# ---- uart_tx_scheduler ----
==> uart_tx_scheduler/class_map.png <==
Bar = 20 um. Fill, decap, tap and diode cells in grey.
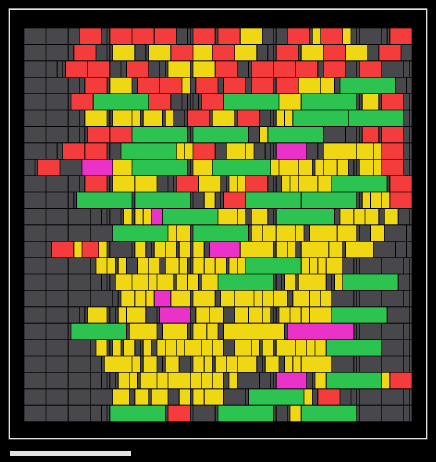

===== config.mk =====
export PLATFORM = sky130hd
export DESIGN_NAME = uart_tx_scheduler
export DESIGN_NICKNAME = d
export VERILOG_FILES = /design/src/rtl/uart_tx_scheduler.sv
export SDC_FILE = /design/constraint.sdc
export NUM_CORES = 1
export LEC_CHECK = 0
export CAP_MARGIN = 0
export CORE_AREA = 2 2 67 69
export DETAILED_ROUTE_END_ITERATION = 10
export DIE_AREA = 0 0 69 71
export PLACE_DENSITY = 0.92
export REMOVE_ABC_BUFFERS = 1
export SLEW_MARGIN = 20
export SYNTH_ARGS = -nofsm -noshare
export SYNTH_HDL_FRONTEND = slang
export SYNTH_SLANG_ARGS = --single-unit

===== constraint.sdc =====
create_clock -name clk -period 4.2 [get_ports clk]
set_clock_uncertainty 0.05 [all_clocks]
set_input_delay 0.42 -clock clk [delete_from_list [all_inputs] [get_ports clk]]
set_output_delay 0.42 -clock clk [all_outputs]
set_load 0.05 [all_outputs]

===== src/rtl/uart_tx_scheduler.sv =====
// Round-robin scheduler that shares one uart_tx transmitter among numReq byte
// requesters. It grants a single byte per frame, issues a start pulse, waits for
// the transmitter's done pulse (or a watchdog timeout) and then inserts an idle gap.
module uart_tx_scheduler #(
  parameter int unsigned numReq      = 4,
  parameter int unsigned clksPerBit  = 87,
  parameter int unsigned gapBits     = 1,
  parameter int unsigned timeoutClks = 1200
) (
  input  logic                      clk,
  input  logic                      rst,
  input  logic [numReq-1:0]         reqValid,
  input  logic [8*numReq-1:0]       reqData,
  output logic [numReq-1:0]         reqReady,
  output logic                      txEnable,
  output logic [7:0]                txBits,
  input  logic                      txDone,
  output logic                      busy,
  output logic [$clog2(numReq)-1:0] grantIdx,
  input  logic                      errClr,
  output logic                      timeoutErr
);

  localparam int unsigned IW       = $clog2(numReq);
  localparam int unsigned GAP_CLKS = gapBits * clksPerBit;
  localparam int unsigned CNT_MAX  = (timeoutClks > GAP_CLKS) ? timeoutClks : GAP_CLKS;
  localparam int unsigned CW       = $clog2(CNT_MAX + 1);

  localparam logic [CW-1:0] TIMEOUT_LAST = CW'(timeoutClks - 1);
  localparam logic [CW-1:0] GAP_LOAD     = CW'((GAP_CLKS == 0) ? 0 : GAP_CLKS - 1);
  localparam logic [IW:0]   NREQ         = (IW+1)'(numReq);
  localparam logic [IW-1:0] LAST_REQ     = IW'(numReq - 1);

  typedef enum logic [1:0] {
    IDLE,
    LOAD,
    WAIT_DONE,
    GAP
  } state_t;

  state_t            state_q;
  logic [IW-1:0]     lastGrant_q;
  logic [IW-1:0]     grantIdx_q;
  logic [CW-1:0]     cnt_q;
  logic [numReq-1:0] reqReady_q;
  logic              txEnable_q;
  logic [7:0]        txBits_q;
  logic              busy_q;
  logic              timeoutErr_q;

  logic              found_d;
  logic [IW:0]       cand_d;
  logic [IW-1:0]     grantIdx_d;
  logic [7:0]        grantByte_d;
  logic [numReq-1:0] grantOneHot_d;

  // Round-robin search: first valid requester strictly after lastGrant, wrapping to 0
  always_comb begin
    found_d       = 1'b0;
    cand_d        = '0;
    grantIdx_d    = '0;
    grantByte_d   = '0;
    grantOneHot_d = '0;
    for (int unsigned k = 1; k <= numReq; k++) begin
      cand_d = {1'b0, lastGrant_q} + (IW+1)'(k);
      if (cand_d >= NREQ) begin
        cand_d = cand_d - NREQ;
      end
      if (!found_d && reqValid[cand_d[IW-1:0]]) begin
        found_d    = 1'b1;
        grantIdx_d = cand_d[IW-1:0];
      end
    end
    for (int unsigned i = 0; i < numReq; i++) begin
      if (grantIdx_d == IW'(i)) begin
        grantByte_d      = reqData[8*i +: 8];
        grantOneHot_d[i] = 1'b1;
      end
    end
  end

  // Frame sequencing FSM; owns every registered output
  always_ff @(posedge clk or posedge rst) begin
    if (rst) begin
      state_q      <= IDLE;
      lastGrant_q  <= LAST_REQ;
      grantIdx_q   <= '0;
      cnt_q        <= '0;
      reqReady_q   <= '0;
      txEnable_q   <= 1'b0;
      txBits_q     <= '0;
      busy_q       <= 1'b0;
      timeoutErr_q <= 1'b0;
    end else begin
      reqReady_q <= '0;
      txEnable_q <= 1'b0;
      // A watchdog set later in this block overrides the clear
      if (errClr) begin
        timeoutErr_q <= 1'b0;
      end
      unique case (state_q)
        IDLE: begin
          if (found_d) begin
            txBits_q    <= grantByte_d;
            grantIdx_q  <= grantIdx_d;
            lastGrant_q <= grantIdx_d;
            reqReady_q  <= grantOneHot_d;
            txEnable_q  <= 1'b1;
            busy_q      <= 1'b1;
            state_q     <= LOAD;
          end
        end
        LOAD: begin
          cnt_q   <= '0;
          state_q <= WAIT_DONE;
        end
        WAIT_DONE: begin
          if (txDone || (cnt_q == TIMEOUT_LAST)) begin
            if (!txDone) begin
              timeoutErr_q <= 1'b1;
            end
            if (GAP_CLKS == 0) begin
              state_q <= IDLE;
              busy_q  <= 1'b0;
            end else begin
              state_q <= GAP;
              cnt_q   <= GAP_LOAD;
            end
          end else begin
            cnt_q <= cnt_q + 1'b1;
          end
        end
        GAP: begin
          if (cnt_q == '0) begin
            state_q <= IDLE;
            busy_q  <= 1'b0;
          end else begin
            cnt_q <= cnt_q - 1'b1;
          end
        end
        default: begin
          state_q <= IDLE;
          busy_q  <= 1'b0;
        end
      endcase
    end
  end

  assign reqReady   = reqReady_q;
  assign txEnable   = txEnable_q;
  assign txBits     = txBits_q;
  assign busy       = busy_q;
  assign grantIdx   = grantIdx_q;
  assign timeoutErr = timeoutErr_q;

endmodule


# ---- riscv_run_ctrl_flat ----
## src/rtl/riscv_run_ctrl_if.sv

```systemverilog
// riscv_run_ctrl_if
//   Control/status bundle between the run controller and the core/board side.
//   Inputs to the controller: start, halt, retire, stall.
//   Outputs from the controller: core_rst, running, done, timeout,
//   cycle_cnt, instret_cnt, and stall_cnt when RUN_CTRL_STALL_CNT_EN is defined.
//   modport slave  : the run controller.
//   modport master : the core/board side driving requests and reading status.
interface riscv_run_ctrl_if #(
    parameter int CNT_W = 32
);
    logic             start;
    logic             halt;
    logic             retire;
    logic             stall;
    logic             core_rst;
    logic             running;
    logic             done;
    logic             timeout;
    logic [CNT_W-1:0] cycle_cnt;
    logic [CNT_W-1:0] instret_cnt;
`ifdef RUN_CTRL_STALL_CNT_EN
    logic [CNT_W-1:0] stall_cnt;
`endif

    modport slave (
        input  start, halt, retire, stall,
        output core_rst, running, done, timeout, cycle_cnt, instret_cnt
`ifdef RUN_CTRL_STALL_CNT_EN
        , output stall_cnt
`endif
    );

    modport master (
        output start, halt, retire, stall,
        input  core_rst, running, done, timeout, cycle_cnt, instret_cnt
`ifdef RUN_CTRL_STALL_CNT_EN
        , input stall_cnt
`endif
    );
endinterface

```

## src/rtl/riscv_run_ctrl.sv

```systemverilog
// riscv_run_ctrl
//   Run controller for the riscv_5stage core. Holds the core in reset for
//   RESET_CYCLES cycles, runs it until halt (ecall/ebreak retired) or until the
//   MAX_CYCLES budget expires (0 = no budget), then freezes it in reset.
//   Counts run cycles and retired instructions (saturating, CNT_W bits).
//   Ports:
//     clk   - clock, all logic on posedge
//     rst   - synchronous active-low reset
//     ctrl  - riscv_run_ctrl_if.slave: start/halt/retire/stall in,
//             core_rst/running/done/timeout/cycle_cnt/instret_cnt[/stall_cnt] out
//   Optional feature: define RUN_CTRL_STALL_CNT_EN to add the stall_cnt counter,
//   which counts stalled RUN cycles. Without it the stall input is ignored.
module riscv_run_ctrl #(
    parameter int RESET_CYCLES = 2,
    parameter int MAX_CYCLES   = 15,
    parameter int CNT_W        = 32
) (
    input logic             clk,
    input logic             rst,
    riscv_run_ctrl_if.slave ctrl
);

    typedef enum logic [1:0] {
        HOLD = 2'd0,
        RUN  = 2'd1,
        DONE = 2'd2
    } state_t;

    localparam int               HOLD_W      = (RESET_CYCLES > 1) ? $clog2(RESET_CYCLES) : 1;
    localparam logic [HOLD_W-1:0] HOLD_LAST  = HOLD_W'(RESET_CYCLES - 1);
    localparam logic [CNT_W-1:0] CNT_MAX     = '1;
    localparam logic [CNT_W-1:0] BUDGET_LAST = CNT_W'(MAX_CYCLES - 1);

    state_t            state_q, state_d;
    logic [HOLD_W-1:0] hold_q, hold_d;
    logic [CNT_W-1:0]  cyc_q, cyc_d;
    logic [CNT_W-1:0]  ins_q, ins_d;
    logic              timeout_q, timeout_d;
    logic              core_rst_q;
    logic              running_q;
    logic              done_q;
`ifdef RUN_CTRL_STALL_CNT_EN
    logic [CNT_W-1:0]  stl_q, stl_d;
`else
    logic              unused_stall;
    assign unused_stall = ctrl.stall;
`endif

    always_comb begin
        state_d   = state_q;
        hold_d    = hold_q;
        cyc_d     = cyc_q;
        ins_d     = ins_q;
        timeout_d = timeout_q;
`ifdef RUN_CTRL_STALL_CNT_EN
        stl_d     = stl_q;
`endif
        case (state_q)
            HOLD: begin
                if (hold_q == HOLD_LAST) begin
                    state_d = RUN;
                    hold_d  = '0;
                end else begin
                    hold_d = hold_q + 1'b1;
                end
            end
            RUN: begin
                if (cyc_q != CNT_MAX) cyc_d = cyc_q + 1'b1;
                if (ctrl.retire && ins_q != CNT_MAX) ins_d = ins_q + 1'b1;
`ifdef RUN_CTRL_STALL_CNT_EN
                if (ctrl.stall && stl_q != CNT_MAX) stl_d = stl_q + 1'b1;
`endif
                // halt takes priority over a budget expiring in the same cycle
                if (ctrl.halt) begin
                    state_d   = DONE;
                    timeout_d = 1'b0;
                end else if (MAX_CYCLES != 0 && cyc_q == BUDGET_LAST) begin
                    state_d   = DONE;
                    timeout_d = 1'b1;
                end
            end
            DONE: begin
                if (ctrl.start) begin
                    state_d   = HOLD;
                    hold_d    = '0;
                    cyc_d     = '0;
                    ins_d     = '0;
                    timeout_d = 1'b0;
`ifdef RUN_CTRL_STALL_CNT_EN
                    stl_d     = '0;
`endif
                end
            end
            default: begin
                state_d = HOLD;
                hold_d  = '0;
            end
        endcase
    end

    // Status flags are registered from the next state so they line up with
    // the state register after each edge.
    always_ff @(posedge clk) begin
        if (!rst) begin
            state_q    <= HOLD;
            hold_q     <= '0;
            cyc_q      <= '0;
            ins_q      <= '0;
            timeout_q  <= 1'b0;
            core_rst_q <= 1'b1;
            running_q  <= 1'b0;
            done_q     <= 1'b0;
`ifdef RUN_CTRL_STALL_CNT_EN
            stl_q      <= '0;
`endif
        end else begin
            state_q    <= state_d;
            hold_q     <= hold_d;
            cyc_q      <= cyc_d;
            ins_q      <= ins_d;
            timeout_q  <= timeout_d;
            core_rst_q <= (state_d != RUN);
            running_q  <= (state_d == RUN);
            done_q     <= (state_d == DONE);
`ifdef RUN_CTRL_STALL_CNT_EN
            stl_q      <= stl_d;
`endif
        end
    end

    assign ctrl.core_rst    = core_rst_q;
    assign ctrl.running     = running_q;
    assign ctrl.done        = done_q;
    assign ctrl.timeout     = timeout_q;
    assign ctrl.cycle_cnt   = cyc_q;
    assign ctrl.instret_cnt = ins_q;
`ifdef RUN_CTRL_STALL_CNT_EN
    assign ctrl.stall_cnt   = stl_q;
`endif

endmodule
```

## src/flat_wrapper.sv

```systemverilog
// flat-port wrapper written by rule: the top's interface ports become plain ports
module riscv_run_ctrl_flat 
#(
    parameter int RESET_CYCLES = 2,
    parameter int MAX_CYCLES   = 15,
    parameter int CNT_W        = 32
)
  (clk, rst, ctrl_start, ctrl_halt, ctrl_retire, ctrl_stall, ctrl_core_rst, ctrl_running, ctrl_done, ctrl_timeout, ctrl_cycle_cnt, ctrl_instret_cnt);
  riscv_run_ctrl_if #(.CNT_W(CNT_W)) ctrl_i ();
  input logic clk;
  input logic rst;
  input wire logic [$bits(ctrl_i.start)-1:0] ctrl_start;
  input wire logic [$bits(ctrl_i.halt)-1:0] ctrl_halt;
  input wire logic [$bits(ctrl_i.retire)-1:0] ctrl_retire;
  input wire logic [$bits(ctrl_i.stall)-1:0] ctrl_stall;
  output wire logic [$bits(ctrl_i.core_rst)-1:0] ctrl_core_rst;
  output wire logic [$bits(ctrl_i.running)-1:0] ctrl_running;
  output wire logic [$bits(ctrl_i.done)-1:0] ctrl_done;
  output wire logic [$bits(ctrl_i.timeout)-1:0] ctrl_timeout;
  output wire logic [$bits(ctrl_i.cycle_cnt)-1:0] ctrl_cycle_cnt;
  output wire logic [$bits(ctrl_i.instret_cnt)-1:0] ctrl_instret_cnt;
  assign ctrl_i.start = ctrl_start;
  assign ctrl_i.halt = ctrl_halt;
  assign ctrl_i.retire = ctrl_retire;
  assign ctrl_i.stall = ctrl_stall;
  assign ctrl_core_rst = ctrl_i.core_rst;
  assign ctrl_running = ctrl_i.running;
  assign ctrl_done = ctrl_i.done;
  assign ctrl_timeout = ctrl_i.timeout;
  assign ctrl_cycle_cnt = ctrl_i.cycle_cnt;
  assign ctrl_instret_cnt = ctrl_i.instret_cnt;
  riscv_run_ctrl #(.RESET_CYCLES(RESET_CYCLES), .MAX_CYCLES(MAX_CYCLES), .CNT_W(CNT_W)) u_core (.clk(clk), .rst(rst), .ctrl(ctrl_i));
endmodule
```

## config.mk

```make
export PLATFORM = sky130hd
export DESIGN_NAME = riscv_run_ctrl_flat
export DESIGN_NICKNAME = d
export VERILOG_FILES = /design/src/rtl/riscv_run_ctrl_if.sv /design/src/rtl/riscv_run_ctrl.sv /design/src/flat_wrapper.sv
export SDC_FILE = /design/constraint.sdc
export NUM_CORES = 1
export LEC_CHECK = 0
export CAP_MARGIN = 20
export CORE_ASPECT_RATIO = 0.6
export CORE_MARGIN = 1.5
export CORE_UTILIZATION = 55
export CTS_CLUSTER_SIZE = 8
export DETAILED_ROUTE_END_ITERATION = 16
export PLACE_DENSITY = 0.85
export SYNTH_ARGS = -nofsm -noshare
export SYNTH_HDL_FRONTEND = slang
export SYNTH_SLANG_ARGS = --single-unit
```

## constraint.sdc

```tcl
create_clock -name clk -period 4.5 [get_ports clk]
set_input_delay 0.45 -clock clk [delete_from_list [all_inputs] [get_ports clk]]
set_output_delay 0.45 -clock clk [all_outputs]
set_load 0.02 [all_outputs]
```

# ---- sc_host_if ----
--- src/rtl/sc_host_if.sv ---
// Avalon-MM host front end for the sector controller: control/type registers, write forwarding,
// IFT-completion detection and interrupt. Optional watchdog enabled by defining SC_WATCHDOG_EN.
module sc_host_if #(
    parameter int          STATUS_BITS    = 6,
    parameter int          DONE_HOLD      = 4,
    parameter logic [3:0]  WAIT_CODE      = 4'h7,
    parameter logic [31:0] TIMEOUT_CYCLES = 32'h00FF_FFFF
) (
    input  logic        clock_i,
    input  logic        reset_i,
    input  logic [1:0]  AVL_address_i,
    input  logic        AVL_write_i,
    input  logic        AVL_read_i,
    input  logic [31:0] AVL_writedata_i,
    output logic [31:0] AVL_readdata_o,
    output logic        AVL_irq_o,
    output logic        SC_type_reg_o,
    output logic [3:0]  SC_cmd_reg_o,
    output logic        SC_avl_write_o,
    output logic        SC_avl_address_o,
    output logic [31:0] SC_avl_writedata_o,
    input  logic [31:0] SC_avl_readdata_i
);

    localparam logic [1:0] IDLE   = 2'd0;
    localparam logic [1:0] RUN    = 2'd1;
    localparam logic [1:0] SETTLE = 2'd2;
    localparam logic [1:0] DONE   = 2'd3;

    localparam int               HW       = $clog2(DONE_HOLD + 1);
    localparam logic [HW-1:0]    HOLD_TGT = HW'(DONE_HOLD);

    logic [1:0]    state_q, state_d;
    logic [3:0]    cmd_q, cmd_d;
    logic          type_q, type_d;
    logic          done_q, done_d;
    logic          reject_q, reject_d;
    logic          irq_en_q, irq_en_d;
    logic          irq_q, irq_d;
    logic [HW-1:0] hold_q, hold_d;
    logic [31:0]   cnt_q, cnt_d;
    logic          sc_wr_q, sc_wr_d;
    logic [31:0]   sc_wdata_q, sc_wdata_d;
    logic [31:0]   rdata_q, rdata_d;
    logic          timeout_q, timeout_d;

    logic busy, cond, abort, wr0, wr1, wr2, wr3;
    logic [3:0]             sc_state;
    logic [STATUS_BITS-1:0] sc_count;

    assign sc_state = SC_avl_readdata_i[3:0];
    assign sc_count = SC_avl_readdata_i[STATUS_BITS+3:4];
    assign cond     = (sc_state == WAIT_CODE) && (sc_count == '0);
    assign busy     = (state_q == RUN) || (state_q == SETTLE);
    assign wr0      = AVL_write_i && (AVL_address_i == 2'd0);
    assign wr1      = AVL_write_i && (AVL_address_i == 2'd1);
    assign wr2      = AVL_write_i && (AVL_address_i == 2'd2);
    assign wr3      = AVL_write_i && (AVL_address_i == 2'd3);
    assign abort    = wr1 && busy && !AVL_writedata_i[0];

    always_comb begin
        state_d    = state_q;
        cmd_d      = cmd_q;
        type_d     = type_q;
        done_d     = done_q;
        reject_d   = reject_q;
        irq_en_d   = irq_en_q;
        hold_d     = hold_q;
        cnt_d      = cnt_q;
        timeout_d  = timeout_q;
        sc_wr_d    = 1'b0;
        sc_wdata_d = sc_wdata_q;
        rdata_d    = rdata_q;
        irq_d      = irq_en_q & (done_q | timeout_q);

        if (busy && cnt_q != 32'hFFFF_FFFF)
            cnt_d = cnt_q + 32'd1;

        // Clears are applied first so any same-cycle set overrides them
        if (wr2) begin
            if (AVL_writedata_i[3]) reject_d  = 1'b0;
            if (AVL_writedata_i[2]) timeout_d = 1'b0;
            if (AVL_writedata_i[1]) done_d    = 1'b0;
        end
        if (wr3)
            irq_en_d = AVL_writedata_i[0];
        if (wr0) begin
            if (busy) begin
                reject_d = 1'b1;
            end else begin
                sc_wr_d    = 1'b1;
                sc_wdata_d = AVL_writedata_i;
            end
        end
        if (wr1) begin
            if (!busy) begin
                cmd_d  = AVL_writedata_i[3:0];
                type_d = AVL_writedata_i[4];
                if (AVL_writedata_i[0]) begin
                    state_d = RUN;
                    cnt_d   = '0;
                    hold_d  = '0;
                end
            end else if (abort) begin
                cmd_d   = {AVL_writedata_i[3:1], 1'b0};
                type_d  = AVL_writedata_i[4];
                state_d = IDLE;
                hold_d  = '0;
            end else begin
                reject_d = 1'b1;
            end
        end

        if (!abort) begin
            case (state_q)
                RUN: if (cond) begin
                    state_d = SETTLE;
                    hold_d  = HW'(1);
                end
                SETTLE: if (!cond) begin
                    state_d = RUN;
                    hold_d  = '0;
                end else if (hold_q + HW'(1) == HOLD_TGT) begin
                    state_d  = DONE;
                    cmd_d[0] = 1'b0;
                    done_d   = 1'b1;
                    hold_d   = '0;
                end else begin
                    hold_d = hold_q + HW'(1);
                end
                DONE: if (wr2 && AVL_writedata_i[1]) state_d = IDLE;
                default: ;
            endcase
        end

`ifdef SC_WATCHDOG_EN
        if (!abort && busy && state_d != DONE && cnt_q == TIMEOUT_CYCLES) begin
            state_d   = IDLE;
            cmd_d[0]  = 1'b0;
            timeout_d = 1'b1;
            hold_d    = '0;
        end
`endif

        if (AVL_read_i) begin
            case (AVL_address_i)
                2'd0:    rdata_d = SC_avl_readdata_i;
                2'd1:    rdata_d = {27'b0, type_q, cmd_q};
                2'd2:    rdata_d = {28'b0, reject_q, timeout_q, done_q, busy};
                default: rdata_d = cnt_q;
            endcase
        end
    end

    always_ff @(posedge clock_i or posedge reset_i) begin
        if (reset_i) begin
            state_q    <= IDLE;
            cmd_q      <= '0;
            type_q     <= 1'b0;
            done_q     <= 1'b0;
            reject_q   <= 1'b0;
            irq_en_q   <= 1'b0;
            irq_q      <= 1'b0;
            hold_q     <= '0;
            cnt_q      <= '0;
            sc_wr_q    <= 1'b0;
            sc_wdata_q <= '0;
            rdata_q    <= '0;
        end else begin
            state_q    <= state_d;
            cmd_q      <= cmd_d;
            type_q     <= type_d;
            done_q     <= done_d;
            reject_q   <= reject_d;
            irq_en_q   <= irq_en_d;
            irq_q      <= irq_d;
            hold_q     <= hold_d;
            cnt_q      <= cnt_d;
            sc_wr_q    <= sc_wr_d;
            sc_wdata_q <= sc_wdata_d;
            rdata_q    <= rdata_d;
        end
    end

`ifdef SC_WATCHDOG_EN
    always_ff @(posedge clock_i or posedge reset_i) begin
        if (reset_i) timeout_q <= 1'b0;
        else         timeout_q <= timeout_d;
    end
`else
    logic unused_timeout;
    assign timeout_q      = 1'b0;
    assign unused_timeout = ^{timeout_d, TIMEOUT_CYCLES};
`endif

    assign AVL_readdata_o     = rdata_q;
    assign AVL_irq_o          = irq_q;
    assign SC_type_reg_o      = type_q;
    assign SC_cmd_reg_o       = cmd_q;
    assign SC_avl_write_o     = sc_wr_q;
    assign SC_avl_address_o   = 1'b0;
    assign SC_avl_writedata_o = sc_wdata_q;

endmodule
--- config.mk ---
export PLATFORM = sky130hd
export DESIGN_NAME = sc_host_if
export DESIGN_NICKNAME = d
export VERILOG_FILES = /design/src/rtl/sc_host_if.sv
export SDC_FILE = /design/constraint.sdc
export NUM_CORES = 1
export LEC_CHECK = 0
export CORE_MARGIN = 10
export CORE_UTILIZATION = 35
export DETAILED_ROUTE_END_ITERATION = 8
export HOLD_SLACK_MARGIN = 0.02
export PLACE_DENSITY = 0.68
export SLEW_MARGIN = 20
export SYNTH_ARGS = -nofsm -noshare
export SYNTH_HDL_FRONTEND = slang
export SYNTH_SLANG_ARGS = --single-unit
export TNS_END_PERCENT = 50
--- constraint.sdc ---
create_clock -name clock_i -period 3.55 [get_ports clock_i]
set_clock_uncertainty 0.15 [all_clocks]
set_input_delay 0.71 -clock clock_i [delete_from_list [all_inputs] [get_ports clock_i]]
set_output_delay 0.71 -clock clock_i [all_outputs]
set_load 0.005 [all_outputs]
# ---- ones_counter_seq ----
[src/rtl/ones_counter_seq.sv]
// ---------------------------------------------------------------------------
// ones_counter_seq
//
// Counts set bits (mode=0) or clear bits (mode=1) across all words of a frame
// and processes CHUNK_W bits per clock. A word is accepted in IDLE. It takes
// K = DATA_W/CHUNK_W COUNT cycles. The last word of a frame leads to DONE,
// where the frame total is held until the consumer takes it.
//
// Handshake: an input word transfers on a rising edge where in_valid=1 and
// in_ready=1. A result transfers on a rising edge where out_valid=1 and
// out_ready=1. The block never waits on in_valid while holding a result.
// Upstream keeps in_data/in_last/mode stable until the transfer edge.
//
// Ports
//   clk        : clock, all state changes on the rising edge
//   rst_n      : asynchronous active-low reset
//   in_valid   : in_data/in_last/mode valid
//   in_ready   : block accepts a word this cycle (high only in IDLE)
//   in_data    : word to count
//   in_last    : word is the final word of its frame
//   mode       : 0 = count ones, 1 = count zeros (sampled per word)
//   out_valid  : frame result available (high only in DONE)
//   out_ready  : consumer takes the result
//   out_count  : frame accumulator (shown in every state)
//   out_sat    : frame count saturated at 2^ACC_W-1
//   dbg_state  : current FSM state encoding (IDLE=0, COUNT=1, DONE=2)
// ---------------------------------------------------------------------------
module ones_counter_seq #(
    parameter int DATA_W  = 16,
    parameter int CHUNK_W = 4,
    parameter int ACC_W   = 16
) (
    input  logic              clk,
    input  logic              rst_n,
    input  logic              in_valid,
    output logic              in_ready,
    input  logic [DATA_W-1:0] in_data,
    input  logic              in_last,
    input  logic              mode,
    output logic              out_valid,
    input  logic              out_ready,
    output logic [ACC_W-1:0]  out_count,
    output logic              out_sat,
    output logic [1:0]        dbg_state
);

    localparam int K     = DATA_W / CHUNK_W;
    localparam int IDX_W = (K > 1) ? $clog2(K) : 1;
    localparam int CNT_W = $clog2(CHUNK_W + 1);

    localparam logic [ACC_W-1:0] ACC_MAX  = '1;
    localparam logic [IDX_W-1:0] IDX_LAST = IDX_W'(K - 1);

    typedef enum logic [1:0] {
        IDLE  = 2'd0,
        COUNT = 2'd1,
        DONE  = 2'd2
    } state_e;

    state_e              state_q, state_d;
    logic [DATA_W-1:0]   data_q,  data_d;
    logic                last_q,  last_d;
    logic [IDX_W-1:0]    idx_q,   idx_d;
    logic [ACC_W-1:0]    acc_q,   acc_d;
    logic                sat_q,   sat_d;

    logic [CNT_W-1:0]    chunk_cnt;
    logic [ACC_W:0]      sum_ext;

    function automatic logic [CNT_W-1:0] popcount(input logic [CHUNK_W-1:0] v);
        logic [CNT_W-1:0] c;
        c = '0;
        for (int b = 0; b < CHUNK_W; b++) begin
            c = c + CNT_W'(v[b]);
        end
        return c;
    endfunction

    // The captured word is shifted right one chunk per COUNT cycle. The chunk
    // under count is therefore always the low CHUNK_W bits. This is the same
    // as selecting [i*CHUNK_W +: CHUNK_W] with the LSB chunk first, but it
    // avoids a variable-index mux.
    always_comb begin
        chunk_cnt = popcount(data_q[CHUNK_W-1:0]);
        // One extra bit so an overflow past ACC_MAX shows up as the carry.
        sum_ext   = {1'b0, acc_q} + (ACC_W + 1)'(chunk_cnt);
    end

    always_comb begin
        state_d = state_q;
        data_d  = data_q;
        last_d  = last_q;
        idx_d   = idx_q;
        acc_d   = acc_q;
        sat_d   = sat_q;

        case (state_q)
            IDLE: begin
                if (in_valid) begin
                    // Inverting on capture turns zero-counting into one-counting.
                    data_d  = mode ? ~in_data : in_data;
                    last_d  = in_last;
                    idx_d   = '0;
                    state_d = COUNT;
                end
            end

            COUNT: begin
                data_d = data_q >> CHUNK_W;
                idx_d  = idx_q + IDX_W'(1);

                // Once saturated, the accumulator stays pinned at max for
                // the rest of the frame.
                if (sat_q) begin
                    acc_d = ACC_MAX;
                end else if (sum_ext[ACC_W]) begin
                    acc_d = ACC_MAX;
                    sat_d = 1'b1;
                end else begin
                    acc_d = sum_ext[ACC_W-1:0];
                end

                if (idx_q == IDX_LAST) begin
                    idx_d   = '0;
                    state_d = last_q ? DONE : IDLE;
                end
            end

            DONE: begin
                if (out_ready) begin
                    acc_d   = '0;
                    sat_d   = 1'b0;
                    state_d = IDLE;
                end
            end

            default: begin
                state_d = IDLE;
            end
        endcase
    end

    always_ff @(posedge clk or negedge rst_n) begin
        if (!rst_n) begin
            state_q <= IDLE;
            data_q  <= '0;
            last_q  <= 1'b0;
            idx_q   <= '0;
            acc_q   <= '0;
            sat_q   <= 1'b0;
        end else begin
            state_q <= state_d;
            data_q  <= data_d;
            last_q  <= last_d;
            idx_q   <= idx_d;
            acc_q   <= acc_d;
            sat_q   <= sat_d;
        end
    end

    assign in_ready  = (state_q == IDLE);
    assign out_valid = (state_q == DONE);
    assign out_count = acc_q;
    assign out_sat   = sat_q;
    assign dbg_state = state_q;

endmodule

[config.mk]
export PLATFORM = sky130hd
export DESIGN_NAME = ones_counter_seq
export DESIGN_NICKNAME = d
export VERILOG_FILES = /design/src/rtl/ones_counter_seq.sv
export SDC_FILE = /design/constraint.sdc
export NUM_CORES = 1
export LEC_CHECK = 0
export ABC_AREA = 1
export CORE_MARGIN = 1
export CORE_UTILIZATION = 55
export CTS_CLUSTER_SIZE = 24
export DETAILED_ROUTE_END_ITERATION = 8
export MAX_ROUTING_LAYER = met4
export PLACE_DENSITY = 0.86
export SLEW_MARGIN = 20
export SYNTH_ARGS = -nofsm -noshare
export SYNTH_HDL_FRONTEND = slang
export SYNTH_SLANG_ARGS = --single-unit
[constraint.sdc]
create_clock -name clk -period 4.8 [get_ports clk]
set_input_delay 1.2 -clock clk [delete_from_list [all_inputs] [get_ports clk]]
set_output_delay 1.2 -clock clk [all_outputs]
set_load 0.1 [all_outputs]

==> screenshots <==
Gate families picked out.
shot_01.png
Bar = 50 um.
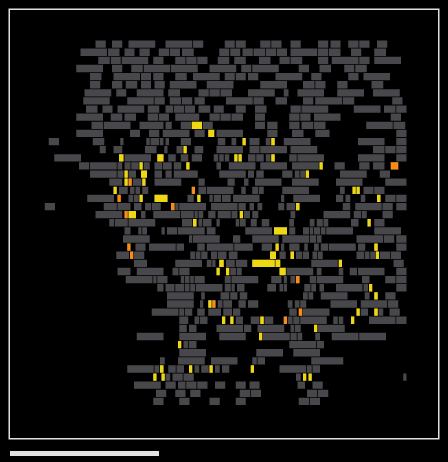
shot_02.png
Bar = 20 um.
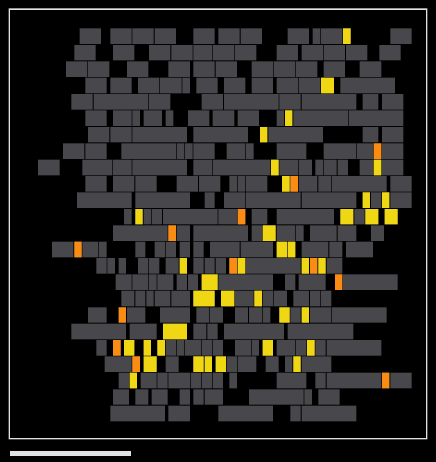
shot_03.png
Bar = 20 um.
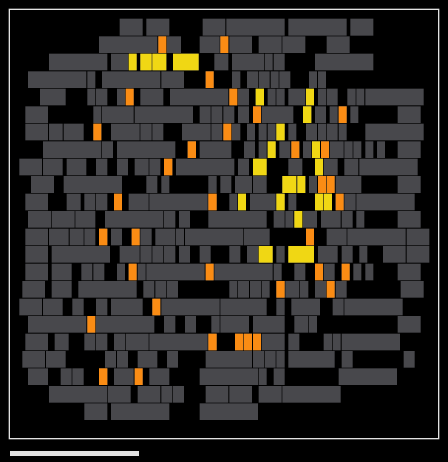
shot_04.png
Bar = 20 um.
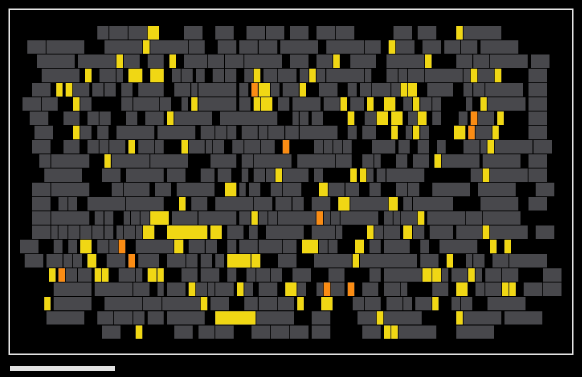
sc_host_if is shot_01.png.
riscv_run_ctrl_flat is shot_04.png.
ones_counter_seq is shot_03.png.
uart_tx_scheduler is shot_02.png.

Key to shot_01.png:
Key: yellow = nor cells [cells 63, most used nor2_1]; orange = inv cells [cells 12, most used inv_1]

==> ones_counter_seq/class_map.png <==
Bar = 20 um. Fill, decap, tap and diode cells in grey.
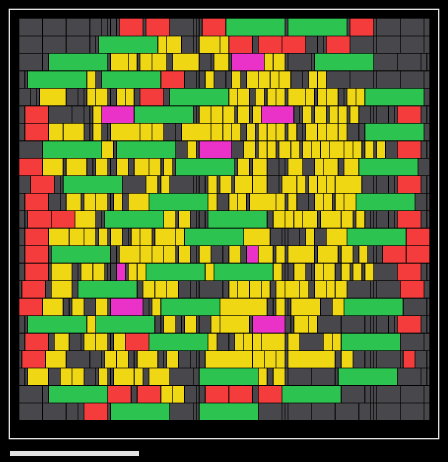
Key: red = remaining buffers and delay cells [cells 42]; magenta = clock drivers and dummy loads [cells 8]; yellow = remaining logic cells [cells 233]; green = registers [cells 38]
post-route cell area: 2780 um2
Rows: 23

==> flow_summary.ini, ones_counter_seq <==
; implementation run metrics
[global_route]
met1_usage_pct = 28.7
grt_pass1_wl_um = 8040
antenna_found_initial = 0

[yosys]
syn_area_per_cell_um2 = 8.14
synth_flop_count = 38
ys_cells = 282
flop_cell = dfrtp_1
mux_share_pct = 0.491
edf_count = 0
yosysWarnings = 0
synthAoiAreaFrac_pct = 14.7
top_cell_area_share_pct = 41.4
synth-xor-area-share_pct = 7.25

[clock_network]
clock_sinks = 38
cts_made_buffers = 5
clockBufferDepth = 2

[critical_path]
r2r-end = out_count[12]$_DFFE_PN0P_
cp_max_fo = 5
worstSetupPathType = reg2out
reg2reg_depth = 12
slowest_delay_ns = 1.15
endpoint = out_valid
critPathLaunch = dbg_state[0]$_DFFE_PN0P_

[floorplanning]
die_area_um2 = 4430
initCoreUtil_pct = 57.4

[route]
top_layer = met4
met1Wirelength_um = 2080
vias_per_cell = 5.37
drt_wl_total_um = 4700

[run_status]
status = finished clean

[layout]
logic_area_um2 = 1130
lay_top_count = nand2_1
[ones_counter_seq: area by class of cell]
cell class,instances,share of cell area (%)
clock buffers,7,3.10
clock inverters,1,0.180
inverters,35,4.72
multi-input cells,198,40.6
flip-flops and latches,38,34.2
well taps,50,2.25
repair buffers,42,14.9
[ones_counter_seq: sequential cells by signal, indices dropped and copies added (netlist names)]
register and cells:
idx_q 2, dbg_state 2, data_q 16, out_count 16
last_q 1, out_sat 1
[ones_counter_seq: worst max-delay path, delay by kind of cell, from the launching register on]
kind / cells / cell delay, ns
simple gates: 1 / 0.19
flops: 1 / 0.46
buf+inv: 1 / 1.15
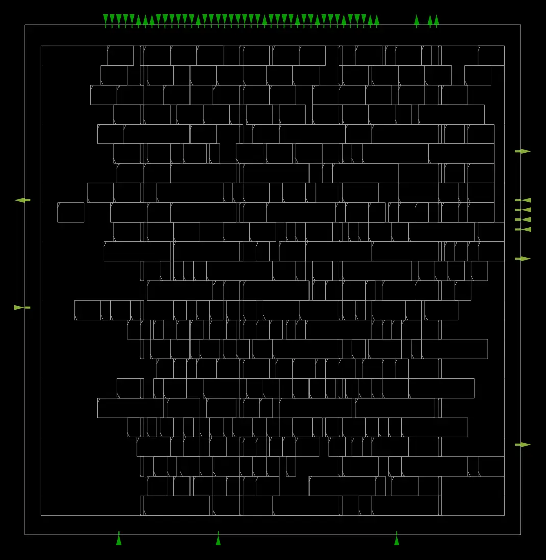
(uart_tx_scheduler/placed.png)
final non-filler cell total: 343
Filler Cells Inserted: 322
Rows: 24

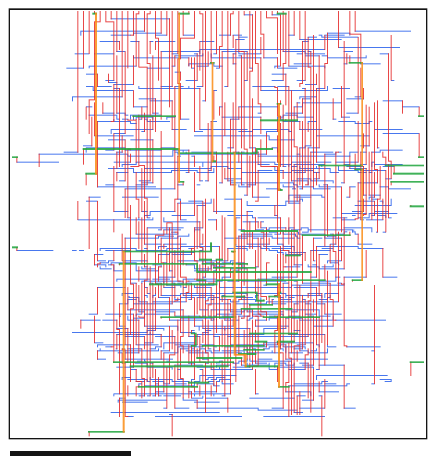
(uart_tx_scheduler/layers.png)
Bar = 20 um.
Key: blue = M1 [wire length 2240 um]; green = M3 [wire length 353 um]; orange = M4 [wire length 205 um]; red = M2 [wire length 3000 um]

## Picture notes: uart_tx_scheduler/class_map.png
Key: yellow = remaining logic cells [cells 193]; magenta = clock drivers and dummy loads [cells 8]; green = registers [cells 32]; red = remaining buffers and delay cells [cells 58]
core area: 4200 um2
post-route cell area: 2780 um2
final core utilization: 66.1%
sequential cell area share: 28.9%

==> flow_summary.ini, uart_tx_scheduler <==
; implementation run metrics
[final_timing]
post-route-min-period_ns = 2.51
finalClockPeriodUsage_pct = 59.8
setup_viol = 0

[layout]
num-multi-input-gates = 181
n_clock_buffer = 5
sh_comb_area_pct = 42.4
dominant_cells = logic gates
synthToLayoutAreaGrowth_pct = 30.6
ff_count = 32
inverters_excl_clock = 12

[yosys]
syn_area_um2 = 2130
ys_top_logic_family = AND-OR/OR-AND gates
ys_sh_adder_pct = 3.53
yosysWarnings = 0
simple_gate_share_pct = 20.3
top_cells_by_count = 30 x dfrtp_1, 25 x nand2_1, 24 x o21ai_0
yosys-top-cells-area = dfrtp_1 35%, mux2i_1 8.0%, o21ai_0 5.6%, nand2_1 4.4%, nor2_1 3.9%
mux_share_pct = 8.70
synthCells = 241
top_cell_area_share_pct = 35.3
syn_area_per_cell_um2 = 8.83
yosysChipArea_um2 = 2130
synth_top_cell_by_area = dfrtp_1
ys_cells = 241

[placed_design]
dpl_cell_area_um2 = 2670
post-dp-hpwl_um = 4220

[global_route]
grt_usage_pct = 24.1
grt_max_degree = 33

[critical_path]
cp.required_ns = 4.33
reg2reg_depth = 6
critical-path-top-delay-family = adder cells
path_cells = ha_1 > inv_1 > a41oi_1 > a221oi_1 > nand2_2 > mux2_4
r2r-end = state_q[1]$_DFFE_PP0P_
endpoint = state_q[1]$_DFFE_PP0P_

[worst_hold_path]
hold_class = in2async

[route]
drt_wl_total_um = 5800
dr.first_iter.drc_count = 227

[clock_network]
clockBufferDepth = 2
htree_levels = 2

[run_status]
status = finished clean
-- uart_tx_scheduler: flip-flops by register name, summed over array words and instances, names as in the netlist --
register / cells
timeoutErr: 1
busy: 1
grantIdx: 2
cnt_q: 11
txBits: 8
lastGrant_q: 2
txEnable: 1
state_q: 2
reqReady: 4
-- uart_tx_scheduler: routing by layer --
metal,vias up,wire (um),GRT usage (%)
met5,-,0,0
met4,0,204,10.7
met3,20,352,5.27
met2,98,3000,39.6
met1,989,2240,30.7
li1,972,-,-
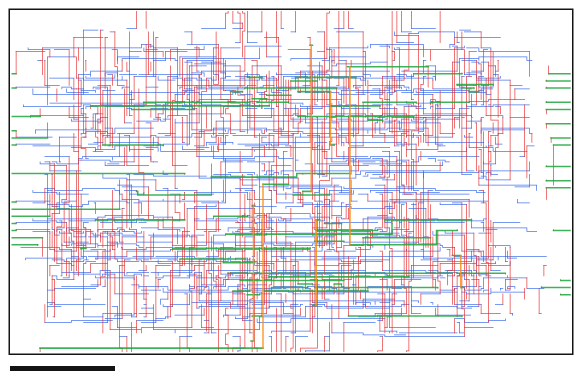
(riscv_run_ctrl_flat/layers.png)
Bar = 20 um.
Key: green = M3 [wire length 831 um]; blue = M1 [wire length 4530 um]; orange = M4 [wire length 152 um]; red = M2 [wire length 4010 um]

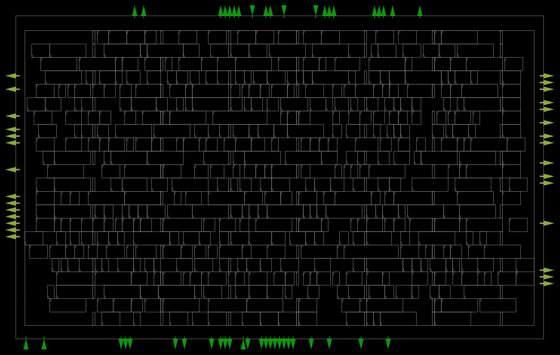
(riscv_run_ctrl_flat/placed.png)
Rows: 22
Tap Cells: 84
final core utilization: 73.9%
sequential cell area share: 31.0%

==> flow_summary.ini, riscv_run_ctrl_flat <==
; implementation run metrics
[run_status]
status = finished clean

[layout]
dominant_cells = logic gates
clk_share_pct = 4.86
ff_count = 71

[global_route]
grt_usage_pct = 29.0
grt_max_degree = 40
antenna_found_initial = 0

[clock_network]
cts-resized-gates = 0
insertion_delay_ns = 0.34
ctsRootBufferMaster = clkbuf_8

[yosys]
top_cell_area_share_pct = 39.6
flop_cell = dfxtp_1

[floorplanning]
initCoreUtil_pct = 57.9

[worst_hold_path]
hold_end = u_core.hold_q$_SDFFE_PN0P_
holdPathStages = 1

[placed_design]
gp_congestion = 0.924
post-dp-hpwl_um = 6920
## riscv_run_ctrl_flat: metal layers
layer  vias to the layer above  wire length (um)  GRT usage [%]
met5                         -                 0              0
met4                         0               151           10.7
met3                        17               830           7.34
met2                       157              4010           40.6
met1                      1688              4530           42.3
li1                       1679                 -              -
## riscv_run_ctrl_flat: state kept, by name (all words and copies together) (netlist names)
register,flops
u_core.ctrl.running,1
u_core.state_q,2
u_core.hold_q,1
u_core.ctrl.timeout,1
u_core.ctrl.cycle_cnt,32
u_core.ctrl.instret_cnt,32
u_core.ctrl.done,1
u_core.ctrl.core_rst,1
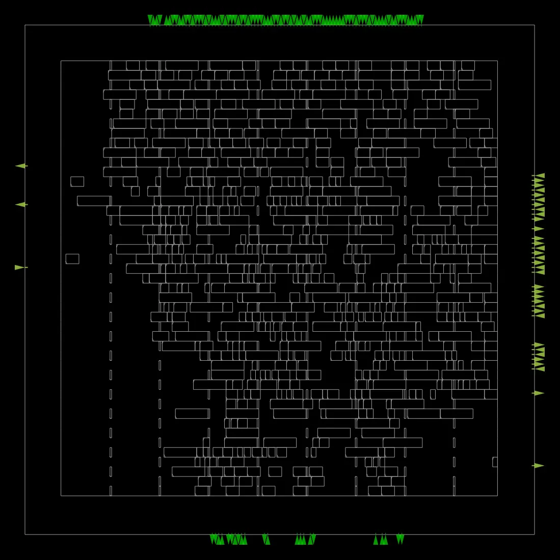
(sc_host_if/placed.png)
final core utilization: 48.0%
FFs & Latches: 111

==> flow_summary.ini, sc_host_if <==
; implementation run metrics
[global_route]
gr-total-overflow = 0
met3_usage_pct = 2.81
busiest_layer = met2
met1_usage_pct = 17.3

[yosys]
ys_sh_adder_pct = 1.88
synth_cell_types = 56
yosysChipArea_um2 = 5330
synth_async_sr_flop_share_pct = 100
syn_area_per_cell_um2 = 10.8
synth_flop_count = 111
yosysWarnings = 0
edf_count = 0

[final_timing]
slew_headroom_pct = 30.6
finalClockPeriodUsage_pct = 82.6

[floorplanning]
die_area_um2 = 20500
die_height_um = 143
ios = 142
rows = 45

[critical_path]
worstSetupPathType = reg2reg
r2r_start = state_q[0]$_DFF_PP0_
slowest_delay_ns = 0.56
worst-path-buf-inv = 2
cp_common_cell = inv_1
critical-path-top-delay-family = simple AND/OR/NAND/NOR gates
r2r_setup_slack_ns = 0.62

[run_status]
status = finished clean

[route]
vias_per_cell = 5.34
ant_nets = 0

[worst_hold_path]
hold_class = reg2reg

[layout]
fill_cells = 1364
flop_area_um2 = 2780
clk_share_pct = 4.26
finalNonFillerCells = 819

[placed_design]
post-dp-hpwl_um = 11300
post-place-ws_ns = 0.462

[clock_network]
cts_hold_buf = 0
htree_levels = 3
ctsRootBufferMaster = clkbuf_16
post_cts_buffers = 0
==> sc_host_if: worst paths after layout <==
| path | end | depth (start not counted) |
|---|---|---|
| min in group asynchronous | SC_avl_writedata_o[15]$_DFFE_PP0P_ | 3 |
| max in group asynchronous | irq_en_q$_DFFE_PP0P_ | 3 |
| hold reg to reg | AVL_irq_o$_DFF_PP0_ | 1 |
| setup / recovery | cnt_q[24]$_DFF_PP0_ | 7 |
| setup reg to reg | cnt_q[24]$_DFF_PP0_ | 7 |
| hold / removal | AVL_irq_o$_DFF_PP0_ | 1 |

# ---- register_file ----
==> register_file/m4.png <==
Bar = 100 um.
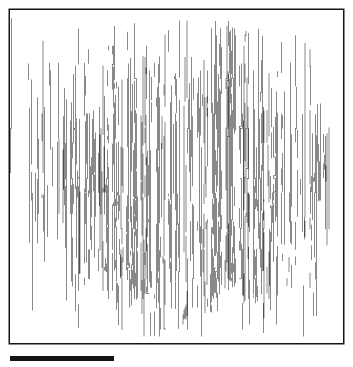

$ cat src/rtl/register_file.sv
// MIPS GPR file: 32x32, two combinational read ports, one write port (1-cycle write latency), r0 reads 0.
// Optional same-cycle write-to-read forwarding; no backpressure, a write is accepted every cycle.
module register_file #(
    parameter int DATA_W = 32,
    parameter int ADDR_W = 5,
    parameter bit BYPASS = 1'b1
) (
    input  logic              clk,
    input  logic              reset,
    input  logic [ADDR_W-1:0] rs_addr,
    input  logic [ADDR_W-1:0] rt_addr,
    output logic [DATA_W-1:0] rs_data,
    output logic [DATA_W-1:0] rt_data,
    input  logic              wr_en,
    input  logic [ADDR_W-1:0] wr_addr,
    input  logic [DATA_W-1:0] wr_data
);

    localparam int NREG = 2 ** ADDR_W;

    logic              wr_hit;
    logic              byp_vld;
    logic [DATA_W-1:0] rd_arr [NREG];

    assign wr_hit = wr_en && (wr_addr != '0);

    // r0 has no flops; its read-mux leg is tied to zero.
    assign rd_arr[0] = '0;

    for (genvar g = 1; g < NREG; g++) begin : g_reg
        logic [DATA_W-1:0] reg_q;
        logic [DATA_W-1:0] reg_d;

        always_comb begin
            reg_d = reg_q;
            if (wr_hit && (wr_addr == ADDR_W'(g))) begin
                reg_d = wr_data;
            end
        end

        always_ff @(posedge clk) begin
            if (reset) begin
                reg_q <= '0;
            end else begin
                reg_q <= reg_d;
            end
        end

        assign rd_arr[g] = reg_q;
    end

    // Forwarding is suppressed during reset since that write never lands.
    assign byp_vld = BYPASS && wr_hit && !reset;

    always_comb begin
        rs_data = rd_arr[rs_addr];
        rt_data = rd_arr[rt_addr];
        if (byp_vld && (rs_addr == wr_addr)) begin
            rs_data = wr_data;
        end
        if (byp_vld && (rt_addr == wr_addr)) begin
            rt_data = wr_data;
        end
    end

endmodule

$ cat config.mk
export PLATFORM = sky130hd
export DESIGN_NAME = register_file
export DESIGN_NICKNAME = d
export VERILOG_FILES = /design/src/rtl/register_file.sv
export SDC_FILE = /design/constraint.sdc
export NUM_CORES = 2
export LEC_CHECK = 0
export CAP_MARGIN = 20
export CORE_MARGIN = 2
export CORE_UTILIZATION = 51
export CTS_CLUSTER_DIAMETER = 60
export DETAILED_ROUTE_END_ITERATION = 8
export GPL_TIMING_DRIVEN = 0
export PLACE_DENSITY = 0.68
export SYNTH_ARGS = -nofsm -noshare
export SYNTH_HDL_FRONTEND = slang
export SYNTH_SLANG_ARGS = --single-unit
$ cat constraint.sdc
create_clock -name clk -period 2.1 [get_ports clk]
set_input_delay 0.21 -clock clk [delete_from_list [all_inputs] [get_ports clk]]
set_output_delay 0.21 -clock clk [all_outputs]
set_load 0.05 [all_outputs]
# ---- fft_bitrev_loader ----
===== config.mk =====
export PLATFORM = sky130hd
export DESIGN_NAME = fft_bitrev_loader
export DESIGN_NICKNAME = d
export VERILOG_FILES = /design/src/rtl/fft_bitrev_loader.sv
export SDC_FILE = /design/constraint.sdc
export NUM_CORES = 1
export LEC_CHECK = 0
export CAP_MARGIN = 40
export CORE_MARGIN = 2
export CORE_UTILIZATION = 60
export DETAILED_ROUTE_END_ITERATION = 7
export GPL_TIMING_DRIVEN = 0
export PLACE_DENSITY = 0.81
export SYNTH_ARGS = -nofsm -noshare
export SYNTH_HDL_FRONTEND = slang
export SYNTH_SLANG_ARGS = --single-unit

===== constraint.sdc =====
create_clock -name clk -period 10.7 [get_ports clk]
set_input_delay 2.14 -clock clk [delete_from_list [all_inputs] [get_ports clk]]
set_output_delay 2.14 -clock clk [all_outputs]
set_load 0.005 [all_outputs]

===== src/rtl/fft_bitrev_loader.sv =====
// rtl/fft_bitrev_loader.sv - bit-reversed reorder buffer feeding an FFT stage.
// One frame is stored with bit-reversed write addresses, then drained in natural address order.
module fft_bitrev_loader #(
  parameter int N       = 32,
  parameter int PTS     = 8,
  parameter int LOG2PTS = 3
) (
  input  logic         clk,
  input  logic         reset,
  input  logic         flush,
  input  logic         in_valid,
  output logic         in_ready,
  input  logic [N-1:0] in_data,
  output logic         out_valid,
  input  logic         out_ready,
  output logic [N-1:0] out_data,
  output logic         out_last
);

  typedef enum logic {FILL, DRAIN} state_t;

  localparam logic [LOG2PTS-1:0] LAST = LOG2PTS'(PTS - 1);

  state_t             state, state_next;
  logic [LOG2PTS-1:0] wr_cnt, wr_cnt_next;
  logic [LOG2PTS-1:0] rd_cnt, rd_cnt_next;
  logic               live;
  logic               in_xfer, out_xfer;
  logic [N-1:0]       mem [PTS];

  function automatic logic [LOG2PTS-1:0] bitrev(input logic [LOG2PTS-1:0] a);
    logic [LOG2PTS-1:0] r;
    r = '0;
    for (int i = 0; i < LOG2PTS; i++) r[i] = a[LOG2PTS-1-i];
    return r;
  endfunction

  // live holds in_ready low until the first edge after reset is released
  always_ff @(posedge clk or posedge reset) begin
    if (reset) live <= 1'b0;
    else       live <= 1'b1;
  end

  assign in_ready  = (state == FILL) && live;
  assign out_valid = (state == DRAIN);
  assign in_xfer   = in_valid && in_ready && !flush;
  assign out_xfer  = out_valid && out_ready && !flush;

  always_comb begin
    out_data = '0;
    out_last = 1'b0;
    if (out_valid) begin
      out_data = mem[rd_cnt];
      out_last = (rd_cnt == LAST);
    end
  end

  always_comb begin
    state_next  = state;
    wr_cnt_next = wr_cnt;
    rd_cnt_next = rd_cnt;
    case (state)
      FILL: begin
        if (in_xfer) begin
          wr_cnt_next = wr_cnt + 1'b1;
          if (wr_cnt == LAST) state_next = DRAIN;
        end
      end
      DRAIN: begin
        if (out_xfer) begin
          rd_cnt_next = rd_cnt + 1'b1;
          if (rd_cnt == LAST) state_next = FILL;
        end
      end
      default: state_next = FILL;
    endcase
    if (flush) begin
      state_next  = FILL;
      wr_cnt_next = '0;
      rd_cnt_next = '0;
    end
  end

  always_ff @(posedge clk or posedge reset) begin
    if (reset) begin
      state  <= FILL;
      wr_cnt <= '0;
      rd_cnt <= '0;
    end else begin
      state  <= state_next;
      wr_cnt <= wr_cnt_next;
      rd_cnt <= rd_cnt_next;
    end
  end

  always_ff @(posedge clk or posedge reset) begin
    if (reset) begin
      for (int i = 0; i < PTS; i++) mem[i] <= '0;
    end else if (in_xfer) begin
      mem[bitrev(wr_cnt)] <= in_data;
    end
  end

endmodule


# ---- spi_slave_shifter ----
## src/rtl/spi_pkg.sv

```systemverilog
// Shared types and constants for the SPI slave shifter.
package spi_pkg;

  localparam int unsigned SPI_DATA_W       = 8;
  localparam int unsigned SPI_MIN_SCLK_DIV = 8;

  typedef enum logic [1:0] {
    IDLE  = 2'd0,
    LOAD  = 2'd1,
    SHIFT = 2'd2
  } spi_state_e;

endpackage

```

## src/rtl/spi_sync_edge.sv

```systemverilog
// Synchronises one asynchronous pin over SYNC_STAGES flops and flags its
// rising and falling edges one register later.
module spi_sync_edge #(
  parameter int unsigned SYNC_STAGES = 2,
  parameter logic        RST_VAL     = 1'b0
) (
  input  logic PCLK,
  input  logic PRESET,
  input  logic d_i,
  output logic rise_c_o,
  output logic fall_c_o
);

  logic [SYNC_STAGES-1:0] sync_q;
  logic                   prev_q;
  logic                   level;

  assign level = sync_q[SYNC_STAGES-1];

  always_ff @(posedge PCLK or posedge PRESET) begin
    if (PRESET) begin
      sync_q <= {SYNC_STAGES{RST_VAL}};
      prev_q <= RST_VAL;
    end else begin
      sync_q <= {sync_q[SYNC_STAGES-2:0], d_i};
      prev_q <= level;
    end
  end

  assign rise_c_o = level & ~prev_q;
  assign fall_c_o = ~level & prev_q;

endmodule

```

## src/rtl/spi_slave_shifter.sv

```systemverilog
// SPI slave byte engine: oversampled pins, all CPOL/CPHA modes, one-entry TX
// buffer and RX valid/ack. Define SPI_SLAVE_LSBFE_EN for selectable bit order.
module spi_slave_shifter
  import spi_pkg::*;
#(
  parameter int unsigned DATA_W      = SPI_DATA_W,
  parameter int unsigned SYNC_STAGES = 2
) (
  input  logic              PCLK,
  input  logic              PRESET,
  input  logic              spe_i,
  input  logic              cpol_i,
  input  logic              cpha_i,
`ifdef SPI_SLAVE_LSBFE_EN
  input  logic              lsbfe_i,
`endif
  input  logic              sclk_i,
  input  logic              ss_n_i,
  input  logic              mosi_i,
  output logic              miso_o,
  output logic              miso_oe_o,
  input  logic [DATA_W-1:0] tx_data_i,
  input  logic              tx_valid_i,
  output logic              tx_ready_o,
  output logic [DATA_W-1:0] rx_data_o,
  output logic              rx_valid_o,
  input  logic              rx_ack_i,
  output logic              busy_o,
  output logic              overrun_o,
  output logic              underrun_o
);

  localparam int unsigned CNT_W = $clog2(DATA_W);

  logic sclk_rise, sclk_fall, ss_rise, ss_fall;
  logic [SYNC_STAGES-1:0] mosi_sync_q;
  logic mosi_s, sample_edge, shift_edge, lsb_in, abort, load_now;

  spi_state_e        state_q, state_d;
  logic [DATA_W-1:0] tx_buf_q, tx_buf_d;
  logic              tx_ready_q, tx_ready_d;
  logic [DATA_W-1:0] tx_sr_q, tx_sr_d;
  logic [DATA_W-1:0] rx_sr_q, rx_sr_d;
  logic [CNT_W-1:0]  cnt_q, cnt_d;
  logic [CNT_W-1:0]  ptr_q, ptr_d;
  logic              done_q, done_d;
  logic              lsb_q, lsb_d;
  logic              miso_q, miso_d;
  logic              miso_oe_q, miso_oe_d;
  logic [DATA_W-1:0] rx_data_q, rx_data_d;
  logic              rx_valid_q, rx_valid_d;
  logic              overrun_q, overrun_d;
  logic              underrun_q, underrun_d;
  logic              busy_q, busy_d;

`ifdef SPI_SLAVE_LSBFE_EN
  assign lsb_in = lsbfe_i;
`else
  assign lsb_in = 1'b0;
`endif

  spi_sync_edge #(.SYNC_STAGES(SYNC_STAGES), .RST_VAL(1'b0)) u_sclk_sync (
    .PCLK     (PCLK),
    .PRESET   (PRESET),
    .d_i      (sclk_i),
    .rise_c_o (sclk_rise),
    .fall_c_o (sclk_fall)
  );

  spi_sync_edge #(.SYNC_STAGES(SYNC_STAGES), .RST_VAL(1'b1)) u_ss_sync (
    .PCLK     (PCLK),
    .PRESET   (PRESET),
    .d_i      (ss_n_i),
    .rise_c_o (ss_rise),
    .fall_c_o (ss_fall)
  );

  // MOSI is only synchronised; its stage count keeps it aligned with the SCLK edge pulses.
  always_ff @(posedge PCLK or posedge PRESET) begin
    if (PRESET) mosi_sync_q <= '0;
    else        mosi_sync_q <= {mosi_sync_q[SYNC_STAGES-2:0], mosi_i};
  end
  assign mosi_s = mosi_sync_q[SYNC_STAGES-1];

  assign sample_edge = (cpol_i == cpha_i) ? sclk_rise : sclk_fall;
  assign shift_edge  = (cpol_i == cpha_i) ? sclk_fall : sclk_rise;
  assign abort       = (state_q != IDLE) && (ss_rise || !spe_i);

  function automatic logic tx_bit(input logic [DATA_W-1:0] sr,
                                  input logic [CNT_W-1:0]  idx,
                                  input logic              lsb);
    return lsb ? sr[idx] : sr[CNT_W'(DATA_W-1) - idx];
  endfunction

  always_ff @(posedge PCLK or posedge PRESET) begin
    if (PRESET) begin
      state_q    <= IDLE;
      tx_buf_q   <= '0;
      tx_ready_q <= 1'b1;
      tx_sr_q    <= '0;
      rx_sr_q    <= '0;
      cnt_q      <= '0;
      ptr_q      <= '0;
      done_q     <= 1'b0;
      lsb_q      <= 1'b0;
      miso_q     <= 1'b0;
      miso_oe_q  <= 1'b0;
      rx_data_q  <= '0;
      rx_valid_q <= 1'b0;
      overrun_q  <= 1'b0;
      underrun_q <= 1'b0;
      busy_q     <= 1'b0;
    end else begin
      state_q    <= state_d;
      tx_buf_q   <= tx_buf_d;
      tx_ready_q <= tx_ready_d;
      tx_sr_q    <= tx_sr_d;
      rx_sr_q    <= rx_sr_d;
      cnt_q      <= cnt_d;
      ptr_q      <= ptr_d;
      done_q     <= done_d;
      lsb_q      <= lsb_d;
      miso_q     <= miso_d;
      miso_oe_q  <= miso_oe_d;
      rx_data_q  <= rx_data_d;
      rx_valid_q <= rx_valid_d;
      overrun_q  <= overrun_d;
      underrun_q <= underrun_d;
      busy_q     <= busy_d;
    end
  end

  always_comb begin
    state_d    = state_q;
    tx_buf_d   = tx_buf_q;
    tx_ready_d = tx_ready_q;
    tx_sr_d    = tx_sr_q;
    rx_sr_d    = rx_sr_q;
    cnt_d      = cnt_q;
    ptr_d      = ptr_q;
    done_d     = done_q;
    lsb_d      = lsb_q;
    miso_d     = miso_q;
    miso_oe_d  = miso_oe_q;
    rx_data_d  = rx_data_q;
    rx_valid_d = rx_valid_q;
    overrun_d  = overrun_q;
    underrun_d = underrun_q;
    load_now   = 1'b0;

    if (rx_ack_i) begin
      rx_valid_d = 1'b0;
      overrun_d  = 1'b0;
      underrun_d = 1'b0;
    end

    if (abort) begin
      state_d   = IDLE;
      miso_d    = 1'b0;
      miso_oe_d = 1'b0;
      done_d    = 1'b0;
    end else begin
      case (state_q)
        IDLE: begin
          miso_d    = 1'b0;
          miso_oe_d = 1'b0;
          if (spe_i && ss_fall) state_d = LOAD;
        end
        LOAD: begin
          load_now = 1'b1;
          if (tx_ready_q) begin
            tx_sr_d    = '1;
            underrun_d = 1'b1;
          end else begin
            tx_sr_d = tx_buf_q;
          end
          tx_ready_d = 1'b1;
          lsb_d      = lsb_in;
          miso_d     = tx_bit(tx_sr_d, '0, lsb_in);
          miso_oe_d  = 1'b1;
          cnt_d      = '0;
          ptr_d      = '0;
          done_d     = 1'b0;
          state_d    = SHIFT;
        end
        SHIFT: begin
          if (done_q) begin
            rx_data_d  = rx_sr_q;
            rx_valid_d = 1'b1;
            if (rx_valid_q && !rx_ack_i) overrun_d = 1'b1;
            done_d     = 1'b0;
            state_d    = LOAD;
          end else begin
            if (sample_edge) begin
              rx_sr_d = lsb_q ? {mosi_s, rx_sr_q[DATA_W-1:1]}
                              : {rx_sr_q[DATA_W-2:0], mosi_s};
              cnt_d   = cnt_q + CNT_W'(1);
              if (cnt_q == CNT_W'(DATA_W-1)) done_d = 1'b1;
            end
            // Advance only past bits already sampled: covers the CPHA=1 leading
            // edge and the trailing edge of the previous byte in back-to-back mode.
            if (shift_edge && (ptr_q < cnt_q)) begin
              ptr_d  = ptr_q + CNT_W'(1);
              miso_d = tx_bit(tx_sr_q, ptr_d, lsb_q);
            end
          end
        end
        default: state_d = IDLE;
      endcase
    end

    // The buffer frees up in LOAD, so a same-cycle write is accepted.
    if (tx_valid_i && (tx_ready_q || load_now)) begin
      tx_buf_d   = tx_data_i;
      tx_ready_d = 1'b0;
    end

    busy_d = (state_d != IDLE);
  end

  assign miso_o     = miso_q;
  assign miso_oe_o  = miso_oe_q;
  assign tx_ready_o = tx_ready_q;
  assign rx_data_o  = rx_data_q;
  assign rx_valid_o = rx_valid_q;
  assign overrun_o  = overrun_q;
  assign underrun_o = underrun_q;
  assign busy_o     = busy_q;

endmodule

```

## config.mk

```make
export PLATFORM = sky130hd
export DESIGN_NAME = spi_slave_shifter
export DESIGN_NICKNAME = d
export VERILOG_FILES = /design/src/rtl/spi_pkg.sv /design/src/rtl/spi_sync_edge.sv /design/src/rtl/spi_slave_shifter.sv
export SDC_FILE = /design/constraint.sdc
export NUM_CORES = 1
export LEC_CHECK = 0
export ABC_CLOCK_PERIOD_IN_PS = 2600
export CORE_MARGIN = 4
export CORE_UTILIZATION = 54
export CTS_CLUSTER_DIAMETER = 150
export DETAILED_ROUTE_END_ITERATION = 7
export MAX_ROUTING_LAYER = met4
export PLACE_DENSITY_LB_ADDON = 0.25
export SYNTH_ARGS = -nofsm -noshare
export SYNTH_HDL_FRONTEND = slang
export SYNTH_HIERARCHICAL = 1
export SYNTH_SLANG_ARGS = --single-unit
export TNS_END_PERCENT = 30
```

## constraint.sdc

```tcl
create_clock -name PCLK -period 2.6 [get_ports PCLK]
set_clock_uncertainty 0.1 [all_clocks]
set_input_delay 0.39 -clock PCLK [delete_from_list [all_inputs] [get_ports PCLK]]
set_output_delay 0.39 -clock PCLK [all_outputs]
set_load 0.02 [all_outputs]
```

# ---- step_counter_seq_flat ----
## src/rtl/step_counter_seq_if.sv

```systemverilog
// Control/status bundle for step_counter_seq: run request, config, and counter status.
// Carries the optional wraps counter when STEP_COUNTER_SEQ_WRAPCNT_EN is defined.
interface step_counter_seq_if #(
    parameter int unsigned WIDTH = 8
);
    logic             enable;
    logic             start;
    logic             last_sel;
    logic [WIDTH-1:0] last_in;
    logic             mode;
    logic             pause;
    logic [WIDTH-1:0] count;
    logic             busy;
    logic             tc;
    logic             done;
`ifdef STEP_COUNTER_SEQ_WRAPCNT_EN
    logic [WIDTH-1:0] wraps;
`endif

    modport master (
        output enable,
        output start,
        output last_sel,
        output last_in,
        output mode,
        output pause,
        input  count,
        input  busy,
        input  tc,
`ifdef STEP_COUNTER_SEQ_WRAPCNT_EN
        input  wraps,
`endif
        input  done
    );

    modport slave (
        input  enable,
        input  start,
        input  last_sel,
        input  last_in,
        input  mode,
        input  pause,
        output count,
        output busy,
        output tc,
`ifdef STEP_COUNTER_SEQ_WRAPCNT_EN
        output wraps,
`endif
        output done
    );
endinterface

```

## src/rtl/step_counter_seq.sv

```systemverilog
// Programmable 0..last sequencer with start/busy/done handshake, one-shot or wrap mode, pause.
// Optional saturating wrap counter enabled by defining STEP_COUNTER_SEQ_WRAPCNT_EN.
module step_counter_seq #(
    parameter int unsigned WIDTH        = 8,
    parameter int unsigned DEFAULT_LAST = 7
) (
    input logic               clk,
    input logic               rstn,
    step_counter_seq_if.slave bus
);
    localparam logic [WIDTH-1:0] LastDefault = WIDTH'(DEFAULT_LAST);

    typedef enum logic [1:0] {
        StIdle,
        StRun,
        StDone
    } state_e;

    state_e           r_state;
    logic [WIDTH-1:0] r_count;
    logic             r_busy;
    logic             r_done;
    logic [WIDTH-1:0] r_last;
    logic             r_mode;
`ifdef STEP_COUNTER_SEQ_WRAPCNT_EN
    logic [WIDTH-1:0] r_wraps;
`endif

    logic             w_at_last;
    logic [WIDTH-1:0] w_start_last;

    assign w_at_last    = (r_count == r_last);
    assign w_start_last = bus.last_sel ? bus.last_in : LastDefault;

    always_ff @(posedge clk or negedge rstn) begin
        if (!rstn) begin
            r_state <= StIdle;
            r_count <= '0;
            r_busy  <= 1'b0;
            r_done  <= 1'b0;
            r_last  <= LastDefault;
            r_mode  <= 1'b0;
`ifdef STEP_COUNTER_SEQ_WRAPCNT_EN
            r_wraps <= '0;
`endif
        end else if (!bus.enable) begin
            // Forced idle; the latched configuration is kept.
            r_state <= StIdle;
            r_count <= '0;
            r_busy  <= 1'b0;
            r_done  <= 1'b0;
`ifdef STEP_COUNTER_SEQ_WRAPCNT_EN
            r_wraps <= '0;
`endif
        end else begin
            unique case (r_state)
                // DONE accepts start too, so back-to-back runs have no idle gap.
                StIdle, StDone: begin
                    r_count <= '0;
                    r_done  <= 1'b0;
                    if (bus.start) begin
                        r_state <= StRun;
                        r_busy  <= 1'b1;
                        r_last  <= w_start_last;
                        r_mode  <= bus.mode;
`ifdef STEP_COUNTER_SEQ_WRAPCNT_EN
                        r_wraps <= '0;
`endif
                    end else begin
                        r_state <= StIdle;
                        r_busy  <= 1'b0;
                    end
                end
                StRun: begin
                    if (!bus.pause) begin
                        if (!w_at_last) begin
                            r_count <= r_count + WIDTH'(1);
                        end else if (r_mode) begin
                            r_count <= '0;
`ifdef STEP_COUNTER_SEQ_WRAPCNT_EN
                            if (r_wraps != '1) begin
                                r_wraps <= r_wraps + WIDTH'(1);
                            end
`endif
                        end else begin
                            r_state <= StDone;
                            r_count <= '0;
                            r_busy  <= 1'b0;
                            r_done  <= 1'b1;
                        end
                    end
                end
                default: begin
                    r_state <= StIdle;
                    r_count <= '0;
                    r_busy  <= 1'b0;
                    r_done  <= 1'b0;
                end
            endcase
        end
    end

    assign bus.count = r_count;
    assign bus.busy  = r_busy;
    assign bus.done  = r_done;
    // r_busy is only set in RUN, so tc needs no decode of r_state.
    assign bus.tc    = r_busy & w_at_last;
`ifdef STEP_COUNTER_SEQ_WRAPCNT_EN
    assign bus.wraps = r_wraps;
`endif

endmodule

```

## src/flat_wrapper.sv

```systemverilog
// flat-port wrapper written by rule: the top's interface ports become plain ports
module step_counter_seq_flat 
#(
    parameter int unsigned WIDTH        = 8,
    parameter int unsigned DEFAULT_LAST = 7
)
  (clk, rstn, bus_enable, bus_start, bus_last_sel, bus_last_in, bus_mode, bus_pause, bus_count, bus_busy, bus_tc, bus_done);
  step_counter_seq_if #(.WIDTH(WIDTH)) bus_i ();
  input logic clk;
  input logic rstn;
  input wire logic [$bits(bus_i.enable)-1:0] bus_enable;
  input wire logic [$bits(bus_i.start)-1:0] bus_start;
  input wire logic [$bits(bus_i.last_sel)-1:0] bus_last_sel;
  input wire logic [$bits(bus_i.last_in)-1:0] bus_last_in;
  input wire logic [$bits(bus_i.mode)-1:0] bus_mode;
  input wire logic [$bits(bus_i.pause)-1:0] bus_pause;
  output wire logic [$bits(bus_i.count)-1:0] bus_count;
  output wire logic [$bits(bus_i.busy)-1:0] bus_busy;
  output wire logic [$bits(bus_i.tc)-1:0] bus_tc;
  output wire logic [$bits(bus_i.done)-1:0] bus_done;
  assign bus_i.enable = bus_enable;
  assign bus_i.start = bus_start;
  assign bus_i.last_sel = bus_last_sel;
  assign bus_i.last_in = bus_last_in;
  assign bus_i.mode = bus_mode;
  assign bus_i.pause = bus_pause;
  assign bus_count = bus_i.count;
  assign bus_busy = bus_i.busy;
  assign bus_tc = bus_i.tc;
  assign bus_done = bus_i.done;
  step_counter_seq #(.WIDTH(WIDTH), .DEFAULT_LAST(DEFAULT_LAST)) u_core (.clk(clk), .rstn(rstn), .bus(bus_i));
endmodule
```

## config.mk

```make
export PLATFORM = sky130hd
export DESIGN_NAME = step_counter_seq_flat
export DESIGN_NICKNAME = d
export VERILOG_FILES = /design/src/rtl/step_counter_seq_if.sv /design/src/rtl/step_counter_seq.sv /design/src/flat_wrapper.sv
export SDC_FILE = /design/constraint.sdc
export NUM_CORES = 1
export LEC_CHECK = 0
export ABC_AREA = 1
export ABC_CLOCK_PERIOD_IN_PS = 1400
export CORE_MARGIN = 2
export CORE_UTILIZATION = 35
export CTS_BUF_LIST = sky130_fd_sc_hd__clkbuf_16
export CTS_CLUSTER_SIZE = 40
export DETAILED_ROUTE_END_ITERATION = 8
export GPL_TIMING_DRIVEN = 0
export PLACE_DENSITY_LB_ADDON = 0.3
export SYNTH_ARGS = -nofsm -noshare
export SYNTH_HDL_FRONTEND = slang
export SYNTH_SLANG_ARGS = --single-unit
```

## constraint.sdc

```tcl
create_clock -name clk -period 1.4 [get_ports clk]
set_clock_uncertainty 0.15 [all_clocks]
set_input_delay 0.28 -clock clk [delete_from_list [all_inputs] [get_ports clk]]
set_output_delay 0.28 -clock clk [all_outputs]
set_load 0.02 [all_outputs]
```

# ---- mem_arb ----
[config.mk]
export PLATFORM = sky130hd
export DESIGN_NAME = mem_arb
export DESIGN_NICKNAME = d
export VERILOG_FILES = /design/src/rtl/sisc_pkg.sv /design/src/rtl/mem_arb_pri.sv /design/src/rtl/mem_arb.sv
export SDC_FILE = /design/constraint.sdc
export NUM_CORES = 1
export LEC_CHECK = 0
export ABC_AREA = 1
export CAP_MARGIN = 20
export CORE_AREA = 3 3 124 126
export CTS_CLUSTER_SIZE = 14
export DETAILED_ROUTE_END_ITERATION = 10
export DIE_AREA = 0 0 127 129
export PLACE_DENSITY_LB_ADDON = 0.12
export SETUP_SLACK_MARGIN = 0.1
export SLEW_MARGIN = 15
export SYNTH_ARGS = -nofsm -noshare
export SYNTH_HDL_FRONTEND = slang
export SYNTH_SLANG_ARGS = --single-unit
[constraint.sdc]
create_clock -name clk -period 1.8 [get_ports clk]
set_clock_uncertainty 0.2 [all_clocks]
set_input_delay 0.54 -clock clk [delete_from_list [all_inputs] [get_ports clk]]
set_output_delay 0.54 -clock clk [all_outputs]
set_load 0.02 [all_outputs]
[src/rtl/sisc_pkg.sv]
// rtl/sisc_pkg.sv - shared encodings and defaults for the memory arbiter
package sisc_pkg;

   typedef enum logic [1:0] {
      ST_IDLE  = 2'd0,
      ST_ISSUE = 2'd1,
      ST_WAIT  = 2'd2,
      ST_DONE  = 2'd3
   } arb_state_t;

   localparam logic OWN_IF = 1'b0;
   localparam logic OWN_DM = 1'b1;

   localparam int MEM_LAT_DEF    = 2;
   localparam int STARVE_MAX_DEF = 2;

endpackage

[src/rtl/mem_arb_pri.sv]
// rtl/mem_arb_pri.sv - fetch/data priority decision with fetch starvation guard
module mem_arb_pri
   import sisc_pkg::*;
#(
   parameter int STARVE_MAX = STARVE_MAX_DEF
) (
   input  logic clk,
   input  logic rst,
   input  logic if_req,
   input  logic dm_req,
   input  logic grant,
   output logic win_dm
);

   logic [2:0] starve_cnt;

   // Data normally wins; a fetch kept waiting STARVE_MAX grants gets its turn.
   assign win_dm = dm_req && !(if_req && (starve_cnt == 3'(STARVE_MAX)));

   always_ff @(posedge clk) begin
      if (rst) begin
         starve_cnt <= 3'd0;
      end else if (grant && (if_req || dm_req)) begin
         if (!win_dm)
            starve_cnt <= 3'd0;
         else if (if_req)
            starve_cnt <= starve_cnt + 3'd1;
      end
   end

endmodule

[src/rtl/mem_arb.sv]
// rtl/mem_arb.sv - single-port memory arbiter between instruction fetch and data access
module mem_arb
   import sisc_pkg::*;
#(
   parameter int MEM_LAT    = MEM_LAT_DEF,
   parameter int STARVE_MAX = STARVE_MAX_DEF
) (
   input  logic        clk,
   input  logic        rst,
   input  logic        if_req,
   input  logic [15:0] if_addr,
   output logic        if_ack,
   output logic [31:0] if_rdata,
   input  logic        dm_req,
   input  logic        dm_we,
   input  logic [15:0] dm_addr,
   input  logic [31:0] dm_wdata,
   output logic        dm_ack,
   output logic [31:0] dm_rdata,
   output logic        mem_en,
   output logic        mem_we,
   output logic [15:0] mem_addr,
   output logic [31:0] mem_wdata,
   input  logic [31:0] mem_rdata,
   output logic        busy,
   output logic        owner
);

   arb_state_t  state, state_nxt;
   logic        win_dm;
   logic        any_req;
   logic        we_q;
   logic [15:0] addr_q;
   logic [31:0] wdata_q;
   logic [3:0]  lat_cnt;

   assign any_req = if_req || dm_req;

   mem_arb_pri #(
      .STARVE_MAX (STARVE_MAX)
   ) u_pri (
      .clk    (clk),
      .rst    (rst),
      .if_req (if_req),
      .dm_req (dm_req),
      .grant  (state == ST_IDLE),
      .win_dm (win_dm)
   );

   always_ff @(posedge clk) begin
      if (rst)
         state <= ST_IDLE;
      else
         state <= state_nxt;
   end

   always_comb begin
      state_nxt = state;
      case (state)
         ST_IDLE:  if (any_req) state_nxt = ST_ISSUE;
         ST_ISSUE: state_nxt = ST_WAIT;
         ST_WAIT:  if (lat_cnt <= 4'd1) state_nxt = ST_DONE;
         ST_DONE:  state_nxt = ST_IDLE;
         default:  state_nxt = ST_IDLE;
      endcase
   end

   // Requests are latched once at grant so later input changes cannot disturb the access.
   always_ff @(posedge clk) begin
      if (rst) begin
         owner    <= OWN_IF;
         we_q     <= 1'b0;
         addr_q   <= 16'h0000;
         wdata_q  <= 32'h0000_0000;
         lat_cnt  <= 4'd0;
         if_rdata <= 32'h0000_0000;
         dm_rdata <= 32'h0000_0000;
      end else begin
         case (state)
            ST_IDLE: begin
               if (any_req) begin
                  owner   <= win_dm ? OWN_DM : OWN_IF;
                  addr_q  <= win_dm ? dm_addr : if_addr;
                  wdata_q <= win_dm ? dm_wdata : 32'h0000_0000;
                  we_q    <= win_dm && dm_we;
               end
            end
            ST_ISSUE: lat_cnt <= 4'(MEM_LAT);
            ST_WAIT: begin
               lat_cnt <= lat_cnt - 4'd1;
               if (lat_cnt == 4'd1) begin
                  if (owner == OWN_IF)
                     if_rdata <= mem_rdata;
                  else if (!we_q)
                     dm_rdata <= mem_rdata;
               end
            end
            default: ;
         endcase
      end
   end

   assign busy      = (state != ST_IDLE);
   assign mem_en    = (state == ST_ISSUE);
   assign mem_we    = (state == ST_ISSUE) && we_q;
   assign mem_addr  = addr_q;
   assign mem_wdata = wdata_q;
   assign if_ack    = (state == ST_DONE) && (owner == OWN_IF);
   assign dm_ack    = (state == ST_DONE) && (owner == OWN_DM);

endmodule

==> fft_bitrev_loader/class_map.png <==
Bar = 50 um. Fill, decap, tap and diode cells in grey.
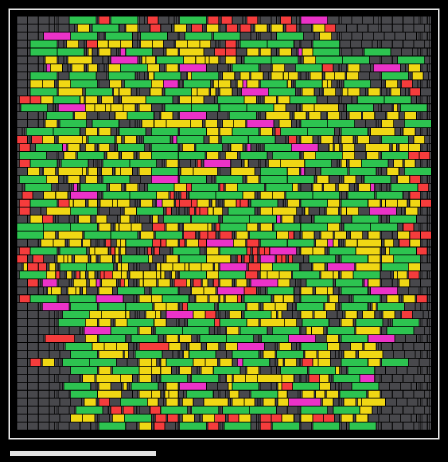
Key: red = remaining buffers and delay cells [cells 129]; green = registers [cells 264]; yellow = remaining logic cells [cells 500]; magenta = clock drivers and dummy loads [cells 50]

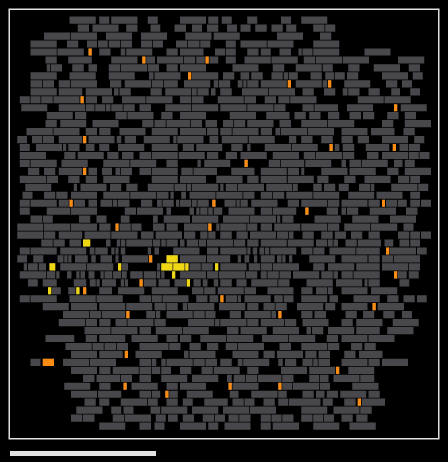
(fft_bitrev_loader/gates.png)
Bar = 50 um.
Key: orange = inv cells [cells 36, most used inv_1, where all over the die]; yellow = nor cells [cells 12, most used nor2_1]

==> flow_summary.ini, fft_bitrev_loader <==
; implementation run metrics
[layout]
reg_top3 = mem: 256 flops, rd_cnt: 3 flops, wr_cnt: 3 flops
final_util_pct = 70.5
nets = 968
num-multi-input-gates = 464
buffers = 129

[final_timing]
worst_pin_slew_ns = 0.801
layout_setup_ws_ns = 5.35
skew_ns = 0.0259

[flow_run]
warnings = 34

[route]
ant_nets = 0
wl_per_cell_um = 21.7

[critical_path]
path_cells = clkbuf_1 > nand2b_1 > clkbuf_1 > o21ai_0 > a221oi_1 > clkdlybuf4s50_1

[power]
cellPowerDensity_nw_per_um2 = 167
comb-power_mw = 0.258
maxPowerGroup = sequential cells
pg_clk_mw = 0.917

[floorplanning]
rows = 52

[clock_network]
cts.clk_slew.worst_paths_ns = 0.06

[worst_hold_path]
hold_class = reg2reg

[run_status]
status = finished clean
[fft_bitrev_loader: cells in the mapped netlist (all sizes together)]
master / n
mux2: 288
dfrtp: 264
buf: 40
inv: 36
a221oi: 32
mux2i: 32
mux4: 32
o21ai: 32
clkbuf: 17
nor2: 10
nand2: 9
ha: 8
a21oi: 4
nand3: 3
and3: 2
nand2b: 2
a211oi: 1
and2: 1
and3b: 1
conb: 1
nand4bb: 1
nor2b: 1
nor3b: 1
or4b: 1
xnor2: 1
xor2: 1
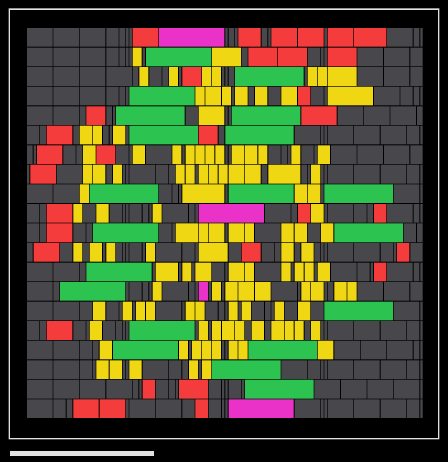
(step_counter_seq_flat/class_map.png)
Bar = 20 um. Fill, decap, tap and diode cells in grey.
Key: magenta = clock drivers and dummy loads [cells 4]; red = remaining buffers and delay cells [cells 32]; yellow = remaining logic cells [cells 118]; green = registers [cells 20]
sequential cell area share: 34.2%
final core utilization: 50.1%
post-route cell area: 1510 um2
Rows: 20

==> flow_summary.ini, step_counter_seq_flat <==
; implementation run metrics
[final_timing]
whs_ns = -0.0172
layout_setup_ws_ns = -0.437
setup_viol = 12
finalClockPeriodUsage_pct = 131
finalHoldViolations = 17

[clock_network]
insertion_delay_ns = 0.26

[critical_path]
r2r-end = u_core.bus.done$_DFFE_PN0P_
endpoint_kind = output pin

[global_route]
gr-total-overflow = 0

[run_status]
status = finished with violations
violations = negative hold slack, negative setup slack

[floorplanning]
core_area_um2 = 3000

[yosys]
synth_flop_count = 20
ys_top_logic_family = simple AND/OR/NAND/NOR gates
synth-xor-area-share_pct = 2.43
edf_count = 0

[flow_run]
cap_violations = 0

[power]
pwr-share-clk_pct = 27.5
swShare_pct = 33.9
seqPwrFrac_pct = 38.9
cellPowerDensity_nw_per_um2 = 1460

[placed_design]
dpl_cell_area_um2 = 1390

[route]
drc = 0
wl_met2_um = 1160
firstDrtPassIters = 4
step_counter_seq_flat: final cells by class:
type | instances | area, um2 | share of cell area (%)
Buffer | 3 | 26.3 | 1.75
Clock buffer | 3 | 75.1 | 4.99
Clock inverter | 1 | 3.75 | 0.249
Inverter | 20 | 75.1 | 4.99
Multi-Input combinational cell | 98 | 512 | 34.0
Sequential cell | 20 | 515 | 34.2
Tap cell | 33 | 41.3 | 2.74
Timing Repair Buffer | 29 | 256 | 17.0
step_counter_seq_flat: timing repair:
action,4_1_cts,5_1_grt
buffers inserted,1,3
pin swaps,1,4
resized,37,13
endpoints found under the setup margin,28,39
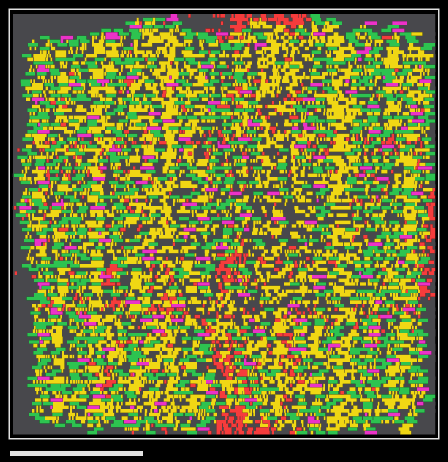
(register_file/class_map.png)
Bar = 100 um. Fill, decap, tap and diode cells in grey.
Key: green = registers [cells 992]; yellow = remaining logic cells [cells 4445]; magenta = clock drivers and dummy loads [cells 206]; red = remaining buffers and delay cells [cells 786]

About register_file/m4.png:
The layer holds 9.9% of the routed length. The longest straight run is 216 um. The layer carries 25.0 mm of wire.
WL final: 253000 um
routed via count: 51.9k

==> flow_summary.ini, register_file <==
; implementation run metrics
[run_status]
status = finished with violations
violations = negative setup slack

[yosys]
synth_flop_count = 992
syn_nets = 6141
yosysChipArea_um2 = 51300
syn_area_per_cell_um2 = 8.43

[worst_hold_path]
hold_end = g_reg[23].reg_q[13]$_SDFFE_PP0P_
holdPathStages = 4

[layout]
clk_share_pct = 6.17
largest_reg_flops = 992
regMostFlops = g.reg_q
design_area_um2 = 62100
ff_count = 992
drive_above_1_share_pct = 23.8
final_util_pct = 62.1

[floorplanning]
die_w_um = 321
taps = 1298

[power]
cellPowerDensity_nw_per_um2 = 738
swShare_pct = 28.7
intPower_mw = 32.7
maxPowerGroup = the clock network

[global_route]
gr-total-overflow = 0
grt_pass1_wl_um = 348000
grt_pass1_vias = 48263

[critical_path]
arrival_ns = 2.57
critical-path-top-delay-family = multiplexers
cp.required_ns = 1.89
endpoint = rt_data[27]
r2r-end = g_reg[31].reg_q[18]$_SDFFE_PP0P_
path_cells = mux4_2 > mux2i_1 > nand2_1 > a31oi_4 > a21oi_4 > buf_6

[clock_network]
post_cts_buffers = 16
cts_hold_buf = 32
cts.clk_slew.worst_paths_ns = 0.06

[final_timing]
layout_setup_ws_ns = -0.683
finalClockPeriodUsage_pct = 133
whs_ns = 0.144
post-route-min-period_ns = 2.78
setup_viol = 64
slew_headroom_pct = 10.4
==> register_file: logic make-up (layout without fill, tap and decap cells) <==
group / Yosys count / in the layout / share of synthesized area, %
AND-OR/OR-AND: 1500 / 1500 / 16.7
multiplexers: 638 / 638 / 21.5
flip-flops: 992 / 992 / 38.7
other: 0 / 4 / 0
XOR/XNOR: 10 / 10 / 0.171
AND/OR/NAND/NOR: 2275 / 2275 / 17.1
buffers and inverters: 676 / 1014 / 5.87
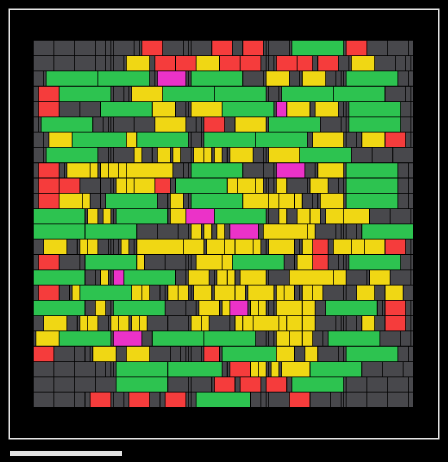
(spi_slave_shifter/class_map.png)
Bar = 20 um. Fill, decap, tap and diode cells in grey.
Key: yellow = remaining logic cells [cells 137]; green = registers [cells 56]; magenta = clock drivers and dummy loads [cells 8]; red = remaining buffers and delay cells [cells 37]

==> flow_summary.ini, spi_slave_shifter <==
; implementation run metrics
[route]
drt_wl_total_um = 4080
vias_per_cell = 5.33

[layout]
synthToLayoutAreaGrowth_pct = 18.7
num-multi-input-gates = 125
logic_area_um2 = 1010
dominant_cells = sequential cells
sh_comb_area_pct = 34.0
nets = 264
insertedDiodeCount = 0
buffers = 37

[critical_path]
cp.required_ns = 2.70
r2r_start = state_q[0]$_DFF_PP0_
r2r-end = rx_sr_q[6]$_DFFE_PP0P_
path_cells = inv_1 > ha_1 > inv_2 > nor4_4 > buf_4 > mux2_2
worst-path-buf-inv = 3

[flow_run]
cap_violations = 0
warnings = 29

[worst_hold_path]
hold_class = in2async

[run_status]
status = finished clean

[final_timing]
layout_setup_ws_ns = 0.462
whs_ns = 0.205
finalClockPeriodUsage_pct = 82.2

[global_route]
grt_usage_pct = 15.5
grt_max_degree = 20
antenna_found_initial = 0

[yosys]
top_cell_area_share_pct = 51.9
flop_cell = dfrtp_1
yosysWarnings = 6
yosysChipArea_um2 = 2510
synth_flop_count = 56
syn_area_um2 = 2510
top_cells_by_count = 52 x dfrtp_1, 19 x mux2_2, 17 x o21ai_0

[power]
p_seq_mw = 1.26
cellPowerDensity_nw_per_um2 = 888
power.switching_mw = 0.892
leakagePower_nw = 1.36
vdd_ir_drop_max_uv = 574

[floorplanning]
taps = 52
ios = 33

[placed_design]
post-dp-hpwl_um = 3100

[clock_network]
clockBufferDepth = 2
clock_sinks = 56
-- spi_slave_shifter: sequential cells by signal, indices dropped and copies added, names as in the netlist, 2 cells and up --
signal,flops
cnt_q,3
mosi_sync_q,2
ptr_q,3
rx_data_o,8
rx_sr_q,8
state_q,2
tx_buf_q,8
tx_sr_q,8
u_sclk_sync/sync_q,2
u_ss_sync/sync_q,2
-- spi_slave_shifter: per-layer routing --
metal  vias to the layer above  wire [um]
met5                         -          0
met4                         0         70
met3                         5        139
met2                        23       2090
met1                       758       1780
li1                        759          -
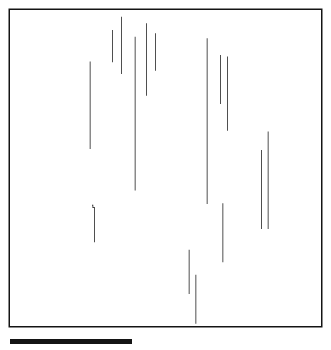
(mem_arb/m4.png)
Bar = 50 um.
12 nets have wire on it. The longest straight run is 67.3 um. The layer holds 2.5% of the routed length. The layer carries 444 um of wire.

==> flow_summary.ini, mem_arb <==
; implementation run metrics
[yosys]
ys_cells = 670
synth-xor-area-share_pct = 0
yosysChipArea_um2 = 5020
synthAoiAreaFrac_pct = 10.7
simple_gate_share_pct = 30.5

[floorplanning]
die_w_um = 127
ios = 219
initCoreUtil_pct = 34.8

[final_timing]
slew_violations = 0
layout_setup_ws_ns = -0.150
setup_viol = 19

[worst_hold_path]
hold_class = reg2reg
holdPathStages = 2
min-delay-start = if_rdata[31]$_SDFFE_PP0P_

[layout]
nets = 1008
finalNonFillerCells = 1097
synthToLayoutAreaGrowth_pct = 62.0
logic_area_um2 = 2310
inverters_excl_clock = 40

[critical_path]
reg2reg_depth = 10
cp_slowest_cell = dfxtp_4
cp.required_ns = 1.06

[route]
firstDrtPassIters = 5
top_layer = met4

[clock_network]
ctsRootBufferMaster = clkbuf_16
cts.clk_slew.worst_paths_ns = 0.05

[power]
swShare_pct = 33.8
p_seq_mw = 3.33
maxPowerGroup = combinational logic
intPower_mw = 6.87
power.switching_mw = 3.50

[global_route]
gr-total-overflow = 0
met3_usage_pct = 6.72
use_met2_pct = 33.0

[run_status]
violations = negative setup slack
status = finished with violations

[placed_design]
dpl.cell_count = 1047
[mem_arb: placed cells by master, fill, tap and decap left out, drive strengths merged]
master / instances
buf: 159
dfxtp: 123
nand2: 121
nor2: 110
clkdlybuf4s50: 97
a21oi: 71
nand4: 67
inv: 39
nand3: 38
o21ai: 36
clkbuf: 30
ha: 8
clkinv: 5
and3: 2
nor3: 2
bufinv: 2
diode: 1
nand3b: 1
dlymetal6s2s: 1
[mem_arb: timing repair]
action	4_1_cts	5_1_grt
setup buffers	3	2
resized	519	85
hold buffers	0	0
pin swaps	0	8
gates cloned	3	9
setup endpoints to repair	216	130

# ---- sseg_scan_mux_flat ----
**src/rtl/sseg_pkg.sv**
```systemverilog
// sseg_pkg: shared constants and helpers for the seven-segment scan path
package sseg_pkg;
  localparam int DIGIT_W = 4;
  localparam int REFRESH_BITS_DEF = 18;
  localparam logic [7:0] SSEG_ANODE_OFF = 8'hFF;
  function automatic logic [7:0] onehot_n(input int unsigned idx, input int unsigned n);
    onehot_n = (idx < n) ? (8'(1) << idx) : 8'h00;
  endfunction
endpackage

```
**src/rtl/sseg_scan_mux_if.sv**
```systemverilog
// sseg_scan_mux_if: digit data, update handshake and scan outputs of the scan mux
interface sseg_scan_mux_if
  import sseg_pkg::*;
#(
  parameter int N_DIGITS = 4
) ();
  localparam int IDX_W = $clog2(N_DIGITS);
  logic                          en;
  logic [DIGIT_W*N_DIGITS-1:0]   hex_in;
  logic [N_DIGITS-1:0]           dp_in;
  logic [N_DIGITS-1:0]           blank_in;
  logic                          upd_req;
  logic                          upd_ack;
  logic [DIGIT_W-1:0]            hex_out;
  logic                          dp_out;
  logic [N_DIGITS-1:0]           an_n;
  logic [IDX_W-1:0]              digit_idx;
  modport master (
    output en, hex_in, dp_in, blank_in, upd_req,
    input  upd_ack, hex_out, dp_out, an_n, digit_idx
  );
  modport slave (
    input  en, hex_in, dp_in, blank_in, upd_req,
    output upd_ack, hex_out, dp_out, an_n, digit_idx
  );
endinterface

```
**src/rtl/sseg_prescaler.sv**
```systemverilog
// sseg_prescaler: free-running digit-period counter with a one-cycle tick on wrap
module sseg_prescaler
  import sseg_pkg::*;
#(
  parameter int REFRESH_BITS = REFRESH_BITS_DEF
) (
  input  logic clk,
  input  logic reset,
  input  logic en,
  output logic tick
);
  logic [REFRESH_BITS-1:0] cnt_q, cnt_d;
  // advance only while scanning; holds its value when disabled
  always_comb cnt_d = en ? cnt_q + REFRESH_BITS'(1) : cnt_q;
  // counter register
  always_ff @(posedge clk) cnt_q <= reset ? '0 : cnt_d;
  assign tick = en & (&cnt_q);
endmodule

```
**src/rtl/sseg_scan_mux.sv**
```systemverilog
// sseg_scan_mux: tear-free time-multiplexed scan of shadowed hex digits
module sseg_scan_mux
  import sseg_pkg::*;
#(
  parameter int N_DIGITS = 4,
  parameter int REFRESH_BITS = REFRESH_BITS_DEF
) (
  input logic clk,
  input logic reset,
  sseg_scan_mux_if.slave bus
);
  localparam int IDX_W = $clog2(N_DIGITS);
  localparam logic [IDX_W-1:0] LAST = IDX_W'(N_DIGITS - 1);
  logic                        tick, frame_end, cap;
  logic [IDX_W-1:0]            cur_dig_q, cur_dig_d;
  logic [DIGIT_W*N_DIGITS-1:0] sh_hex_q;
  logic [N_DIGITS-1:0]         sh_dp_q, sh_blank_q;
  logic                        ack_q;
  logic [DIGIT_W-1:0]          hex_q, hex_d;
  logic                        dp_q, dp_d;
  logic [N_DIGITS-1:0]         an_q, an_d;
  logic [IDX_W-1:0]            idx_q;
  logic [7:0]                  oh;
  sseg_prescaler #(.REFRESH_BITS(REFRESH_BITS)) u_pre (
    .clk  (clk),
    .reset(reset),
    .en   (bus.en),
    .tick (tick)
  );
  // digit stepping, frame boundary detection and capture qualification
  always_comb begin
    frame_end = tick & (cur_dig_q == LAST);
    cap       = bus.upd_req & (~bus.en | frame_end);
    cur_dig_d = tick ? ((cur_dig_q == LAST) ? '0 : cur_dig_q + IDX_W'(1)) : cur_dig_q;
  end
  // output selection from the shadow registers for the current digit
  always_comb begin
    oh    = onehot_n(32'(cur_dig_q), N_DIGITS);
    hex_d = sh_hex_q[{cur_dig_q, 2'b00} +: DIGIT_W];
    dp_d  = sh_dp_q[cur_dig_q];
    an_d  = bus.en ? ~(oh[N_DIGITS-1:0] & ~sh_blank_q) : SSEG_ANODE_OFF[N_DIGITS-1:0];
  end
  // scan position, shadow capture, ack pulse and registered outputs
  always_ff @(posedge clk) begin
    if (reset) begin
      cur_dig_q  <= '0;
      sh_hex_q   <= '0;
      sh_dp_q    <= '0;
      sh_blank_q <= '0;
      ack_q      <= 1'b0;
      hex_q      <= '0;
      dp_q       <= 1'b0;
      an_q       <= SSEG_ANODE_OFF[N_DIGITS-1:0];
      idx_q      <= '0;
    end else begin
      cur_dig_q <= cur_dig_d;
      ack_q     <= cap;
      hex_q     <= hex_d;
      dp_q      <= dp_d;
      an_q      <= an_d;
      idx_q     <= cur_dig_q;
      if (cap) begin
        sh_hex_q   <= bus.hex_in;
        sh_dp_q    <= bus.dp_in;
        sh_blank_q <= bus.blank_in;
      end
    end
  end
  assign bus.upd_ack   = ack_q;
  assign bus.hex_out   = hex_q;
  assign bus.dp_out    = dp_q;
  assign bus.an_n      = an_q;
  assign bus.digit_idx = idx_q;
endmodule

```
**src/flat_wrapper.sv**
```systemverilog
// flat-port wrapper written by rule: the top's interface ports become plain ports
module sseg_scan_mux_flat import sseg_pkg::*;
#(
  parameter int N_DIGITS = 4,
  parameter int REFRESH_BITS = REFRESH_BITS_DEF
)
  (clk, reset, bus_en, bus_hex_in, bus_dp_in, bus_blank_in, bus_upd_req, bus_upd_ack, bus_hex_out, bus_dp_out, bus_an_n, bus_digit_idx);
  sseg_scan_mux_if #(.N_DIGITS(N_DIGITS)) bus_i ();
  input logic clk;
  input logic reset;
  input wire logic [$bits(bus_i.en)-1:0] bus_en;
  input wire logic [$bits(bus_i.hex_in)-1:0] bus_hex_in;
  input wire logic [$bits(bus_i.dp_in)-1:0] bus_dp_in;
  input wire logic [$bits(bus_i.blank_in)-1:0] bus_blank_in;
  input wire logic [$bits(bus_i.upd_req)-1:0] bus_upd_req;
  output wire logic [$bits(bus_i.upd_ack)-1:0] bus_upd_ack;
  output wire logic [$bits(bus_i.hex_out)-1:0] bus_hex_out;
  output wire logic [$bits(bus_i.dp_out)-1:0] bus_dp_out;
  output wire logic [$bits(bus_i.an_n)-1:0] bus_an_n;
  output wire logic [$bits(bus_i.digit_idx)-1:0] bus_digit_idx;
  assign bus_i.en = bus_en;
  assign bus_i.hex_in = bus_hex_in;
  assign bus_i.dp_in = bus_dp_in;
  assign bus_i.blank_in = bus_blank_in;
  assign bus_i.upd_req = bus_upd_req;
  assign bus_upd_ack = bus_i.upd_ack;
  assign bus_hex_out = bus_i.hex_out;
  assign bus_dp_out = bus_i.dp_out;
  assign bus_an_n = bus_i.an_n;
  assign bus_digit_idx = bus_i.digit_idx;
  sseg_scan_mux #(.N_DIGITS(N_DIGITS), .REFRESH_BITS(REFRESH_BITS)) u_core (.clk(clk), .reset(reset), .bus(bus_i));
endmodule
```
**config.mk**
```make
export PLATFORM = sky130hd
export DESIGN_NAME = sseg_scan_mux_flat
export DESIGN_NICKNAME = d
export VERILOG_FILES = /design/src/rtl/sseg_pkg.sv /design/src/rtl/sseg_scan_mux_if.sv /design/src/rtl/sseg_prescaler.sv /design/src/rtl/sseg_scan_mux.sv /design/src/flat_wrapper.sv
export SDC_FILE = /design/constraint.sdc
export NUM_CORES = 1
export LEC_CHECK = 0
export CORE_AREA = 5 5 90 92
export CTS_CLUSTER_SIZE = 24
export DETAILED_ROUTE_END_ITERATION = 16
export DIE_AREA = 0 0 95 97
export PLACE_DENSITY_LB_ADDON = 0.1
export SLEW_MARGIN = 0
export SYNTH_ARGS = -nofsm -noshare
export SYNTH_HDL_FRONTEND = slang
export SYNTH_SLANG_ARGS = --single-unit
```
**constraint.sdc**
```tcl
create_clock -name clk -period 3.2 [get_ports clk]
set_input_delay 0.64 -clock clk [delete_from_list [all_inputs] [get_ports clk]]
set_output_delay 0.64 -clock clk [all_outputs]
set_load 0.01 [all_outputs]
```
# ---- gals_producer_ctrl ----
## src/rtl/gals_pkg.sv

```systemverilog
// rtl/gals_pkg.sv - shared types and constants for the GALS producer/consumer pair
package gals_pkg;
   localparam int DATA_W = 16;

   typedef enum logic [2:0] {
      IDLE,
      FETCH,
      REQ,
      RELEASE,
      DONE,
      ERROR
   } state_e;
endpackage

```

## src/rtl/sync_ff.sv

```systemverilog
// rtl/sync_ff.sv - multi-flop synchroniser for a single asynchronous level
module sync_ff #(
   parameter int STAGES = 2
) (
   input  logic clk_i,
   input  logic rst_ni,
   input  logic d_i,
   output logic q_o
);
   // Fewer than two flops gives no metastability settling time.
   localparam int N = (STAGES < 2) ? 2 : STAGES;

   logic [N-1:0] sync_q;

   always_ff @(posedge clk_i or negedge rst_ni) begin
      if (!rst_ni) begin
         sync_q <= '0;
      end else begin
         sync_q <= {sync_q[N-2:0], d_i};
      end
   end

   assign q_o = sync_q[N-1];
endmodule

```

## src/rtl/gals_producer_ctrl.sv

```systemverilog
// rtl/gals_producer_ctrl.sv - producer controller: fetches timer samples, ships them over 4-phase req/ack
module gals_producer_ctrl
   import gals_pkg::*;
#(
   parameter int MAX_SAMPLES = 0,
   parameter int ACK_TIMEOUT = 1024,
   parameter int SYNC_STAGES = 2
) (
   input  logic              clock_1,
   input  logic              reset,
   input  logic              run,
   input  logic              clear_err,
   input  logic              t_valid,
   input  logic [DATA_W-1:0] t_out,
   input  logic              ack,
   output logic              t_en,
   output logic              req,
   output logic [DATA_W-1:0] data_out,
   output logic              busy,
   output logic              done,
   output logic              err,
   output logic [15:0]       sent_count
);
   localparam logic [15:0] MAX_CNT  = 16'(MAX_SAMPLES);
   localparam logic [31:0] TMO_LAST = 32'(ACK_TIMEOUT - 1);

   state_e            state_q, state_d;
   logic [DATA_W-1:0] data_q, data_d;
   logic [15:0]       sent_q, sent_d;
   logic [31:0]       tmo_q, tmo_d;
   logic              ack_s;
   logic              timeout_hit;

   sync_ff #(
      .STAGES(SYNC_STAGES)
   ) u_ack_sync (
      .clk_i (clock_1),
      .rst_ni(reset),
      .d_i   (ack),
      .q_o   (ack_s)
   );

   assign timeout_hit = (ACK_TIMEOUT != 0) && (tmo_q == TMO_LAST);

   always_comb begin
      state_d = state_q;
      data_d  = data_q;
      sent_d  = sent_q;
      unique case (state_q)
         IDLE: begin
            if (run) state_d = FETCH;
         end
         FETCH: begin
            if (t_valid) begin
               data_d  = t_out;
               state_d = REQ;
            end
         end
         REQ: begin
            // A stale ack still high on entry is accepted; RELEASE makes the consumer drop it.
            if (ack_s)            state_d = RELEASE;
            else if (timeout_hit) state_d = ERROR;
         end
         RELEASE: begin
            if (!ack_s) begin
               sent_d = sent_q + 16'd1;
               if ((MAX_SAMPLES != 0) && (sent_d == MAX_CNT)) state_d = DONE;
               else if (run)                                   state_d = FETCH;
               else                                            state_d = IDLE;
            end else if (timeout_hit) begin
               state_d = ERROR;
            end
         end
         DONE: begin
            if (!run) state_d = IDLE;
         end
         ERROR: begin
            if (clear_err) state_d = IDLE;
         end
         default: state_d = IDLE;
      endcase

      // Every entry into REQ or RELEASE is a state change, so the count restarts there.
      if ((state_d == state_q) && ((state_q == REQ) || (state_q == RELEASE))) begin
         tmo_d = tmo_q + 32'd1;
      end else begin
         tmo_d = '0;
      end
   end

   always_ff @(posedge clock_1 or negedge reset) begin
      if (!reset) begin
         state_q <= IDLE;
         data_q  <= '0;
         sent_q  <= '0;
         tmo_q   <= '0;
      end else begin
         state_q <= state_d;
         data_q  <= data_d;
         sent_q  <= sent_d;
         tmo_q   <= tmo_d;
      end
   end

   assign t_en       = (state_q == FETCH);
   assign req        = (state_q == REQ);
   assign busy       = (state_q == FETCH) || (state_q == REQ) || (state_q == RELEASE);
   assign done       = (state_q == DONE);
   assign err        = (state_q == ERROR);
   assign data_out   = data_q;
   assign sent_count = sent_q;
endmodule
```

## config.mk

```make
export PLATFORM = sky130hd
export DESIGN_NAME = gals_producer_ctrl
export DESIGN_NICKNAME = d
export VERILOG_FILES = /design/src/rtl/gals_pkg.sv /design/src/rtl/sync_ff.sv /design/src/rtl/gals_producer_ctrl.sv
export SDC_FILE = /design/constraint.sdc
export NUM_CORES = 1
export LEC_CHECK = 0
export ABC_AREA = 1
export CORE_MARGIN = 2
export CORE_UTILIZATION = 45
export CTS_CLUSTER_DIAMETER = 200
export DETAILED_ROUTE_END_ITERATION = 8
export GPL_TIMING_DRIVEN = 0
export PLACE_DENSITY = 0.72
export REMOVE_ABC_BUFFERS = 1
export SYNTH_ARGS = -nofsm -noshare
export SYNTH_HDL_FRONTEND = slang
export SYNTH_HIERARCHICAL = 1
export SYNTH_SLANG_ARGS = --single-unit
export TNS_END_PERCENT = 50
```

## constraint.sdc

```tcl
create_clock -name clock_1 -period 2.75 [get_ports clock_1]
set_input_delay 0.825 -clock clock_1 [delete_from_list [all_inputs] [get_ports clock_1]]
set_output_delay 0.825 -clock clock_1 [all_outputs]
set_load 0.01 [all_outputs]
```

# ---- sat_add_pipe_flat ----
### src/rtl/sat_add_pipe_if.sv
// rtl/sat_add_pipe_if.sv - valid/ready operand and result bus for sat_add_pipe
interface sat_add_pipe_if #(parameter int W = 8);
  logic         in_valid;
  logic         in_ready;
  logic [W-1:0] op_a;
  logic [W-1:0] op_b;
  logic [1:0]   mode;
  logic         clr_sticky;
  logic         out_valid;
  logic         out_ready;
  logic [W-1:0] sum;
  logic         sat;
  logic [W-1:0] acc;
  logic         sat_sticky;

  modport master (
    output in_valid, op_a, op_b, mode, clr_sticky, out_ready,
    input  in_ready, out_valid, sum, sat, acc, sat_sticky
  );

  modport slave (
    input  in_valid, op_a, op_b, mode, clr_sticky, out_ready,
    output in_ready, out_valid, sum, sat, acc, sat_sticky
  );
endinterface

### src/rtl/sat_add_pipe.sv
// rtl/sat_add_pipe.sv - two-stage unsigned saturating/wrapping adder with accumulator
module sat_add_pipe #(
  parameter int W = 8
) (
  input logic           i_clk,
  input logic           i_rst,
  sat_add_pipe_if.slave bus
);
  logic         r_s1_valid;
  logic [W-1:0] r_s1_a;
  logic [W-1:0] r_s1_b;
  logic [1:0]   r_s1_mode;
  logic         r_out_valid;
  logic [W-1:0] r_sum;
  logic         r_sat;
  logic [W-1:0] r_acc;
  logic         r_sticky;

  logic         w_stall;
  logic         w_s2_load;
  logic [W-1:0] w_y;
  logic [W:0]   w_t;
  logic [W-1:0] w_sum;
  logic         w_sat;

  assign w_stall   = r_out_valid && !bus.out_ready;
  assign w_s2_load = !w_stall && r_s1_valid;

  // Accumulate mode takes acc as the second operand; acc is already updated by
  // the previous transaction, so back-to-back accumulates need no bypass.
  assign w_y = (r_s1_mode == 2'd2) ? r_acc : r_s1_b;
  assign w_t = {1'b0, r_s1_a} + {1'b0, w_y};

  always_comb begin
    w_sum = w_t[W-1:0];
    w_sat = 1'b0;
    case (r_s1_mode)
      2'd0, 2'd2: begin
        if (w_t[W]) begin
          w_sum = '1;
          w_sat = 1'b1;
        end
      end
      2'd3:    w_sum = r_s1_a;
      default: w_sum = w_t[W-1:0];
    endcase
  end

  always_ff @(posedge i_clk) begin
    if (i_rst) begin
      r_s1_valid  <= 1'b0;
      r_s1_a      <= '0;
      r_s1_b      <= '0;
      r_s1_mode   <= 2'd0;
      r_out_valid <= 1'b0;
      r_sum       <= '0;
      r_sat       <= 1'b0;
      r_acc       <= '0;
      r_sticky    <= 1'b0;
    end else begin
      if (!w_stall) begin
        r_s1_valid  <= bus.in_valid;
        r_s1_a      <= bus.op_a;
        r_s1_b      <= bus.op_b;
        r_s1_mode   <= bus.mode;
        r_out_valid <= r_s1_valid;
      end
      if (w_s2_load) begin
        r_sum <= w_sum;
        r_sat <= w_sat;
        if (r_s1_mode[1]) begin
          r_acc <= w_sum;
        end
      end
      // A new saturation outranks a simultaneous clear.
      if (w_s2_load && w_sat) begin
        r_sticky <= 1'b1;
      end else if (bus.clr_sticky) begin
        r_sticky <= 1'b0;
      end
    end
  end

  assign bus.in_ready   = !w_stall && !i_rst;
  assign bus.out_valid  = r_out_valid;
  assign bus.sum        = r_sum;
  assign bus.sat        = r_sat;
  assign bus.acc        = r_acc;
  assign bus.sat_sticky = r_sticky;
endmodule

### src/flat_wrapper.sv
// flat-port wrapper written by rule: the top's interface ports become plain ports
module sat_add_pipe_flat 
#(
  parameter int W = 8
)
  (i_clk, i_rst, bus_in_valid, bus_op_a, bus_op_b, bus_mode, bus_clr_sticky, bus_out_ready, bus_in_ready, bus_out_valid, bus_sum, bus_sat, bus_acc, bus_sat_sticky);
  sat_add_pipe_if #(.W(W)) bus_i ();
  input logic i_clk;
  input logic i_rst;
  input wire logic [$bits(bus_i.in_valid)-1:0] bus_in_valid;
  input wire logic [$bits(bus_i.op_a)-1:0] bus_op_a;
  input wire logic [$bits(bus_i.op_b)-1:0] bus_op_b;
  input wire logic [$bits(bus_i.mode)-1:0] bus_mode;
  input wire logic [$bits(bus_i.clr_sticky)-1:0] bus_clr_sticky;
  input wire logic [$bits(bus_i.out_ready)-1:0] bus_out_ready;
  output wire logic [$bits(bus_i.in_ready)-1:0] bus_in_ready;
  output wire logic [$bits(bus_i.out_valid)-1:0] bus_out_valid;
  output wire logic [$bits(bus_i.sum)-1:0] bus_sum;
  output wire logic [$bits(bus_i.sat)-1:0] bus_sat;
  output wire logic [$bits(bus_i.acc)-1:0] bus_acc;
  output wire logic [$bits(bus_i.sat_sticky)-1:0] bus_sat_sticky;
  assign bus_i.in_valid = bus_in_valid;
  assign bus_i.op_a = bus_op_a;
  assign bus_i.op_b = bus_op_b;
  assign bus_i.mode = bus_mode;
  assign bus_i.clr_sticky = bus_clr_sticky;
  assign bus_i.out_ready = bus_out_ready;
  assign bus_in_ready = bus_i.in_ready;
  assign bus_out_valid = bus_i.out_valid;
  assign bus_sum = bus_i.sum;
  assign bus_sat = bus_i.sat;
  assign bus_acc = bus_i.acc;
  assign bus_sat_sticky = bus_i.sat_sticky;
  sat_add_pipe #(.W(W)) u_core (.i_clk(i_clk), .i_rst(i_rst), .bus(bus_i));
endmodule
### config.mk
export PLATFORM = sky130hd
export DESIGN_NAME = sat_add_pipe_flat
export DESIGN_NICKNAME = d
export VERILOG_FILES = /design/src/rtl/sat_add_pipe_if.sv /design/src/rtl/sat_add_pipe.sv /design/src/flat_wrapper.sv
export SDC_FILE = /design/constraint.sdc
export NUM_CORES = 1
export LEC_CHECK = 0
export ABC_AREA = 0
export CAP_MARGIN = 20
export CORE_UTILIZATION = 30
export CTS_CLUSTER_DIAMETER = 40
export DETAILED_ROUTE_END_ITERATION = 12
export HOLD_SLACK_MARGIN = 0.03
export PLACE_DENSITY = 0.58
export SLEW_MARGIN = 0
export SYNTH_ARGS = -nofsm -noshare
export SYNTH_HDL_FRONTEND = slang
export SYNTH_SLANG_ARGS = --single-unit
### constraint.sdc
create_clock -name i_clk -period 5.54 [get_ports i_clk]
set_input_delay 0.554 -clock i_clk [delete_from_list [all_inputs] [get_ports i_clk]]
set_output_delay 0.554 -clock i_clk [all_outputs]
set_load 0.01 [all_outputs]

==> screenshots <==
Gate families picked out.
Bar = 20 um.
image #1
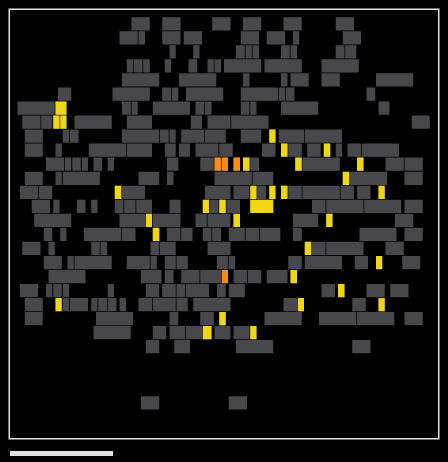
image #2
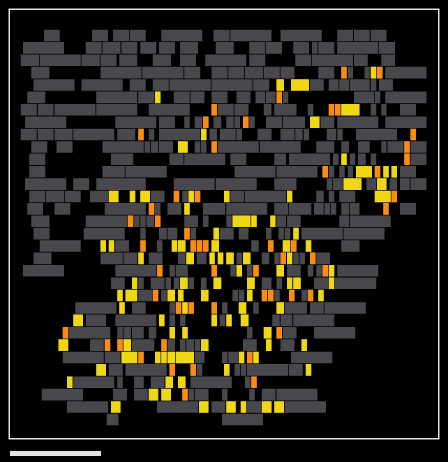
image #3
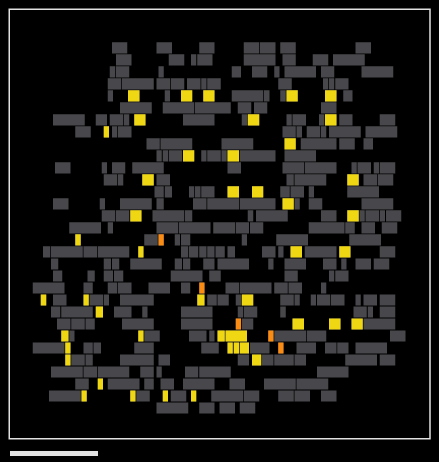
Of these, smallest die: image #1
Of these, most cells: image #2
- image #1 = sat_add_pipe_flat
- image #2 = gals_producer_ctrl
- image #3 = sseg_scan_mux_flat

Key to image #2:
Key: orange = inv cells [cells 54, most used inv_1]; yellow = nor cells [cells 96, most used nor2_1]

==> sseg_scan_mux_flat/placed.png <==
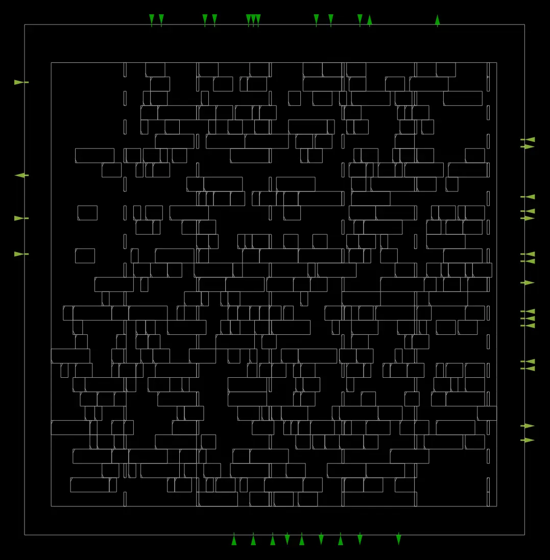
final non-filler cell total: 432
FFs & Latches: 56
Tap Cells: 99
core area: 7140 um2
final core utilization: 46.6%

==> flow_summary.ini, sseg_scan_mux_flat <==
; implementation run metrics
[run_status]
status = finished clean

[yosys]
ys_cells = 310
yosys-top-cells-area = dfxtp_1 40%, a32oi_1 7.5%, nand2_1 7.2%, nor3b_1 6.4%, o311ai_0 4.4%
synth_flop_count = 56
syn_area_per_cell_um2 = 9.08
ys_seq_share_pct = 39.8
top_cells_by_count = 56 x dfxtp_1, 54 x nand2_1, 24 x a32oi_1, 24 x nor3b_1, 21 x clkbuf_1
synth_top_cell_by_area = dfxtp_1
flop_cell = dfxtp_1

[critical_path]
worstSetupPathType = in2reg
worst-path-buf-inv = 2
crit_cells = 6
endpoint = u_core.u_pre.cnt_q[16]$_SDFFE_PP0P_

[route]
ant_nets = 0
wl_met2_um = 2780

[floorplanning]
rows = 31
ios = 40

[global_route]
met1_usage_pct = 19.1
grt_pass1_vias = 2071
use_met2_pct = 20.3

[flow_run]
warnings = 29

[layout]
num-multi-input-gates = 219
bufAreaShareNonClock_pct = 13.1
design_area_um2 = 3320
sh_comb_area_pct = 46.1

[clock_network]
insertion_delay_ns = 0.31
cts-resized-gates = 0
clock_sinks = 56

[final_timing]
whs_ns = 0.450
timing.fmax_mhz = 439
setup_tns_ns = 0

[placed_design]
gp_congestion = 0.731
## sseg_scan_mux_flat: power breakdown
part	internal, mW	switching [mW]	total [mW]
sequential	0.744	0.0241	0.769
combinational	0.107	0.0799	0.187
clock	0.158	0.248	0.406
## sseg_scan_mux_flat: kinds of logic after synthesis
kind of cell,synth area share [%]
AND/OR/NAND/NOR,26.1
adder cells (fa/ha/maj),2.22
flip-flops,39.8
AND-OR/OR-AND,17.3
XOR/XNOR,3.42
multiplexers,5.16
buffers and inverters,5.96
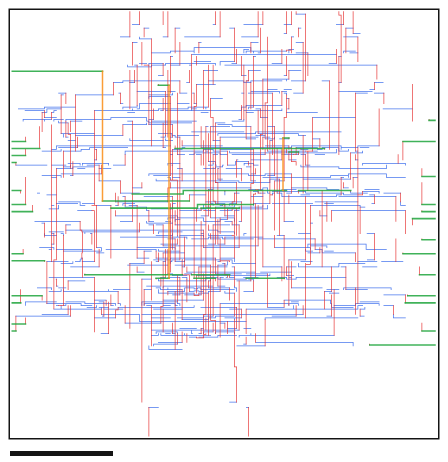
(sat_add_pipe_flat/layers.png)
Bar = 20 um.
Key: red = M2 [wire length 1880 um]; green = M3 [wire length 280 um]; orange = M4 [wire length 72.8 um]; blue = M1 [wire length 2380 um]

==> flow_summary.ini, sat_add_pipe_flat <==
; implementation run metrics
[yosys]
synth_top_cell_by_area = dfxtp_1
synth_async_sr_flop_share_pct = 0

[floorplanning]
initCoreUtil_pct = 30.9
rows = 29

[power]
vdd_ir_drop_max_uv = 121

[final_timing]
whs_ns = 0.457
finalHoldViolations = 0

[layout]
num-multi-input-gates = 178
insertedDiodeCount = 0
buffers = 44
lay_top_cells = 42 x nand2_1, 42 x clkdlybuf4s50_1, 38 x dfxtp_1

[run_status]
status = finished clean

[clock_network]
cts_made_buffers = 5

[critical_path]
cp_max_fo = 10

[route]
drc = 0
## sat_add_pipe_flat: power by group
group | switching [mW] | internal [mW]
Clock | 0.0955 | 0.100
Combinational | 0.0591 | 0.0631
Sequential | 0.0134 | 0.289
## sat_add_pipe_flat: metal layers
layer | GRT usage [%] | routed length, um
met5 | 0 | 0
met4 | 4.55 | 72
met3 | 2.78 | 279
met1 | 20.6 | 2380
met2 | 19.7 | 1880
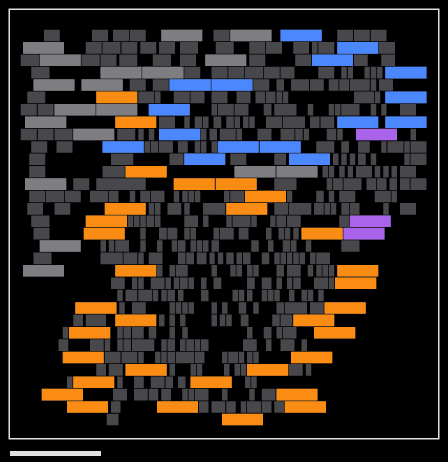
(gals_producer_ctrl/ff_map.png)
Bar = 20 um. Other sequential cells in the stronger grey, the rest of the logic in the fainter grey.
Key: blue = sent_count [sequential cells 16]; purple = state_q [sequential cells 3]; orange = tmo_q [sequential cells 32]
Another 18 sequential cells are not coloured.
sequential cell area share: 38.2%
Reg area: 1730 um2

==> flow_summary.ini, gals_producer_ctrl <==
; implementation run metrics
[layout]
lay_top_cells = 81 x nand2_1, 69 x dfrtp_1, 57 x clkdlybuf4s50_1
regMostFlops = tmo_q

[yosys]
ys_cells = 413
synth_async_sr_flop_share_pct = 100
synth_top_cell_by_area = dfrtp_1
syn_area_per_cell_um2 = 8.83
synthAoiAreaFrac_pct = 0.755
top_cell_area_share_pct = 47.4
ys_sh_adder_pct = 0.687
synth_dominant_cell_count = nand2_1

[route]
dr.first_iter.drc_count = 124
vias_per_cell = 4.87
wl_met2_um = 3760

[global_route]
use_met2_pct = 29.7
busiest_layer = met2
gr-total-overflow = 0
met3_usage_pct = 2.97

[final_timing]
setup_tns_ns = 0

[critical_path]
worstSetupPathType = reg2out
critical-path-top-delay-family = buffers and inverters
r2r_start = tmo_q[0]$_DFF_PN0_
critPathLaunch = state_q[2]$_DFF_PN0_
endpoint = req

[run_status]
status = finished clean

[clock_network]
ctsRootBufferMaster = clkbuf_8
cts_made_buffers = 9
insertion_delay_ns = 0.34

[floorplanning]
core_area_um2 = 7770
die_w_um = 94.0

[power]
p_total_mw = 3.10
comb-power_mw = 0.952
cellPowerDensity_nw_per_um2 = 687
p_seq_mw = 1.30

[placed_design]
gp_congestion = 0.950
post-dp-hpwl_um = 5750

[worst_hold_path]
hold_class = reg2reg
gals_producer_ctrl: layout make-up:
| class | instances | area, um2 | share of cell area (%) |
|---|---|---|---|
| Inverter | 54 | 203 | 4.49 |
| Multi-Input combinational cell | 286 | 1670 | 37.0 |
| Sequential cell | 69 | 1730 | 38.2 |
| Clock buffer | 10 | 138 | 3.05 |
| Timing Repair Buffer | 58 | 578 | 12.8 |
| Clock inverter | 6 | 70.1 | 1.55 |
| Tap cell | 102 | 128 | 2.83 |


==> screenshots <==
Cells coloured by class.
picture 1
Bar = 20 um. Fill, decap, tap and diode cells in grey.
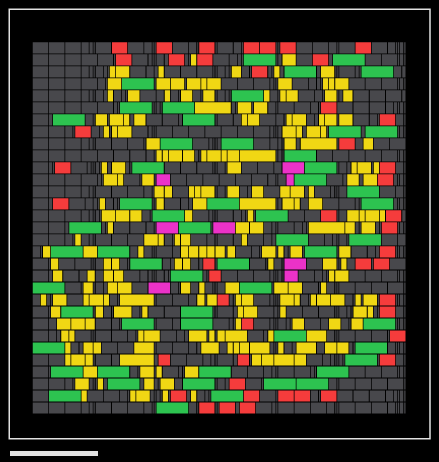
picture 2
Bar = 50 um. Fill, decap, tap and diode cells in grey.
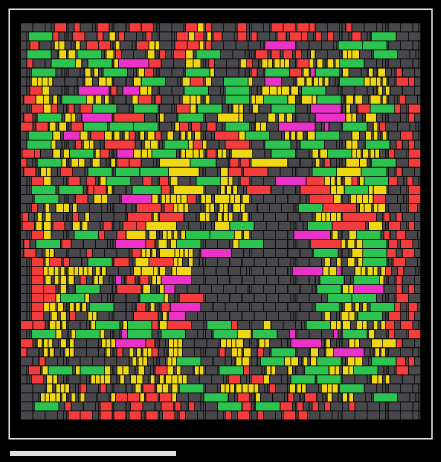
picture 3
Bar = 50 um. Fill, decap, tap and diode cells in grey.
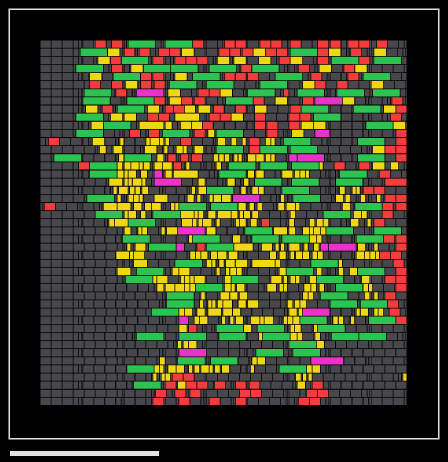
picture 4
Bar = 20 um. Fill, decap, tap and diode cells in grey.
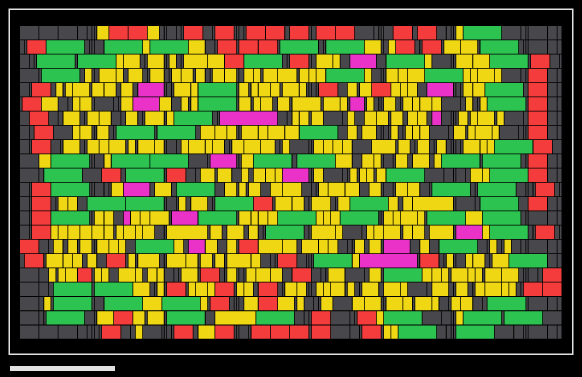
picture 5
Bar = 20 um. Fill, decap, tap and diode cells in grey.
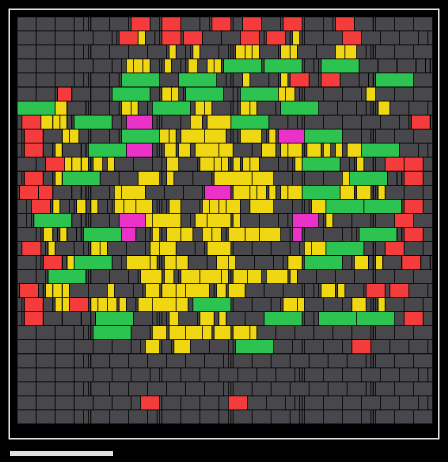
picture 6
Bar = 20 um. Fill, decap, tap and diode cells in grey.
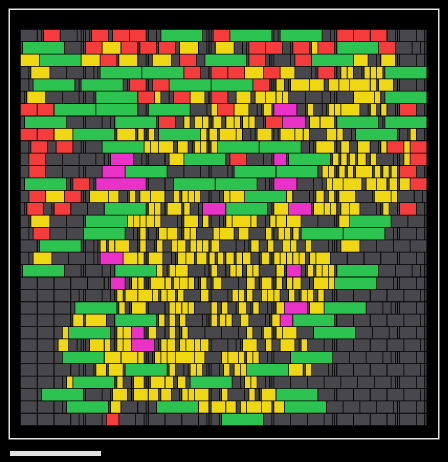
picture 5 -> sat_add_pipe_flat
picture 6 -> gals_producer_ctrl
picture 3 -> sc_host_if
picture 2 -> mem_arb
picture 4 -> riscv_run_ctrl_flat
picture 1 -> sseg_scan_mux_flat

Key to picture 2:
Key: yellow = remaining logic cells [cells 496]; red = remaining buffers and delay cells [cells 261]; green = registers [cells 123]; magenta = clock drivers and dummy loads [cells 32]


==> screenshots <==
Placed standard cells.
(a)
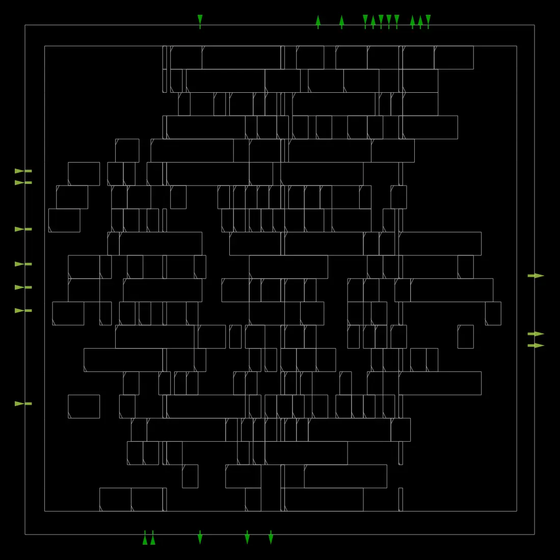
(b)
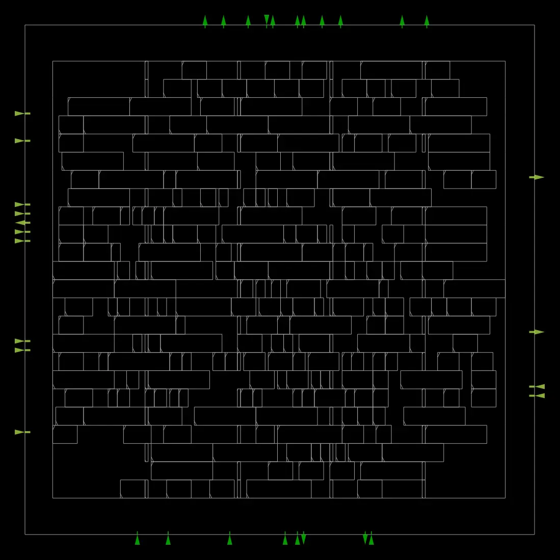
(c)
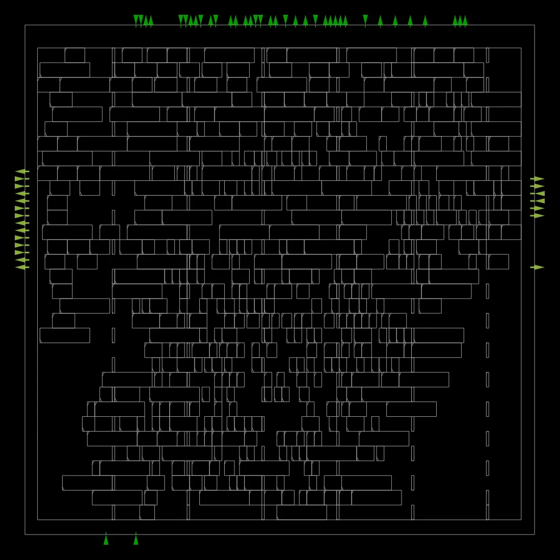
(d)
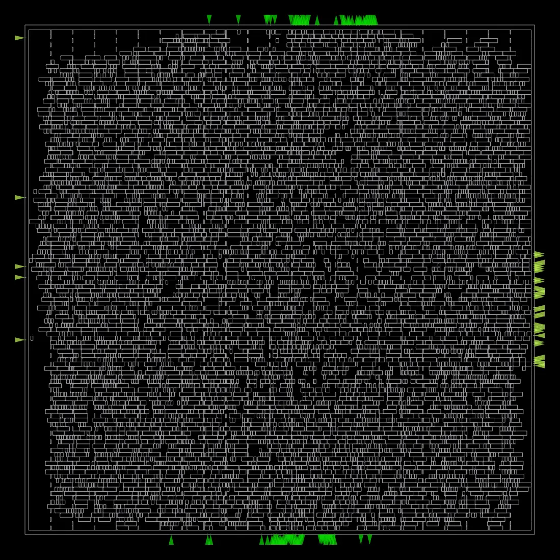
(e)
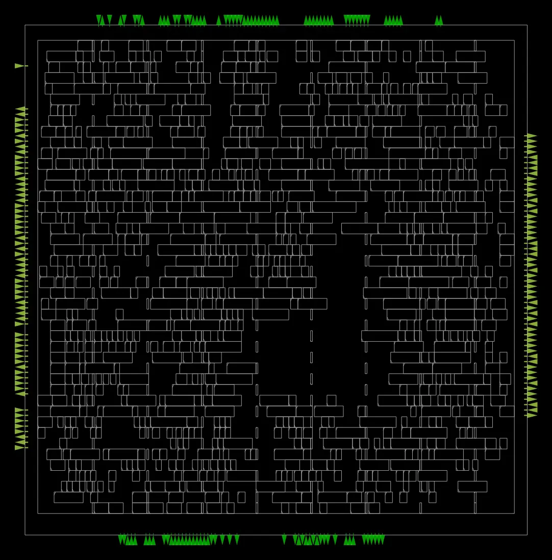
(f)
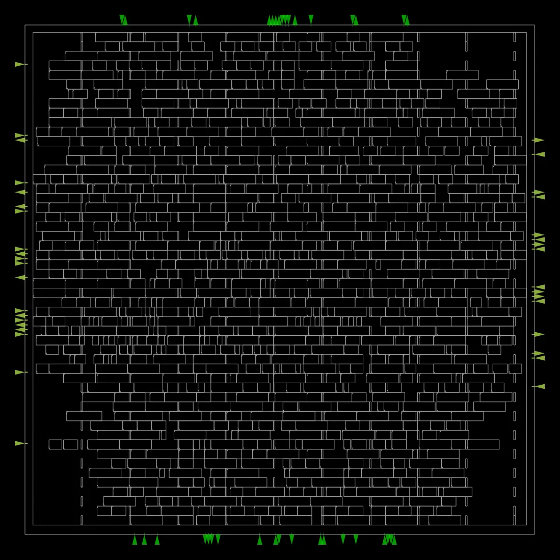
- (e) = mem_arb
- (b) = spi_slave_shifter
- (a) = step_counter_seq_flat
- (c) = gals_producer_ctrl
- (f) = fft_bitrev_loader
- (d) = register_file
The one with the most cells is (d).
The one with the fewest cells is (a).

Power and IR drop assume default switching activity.
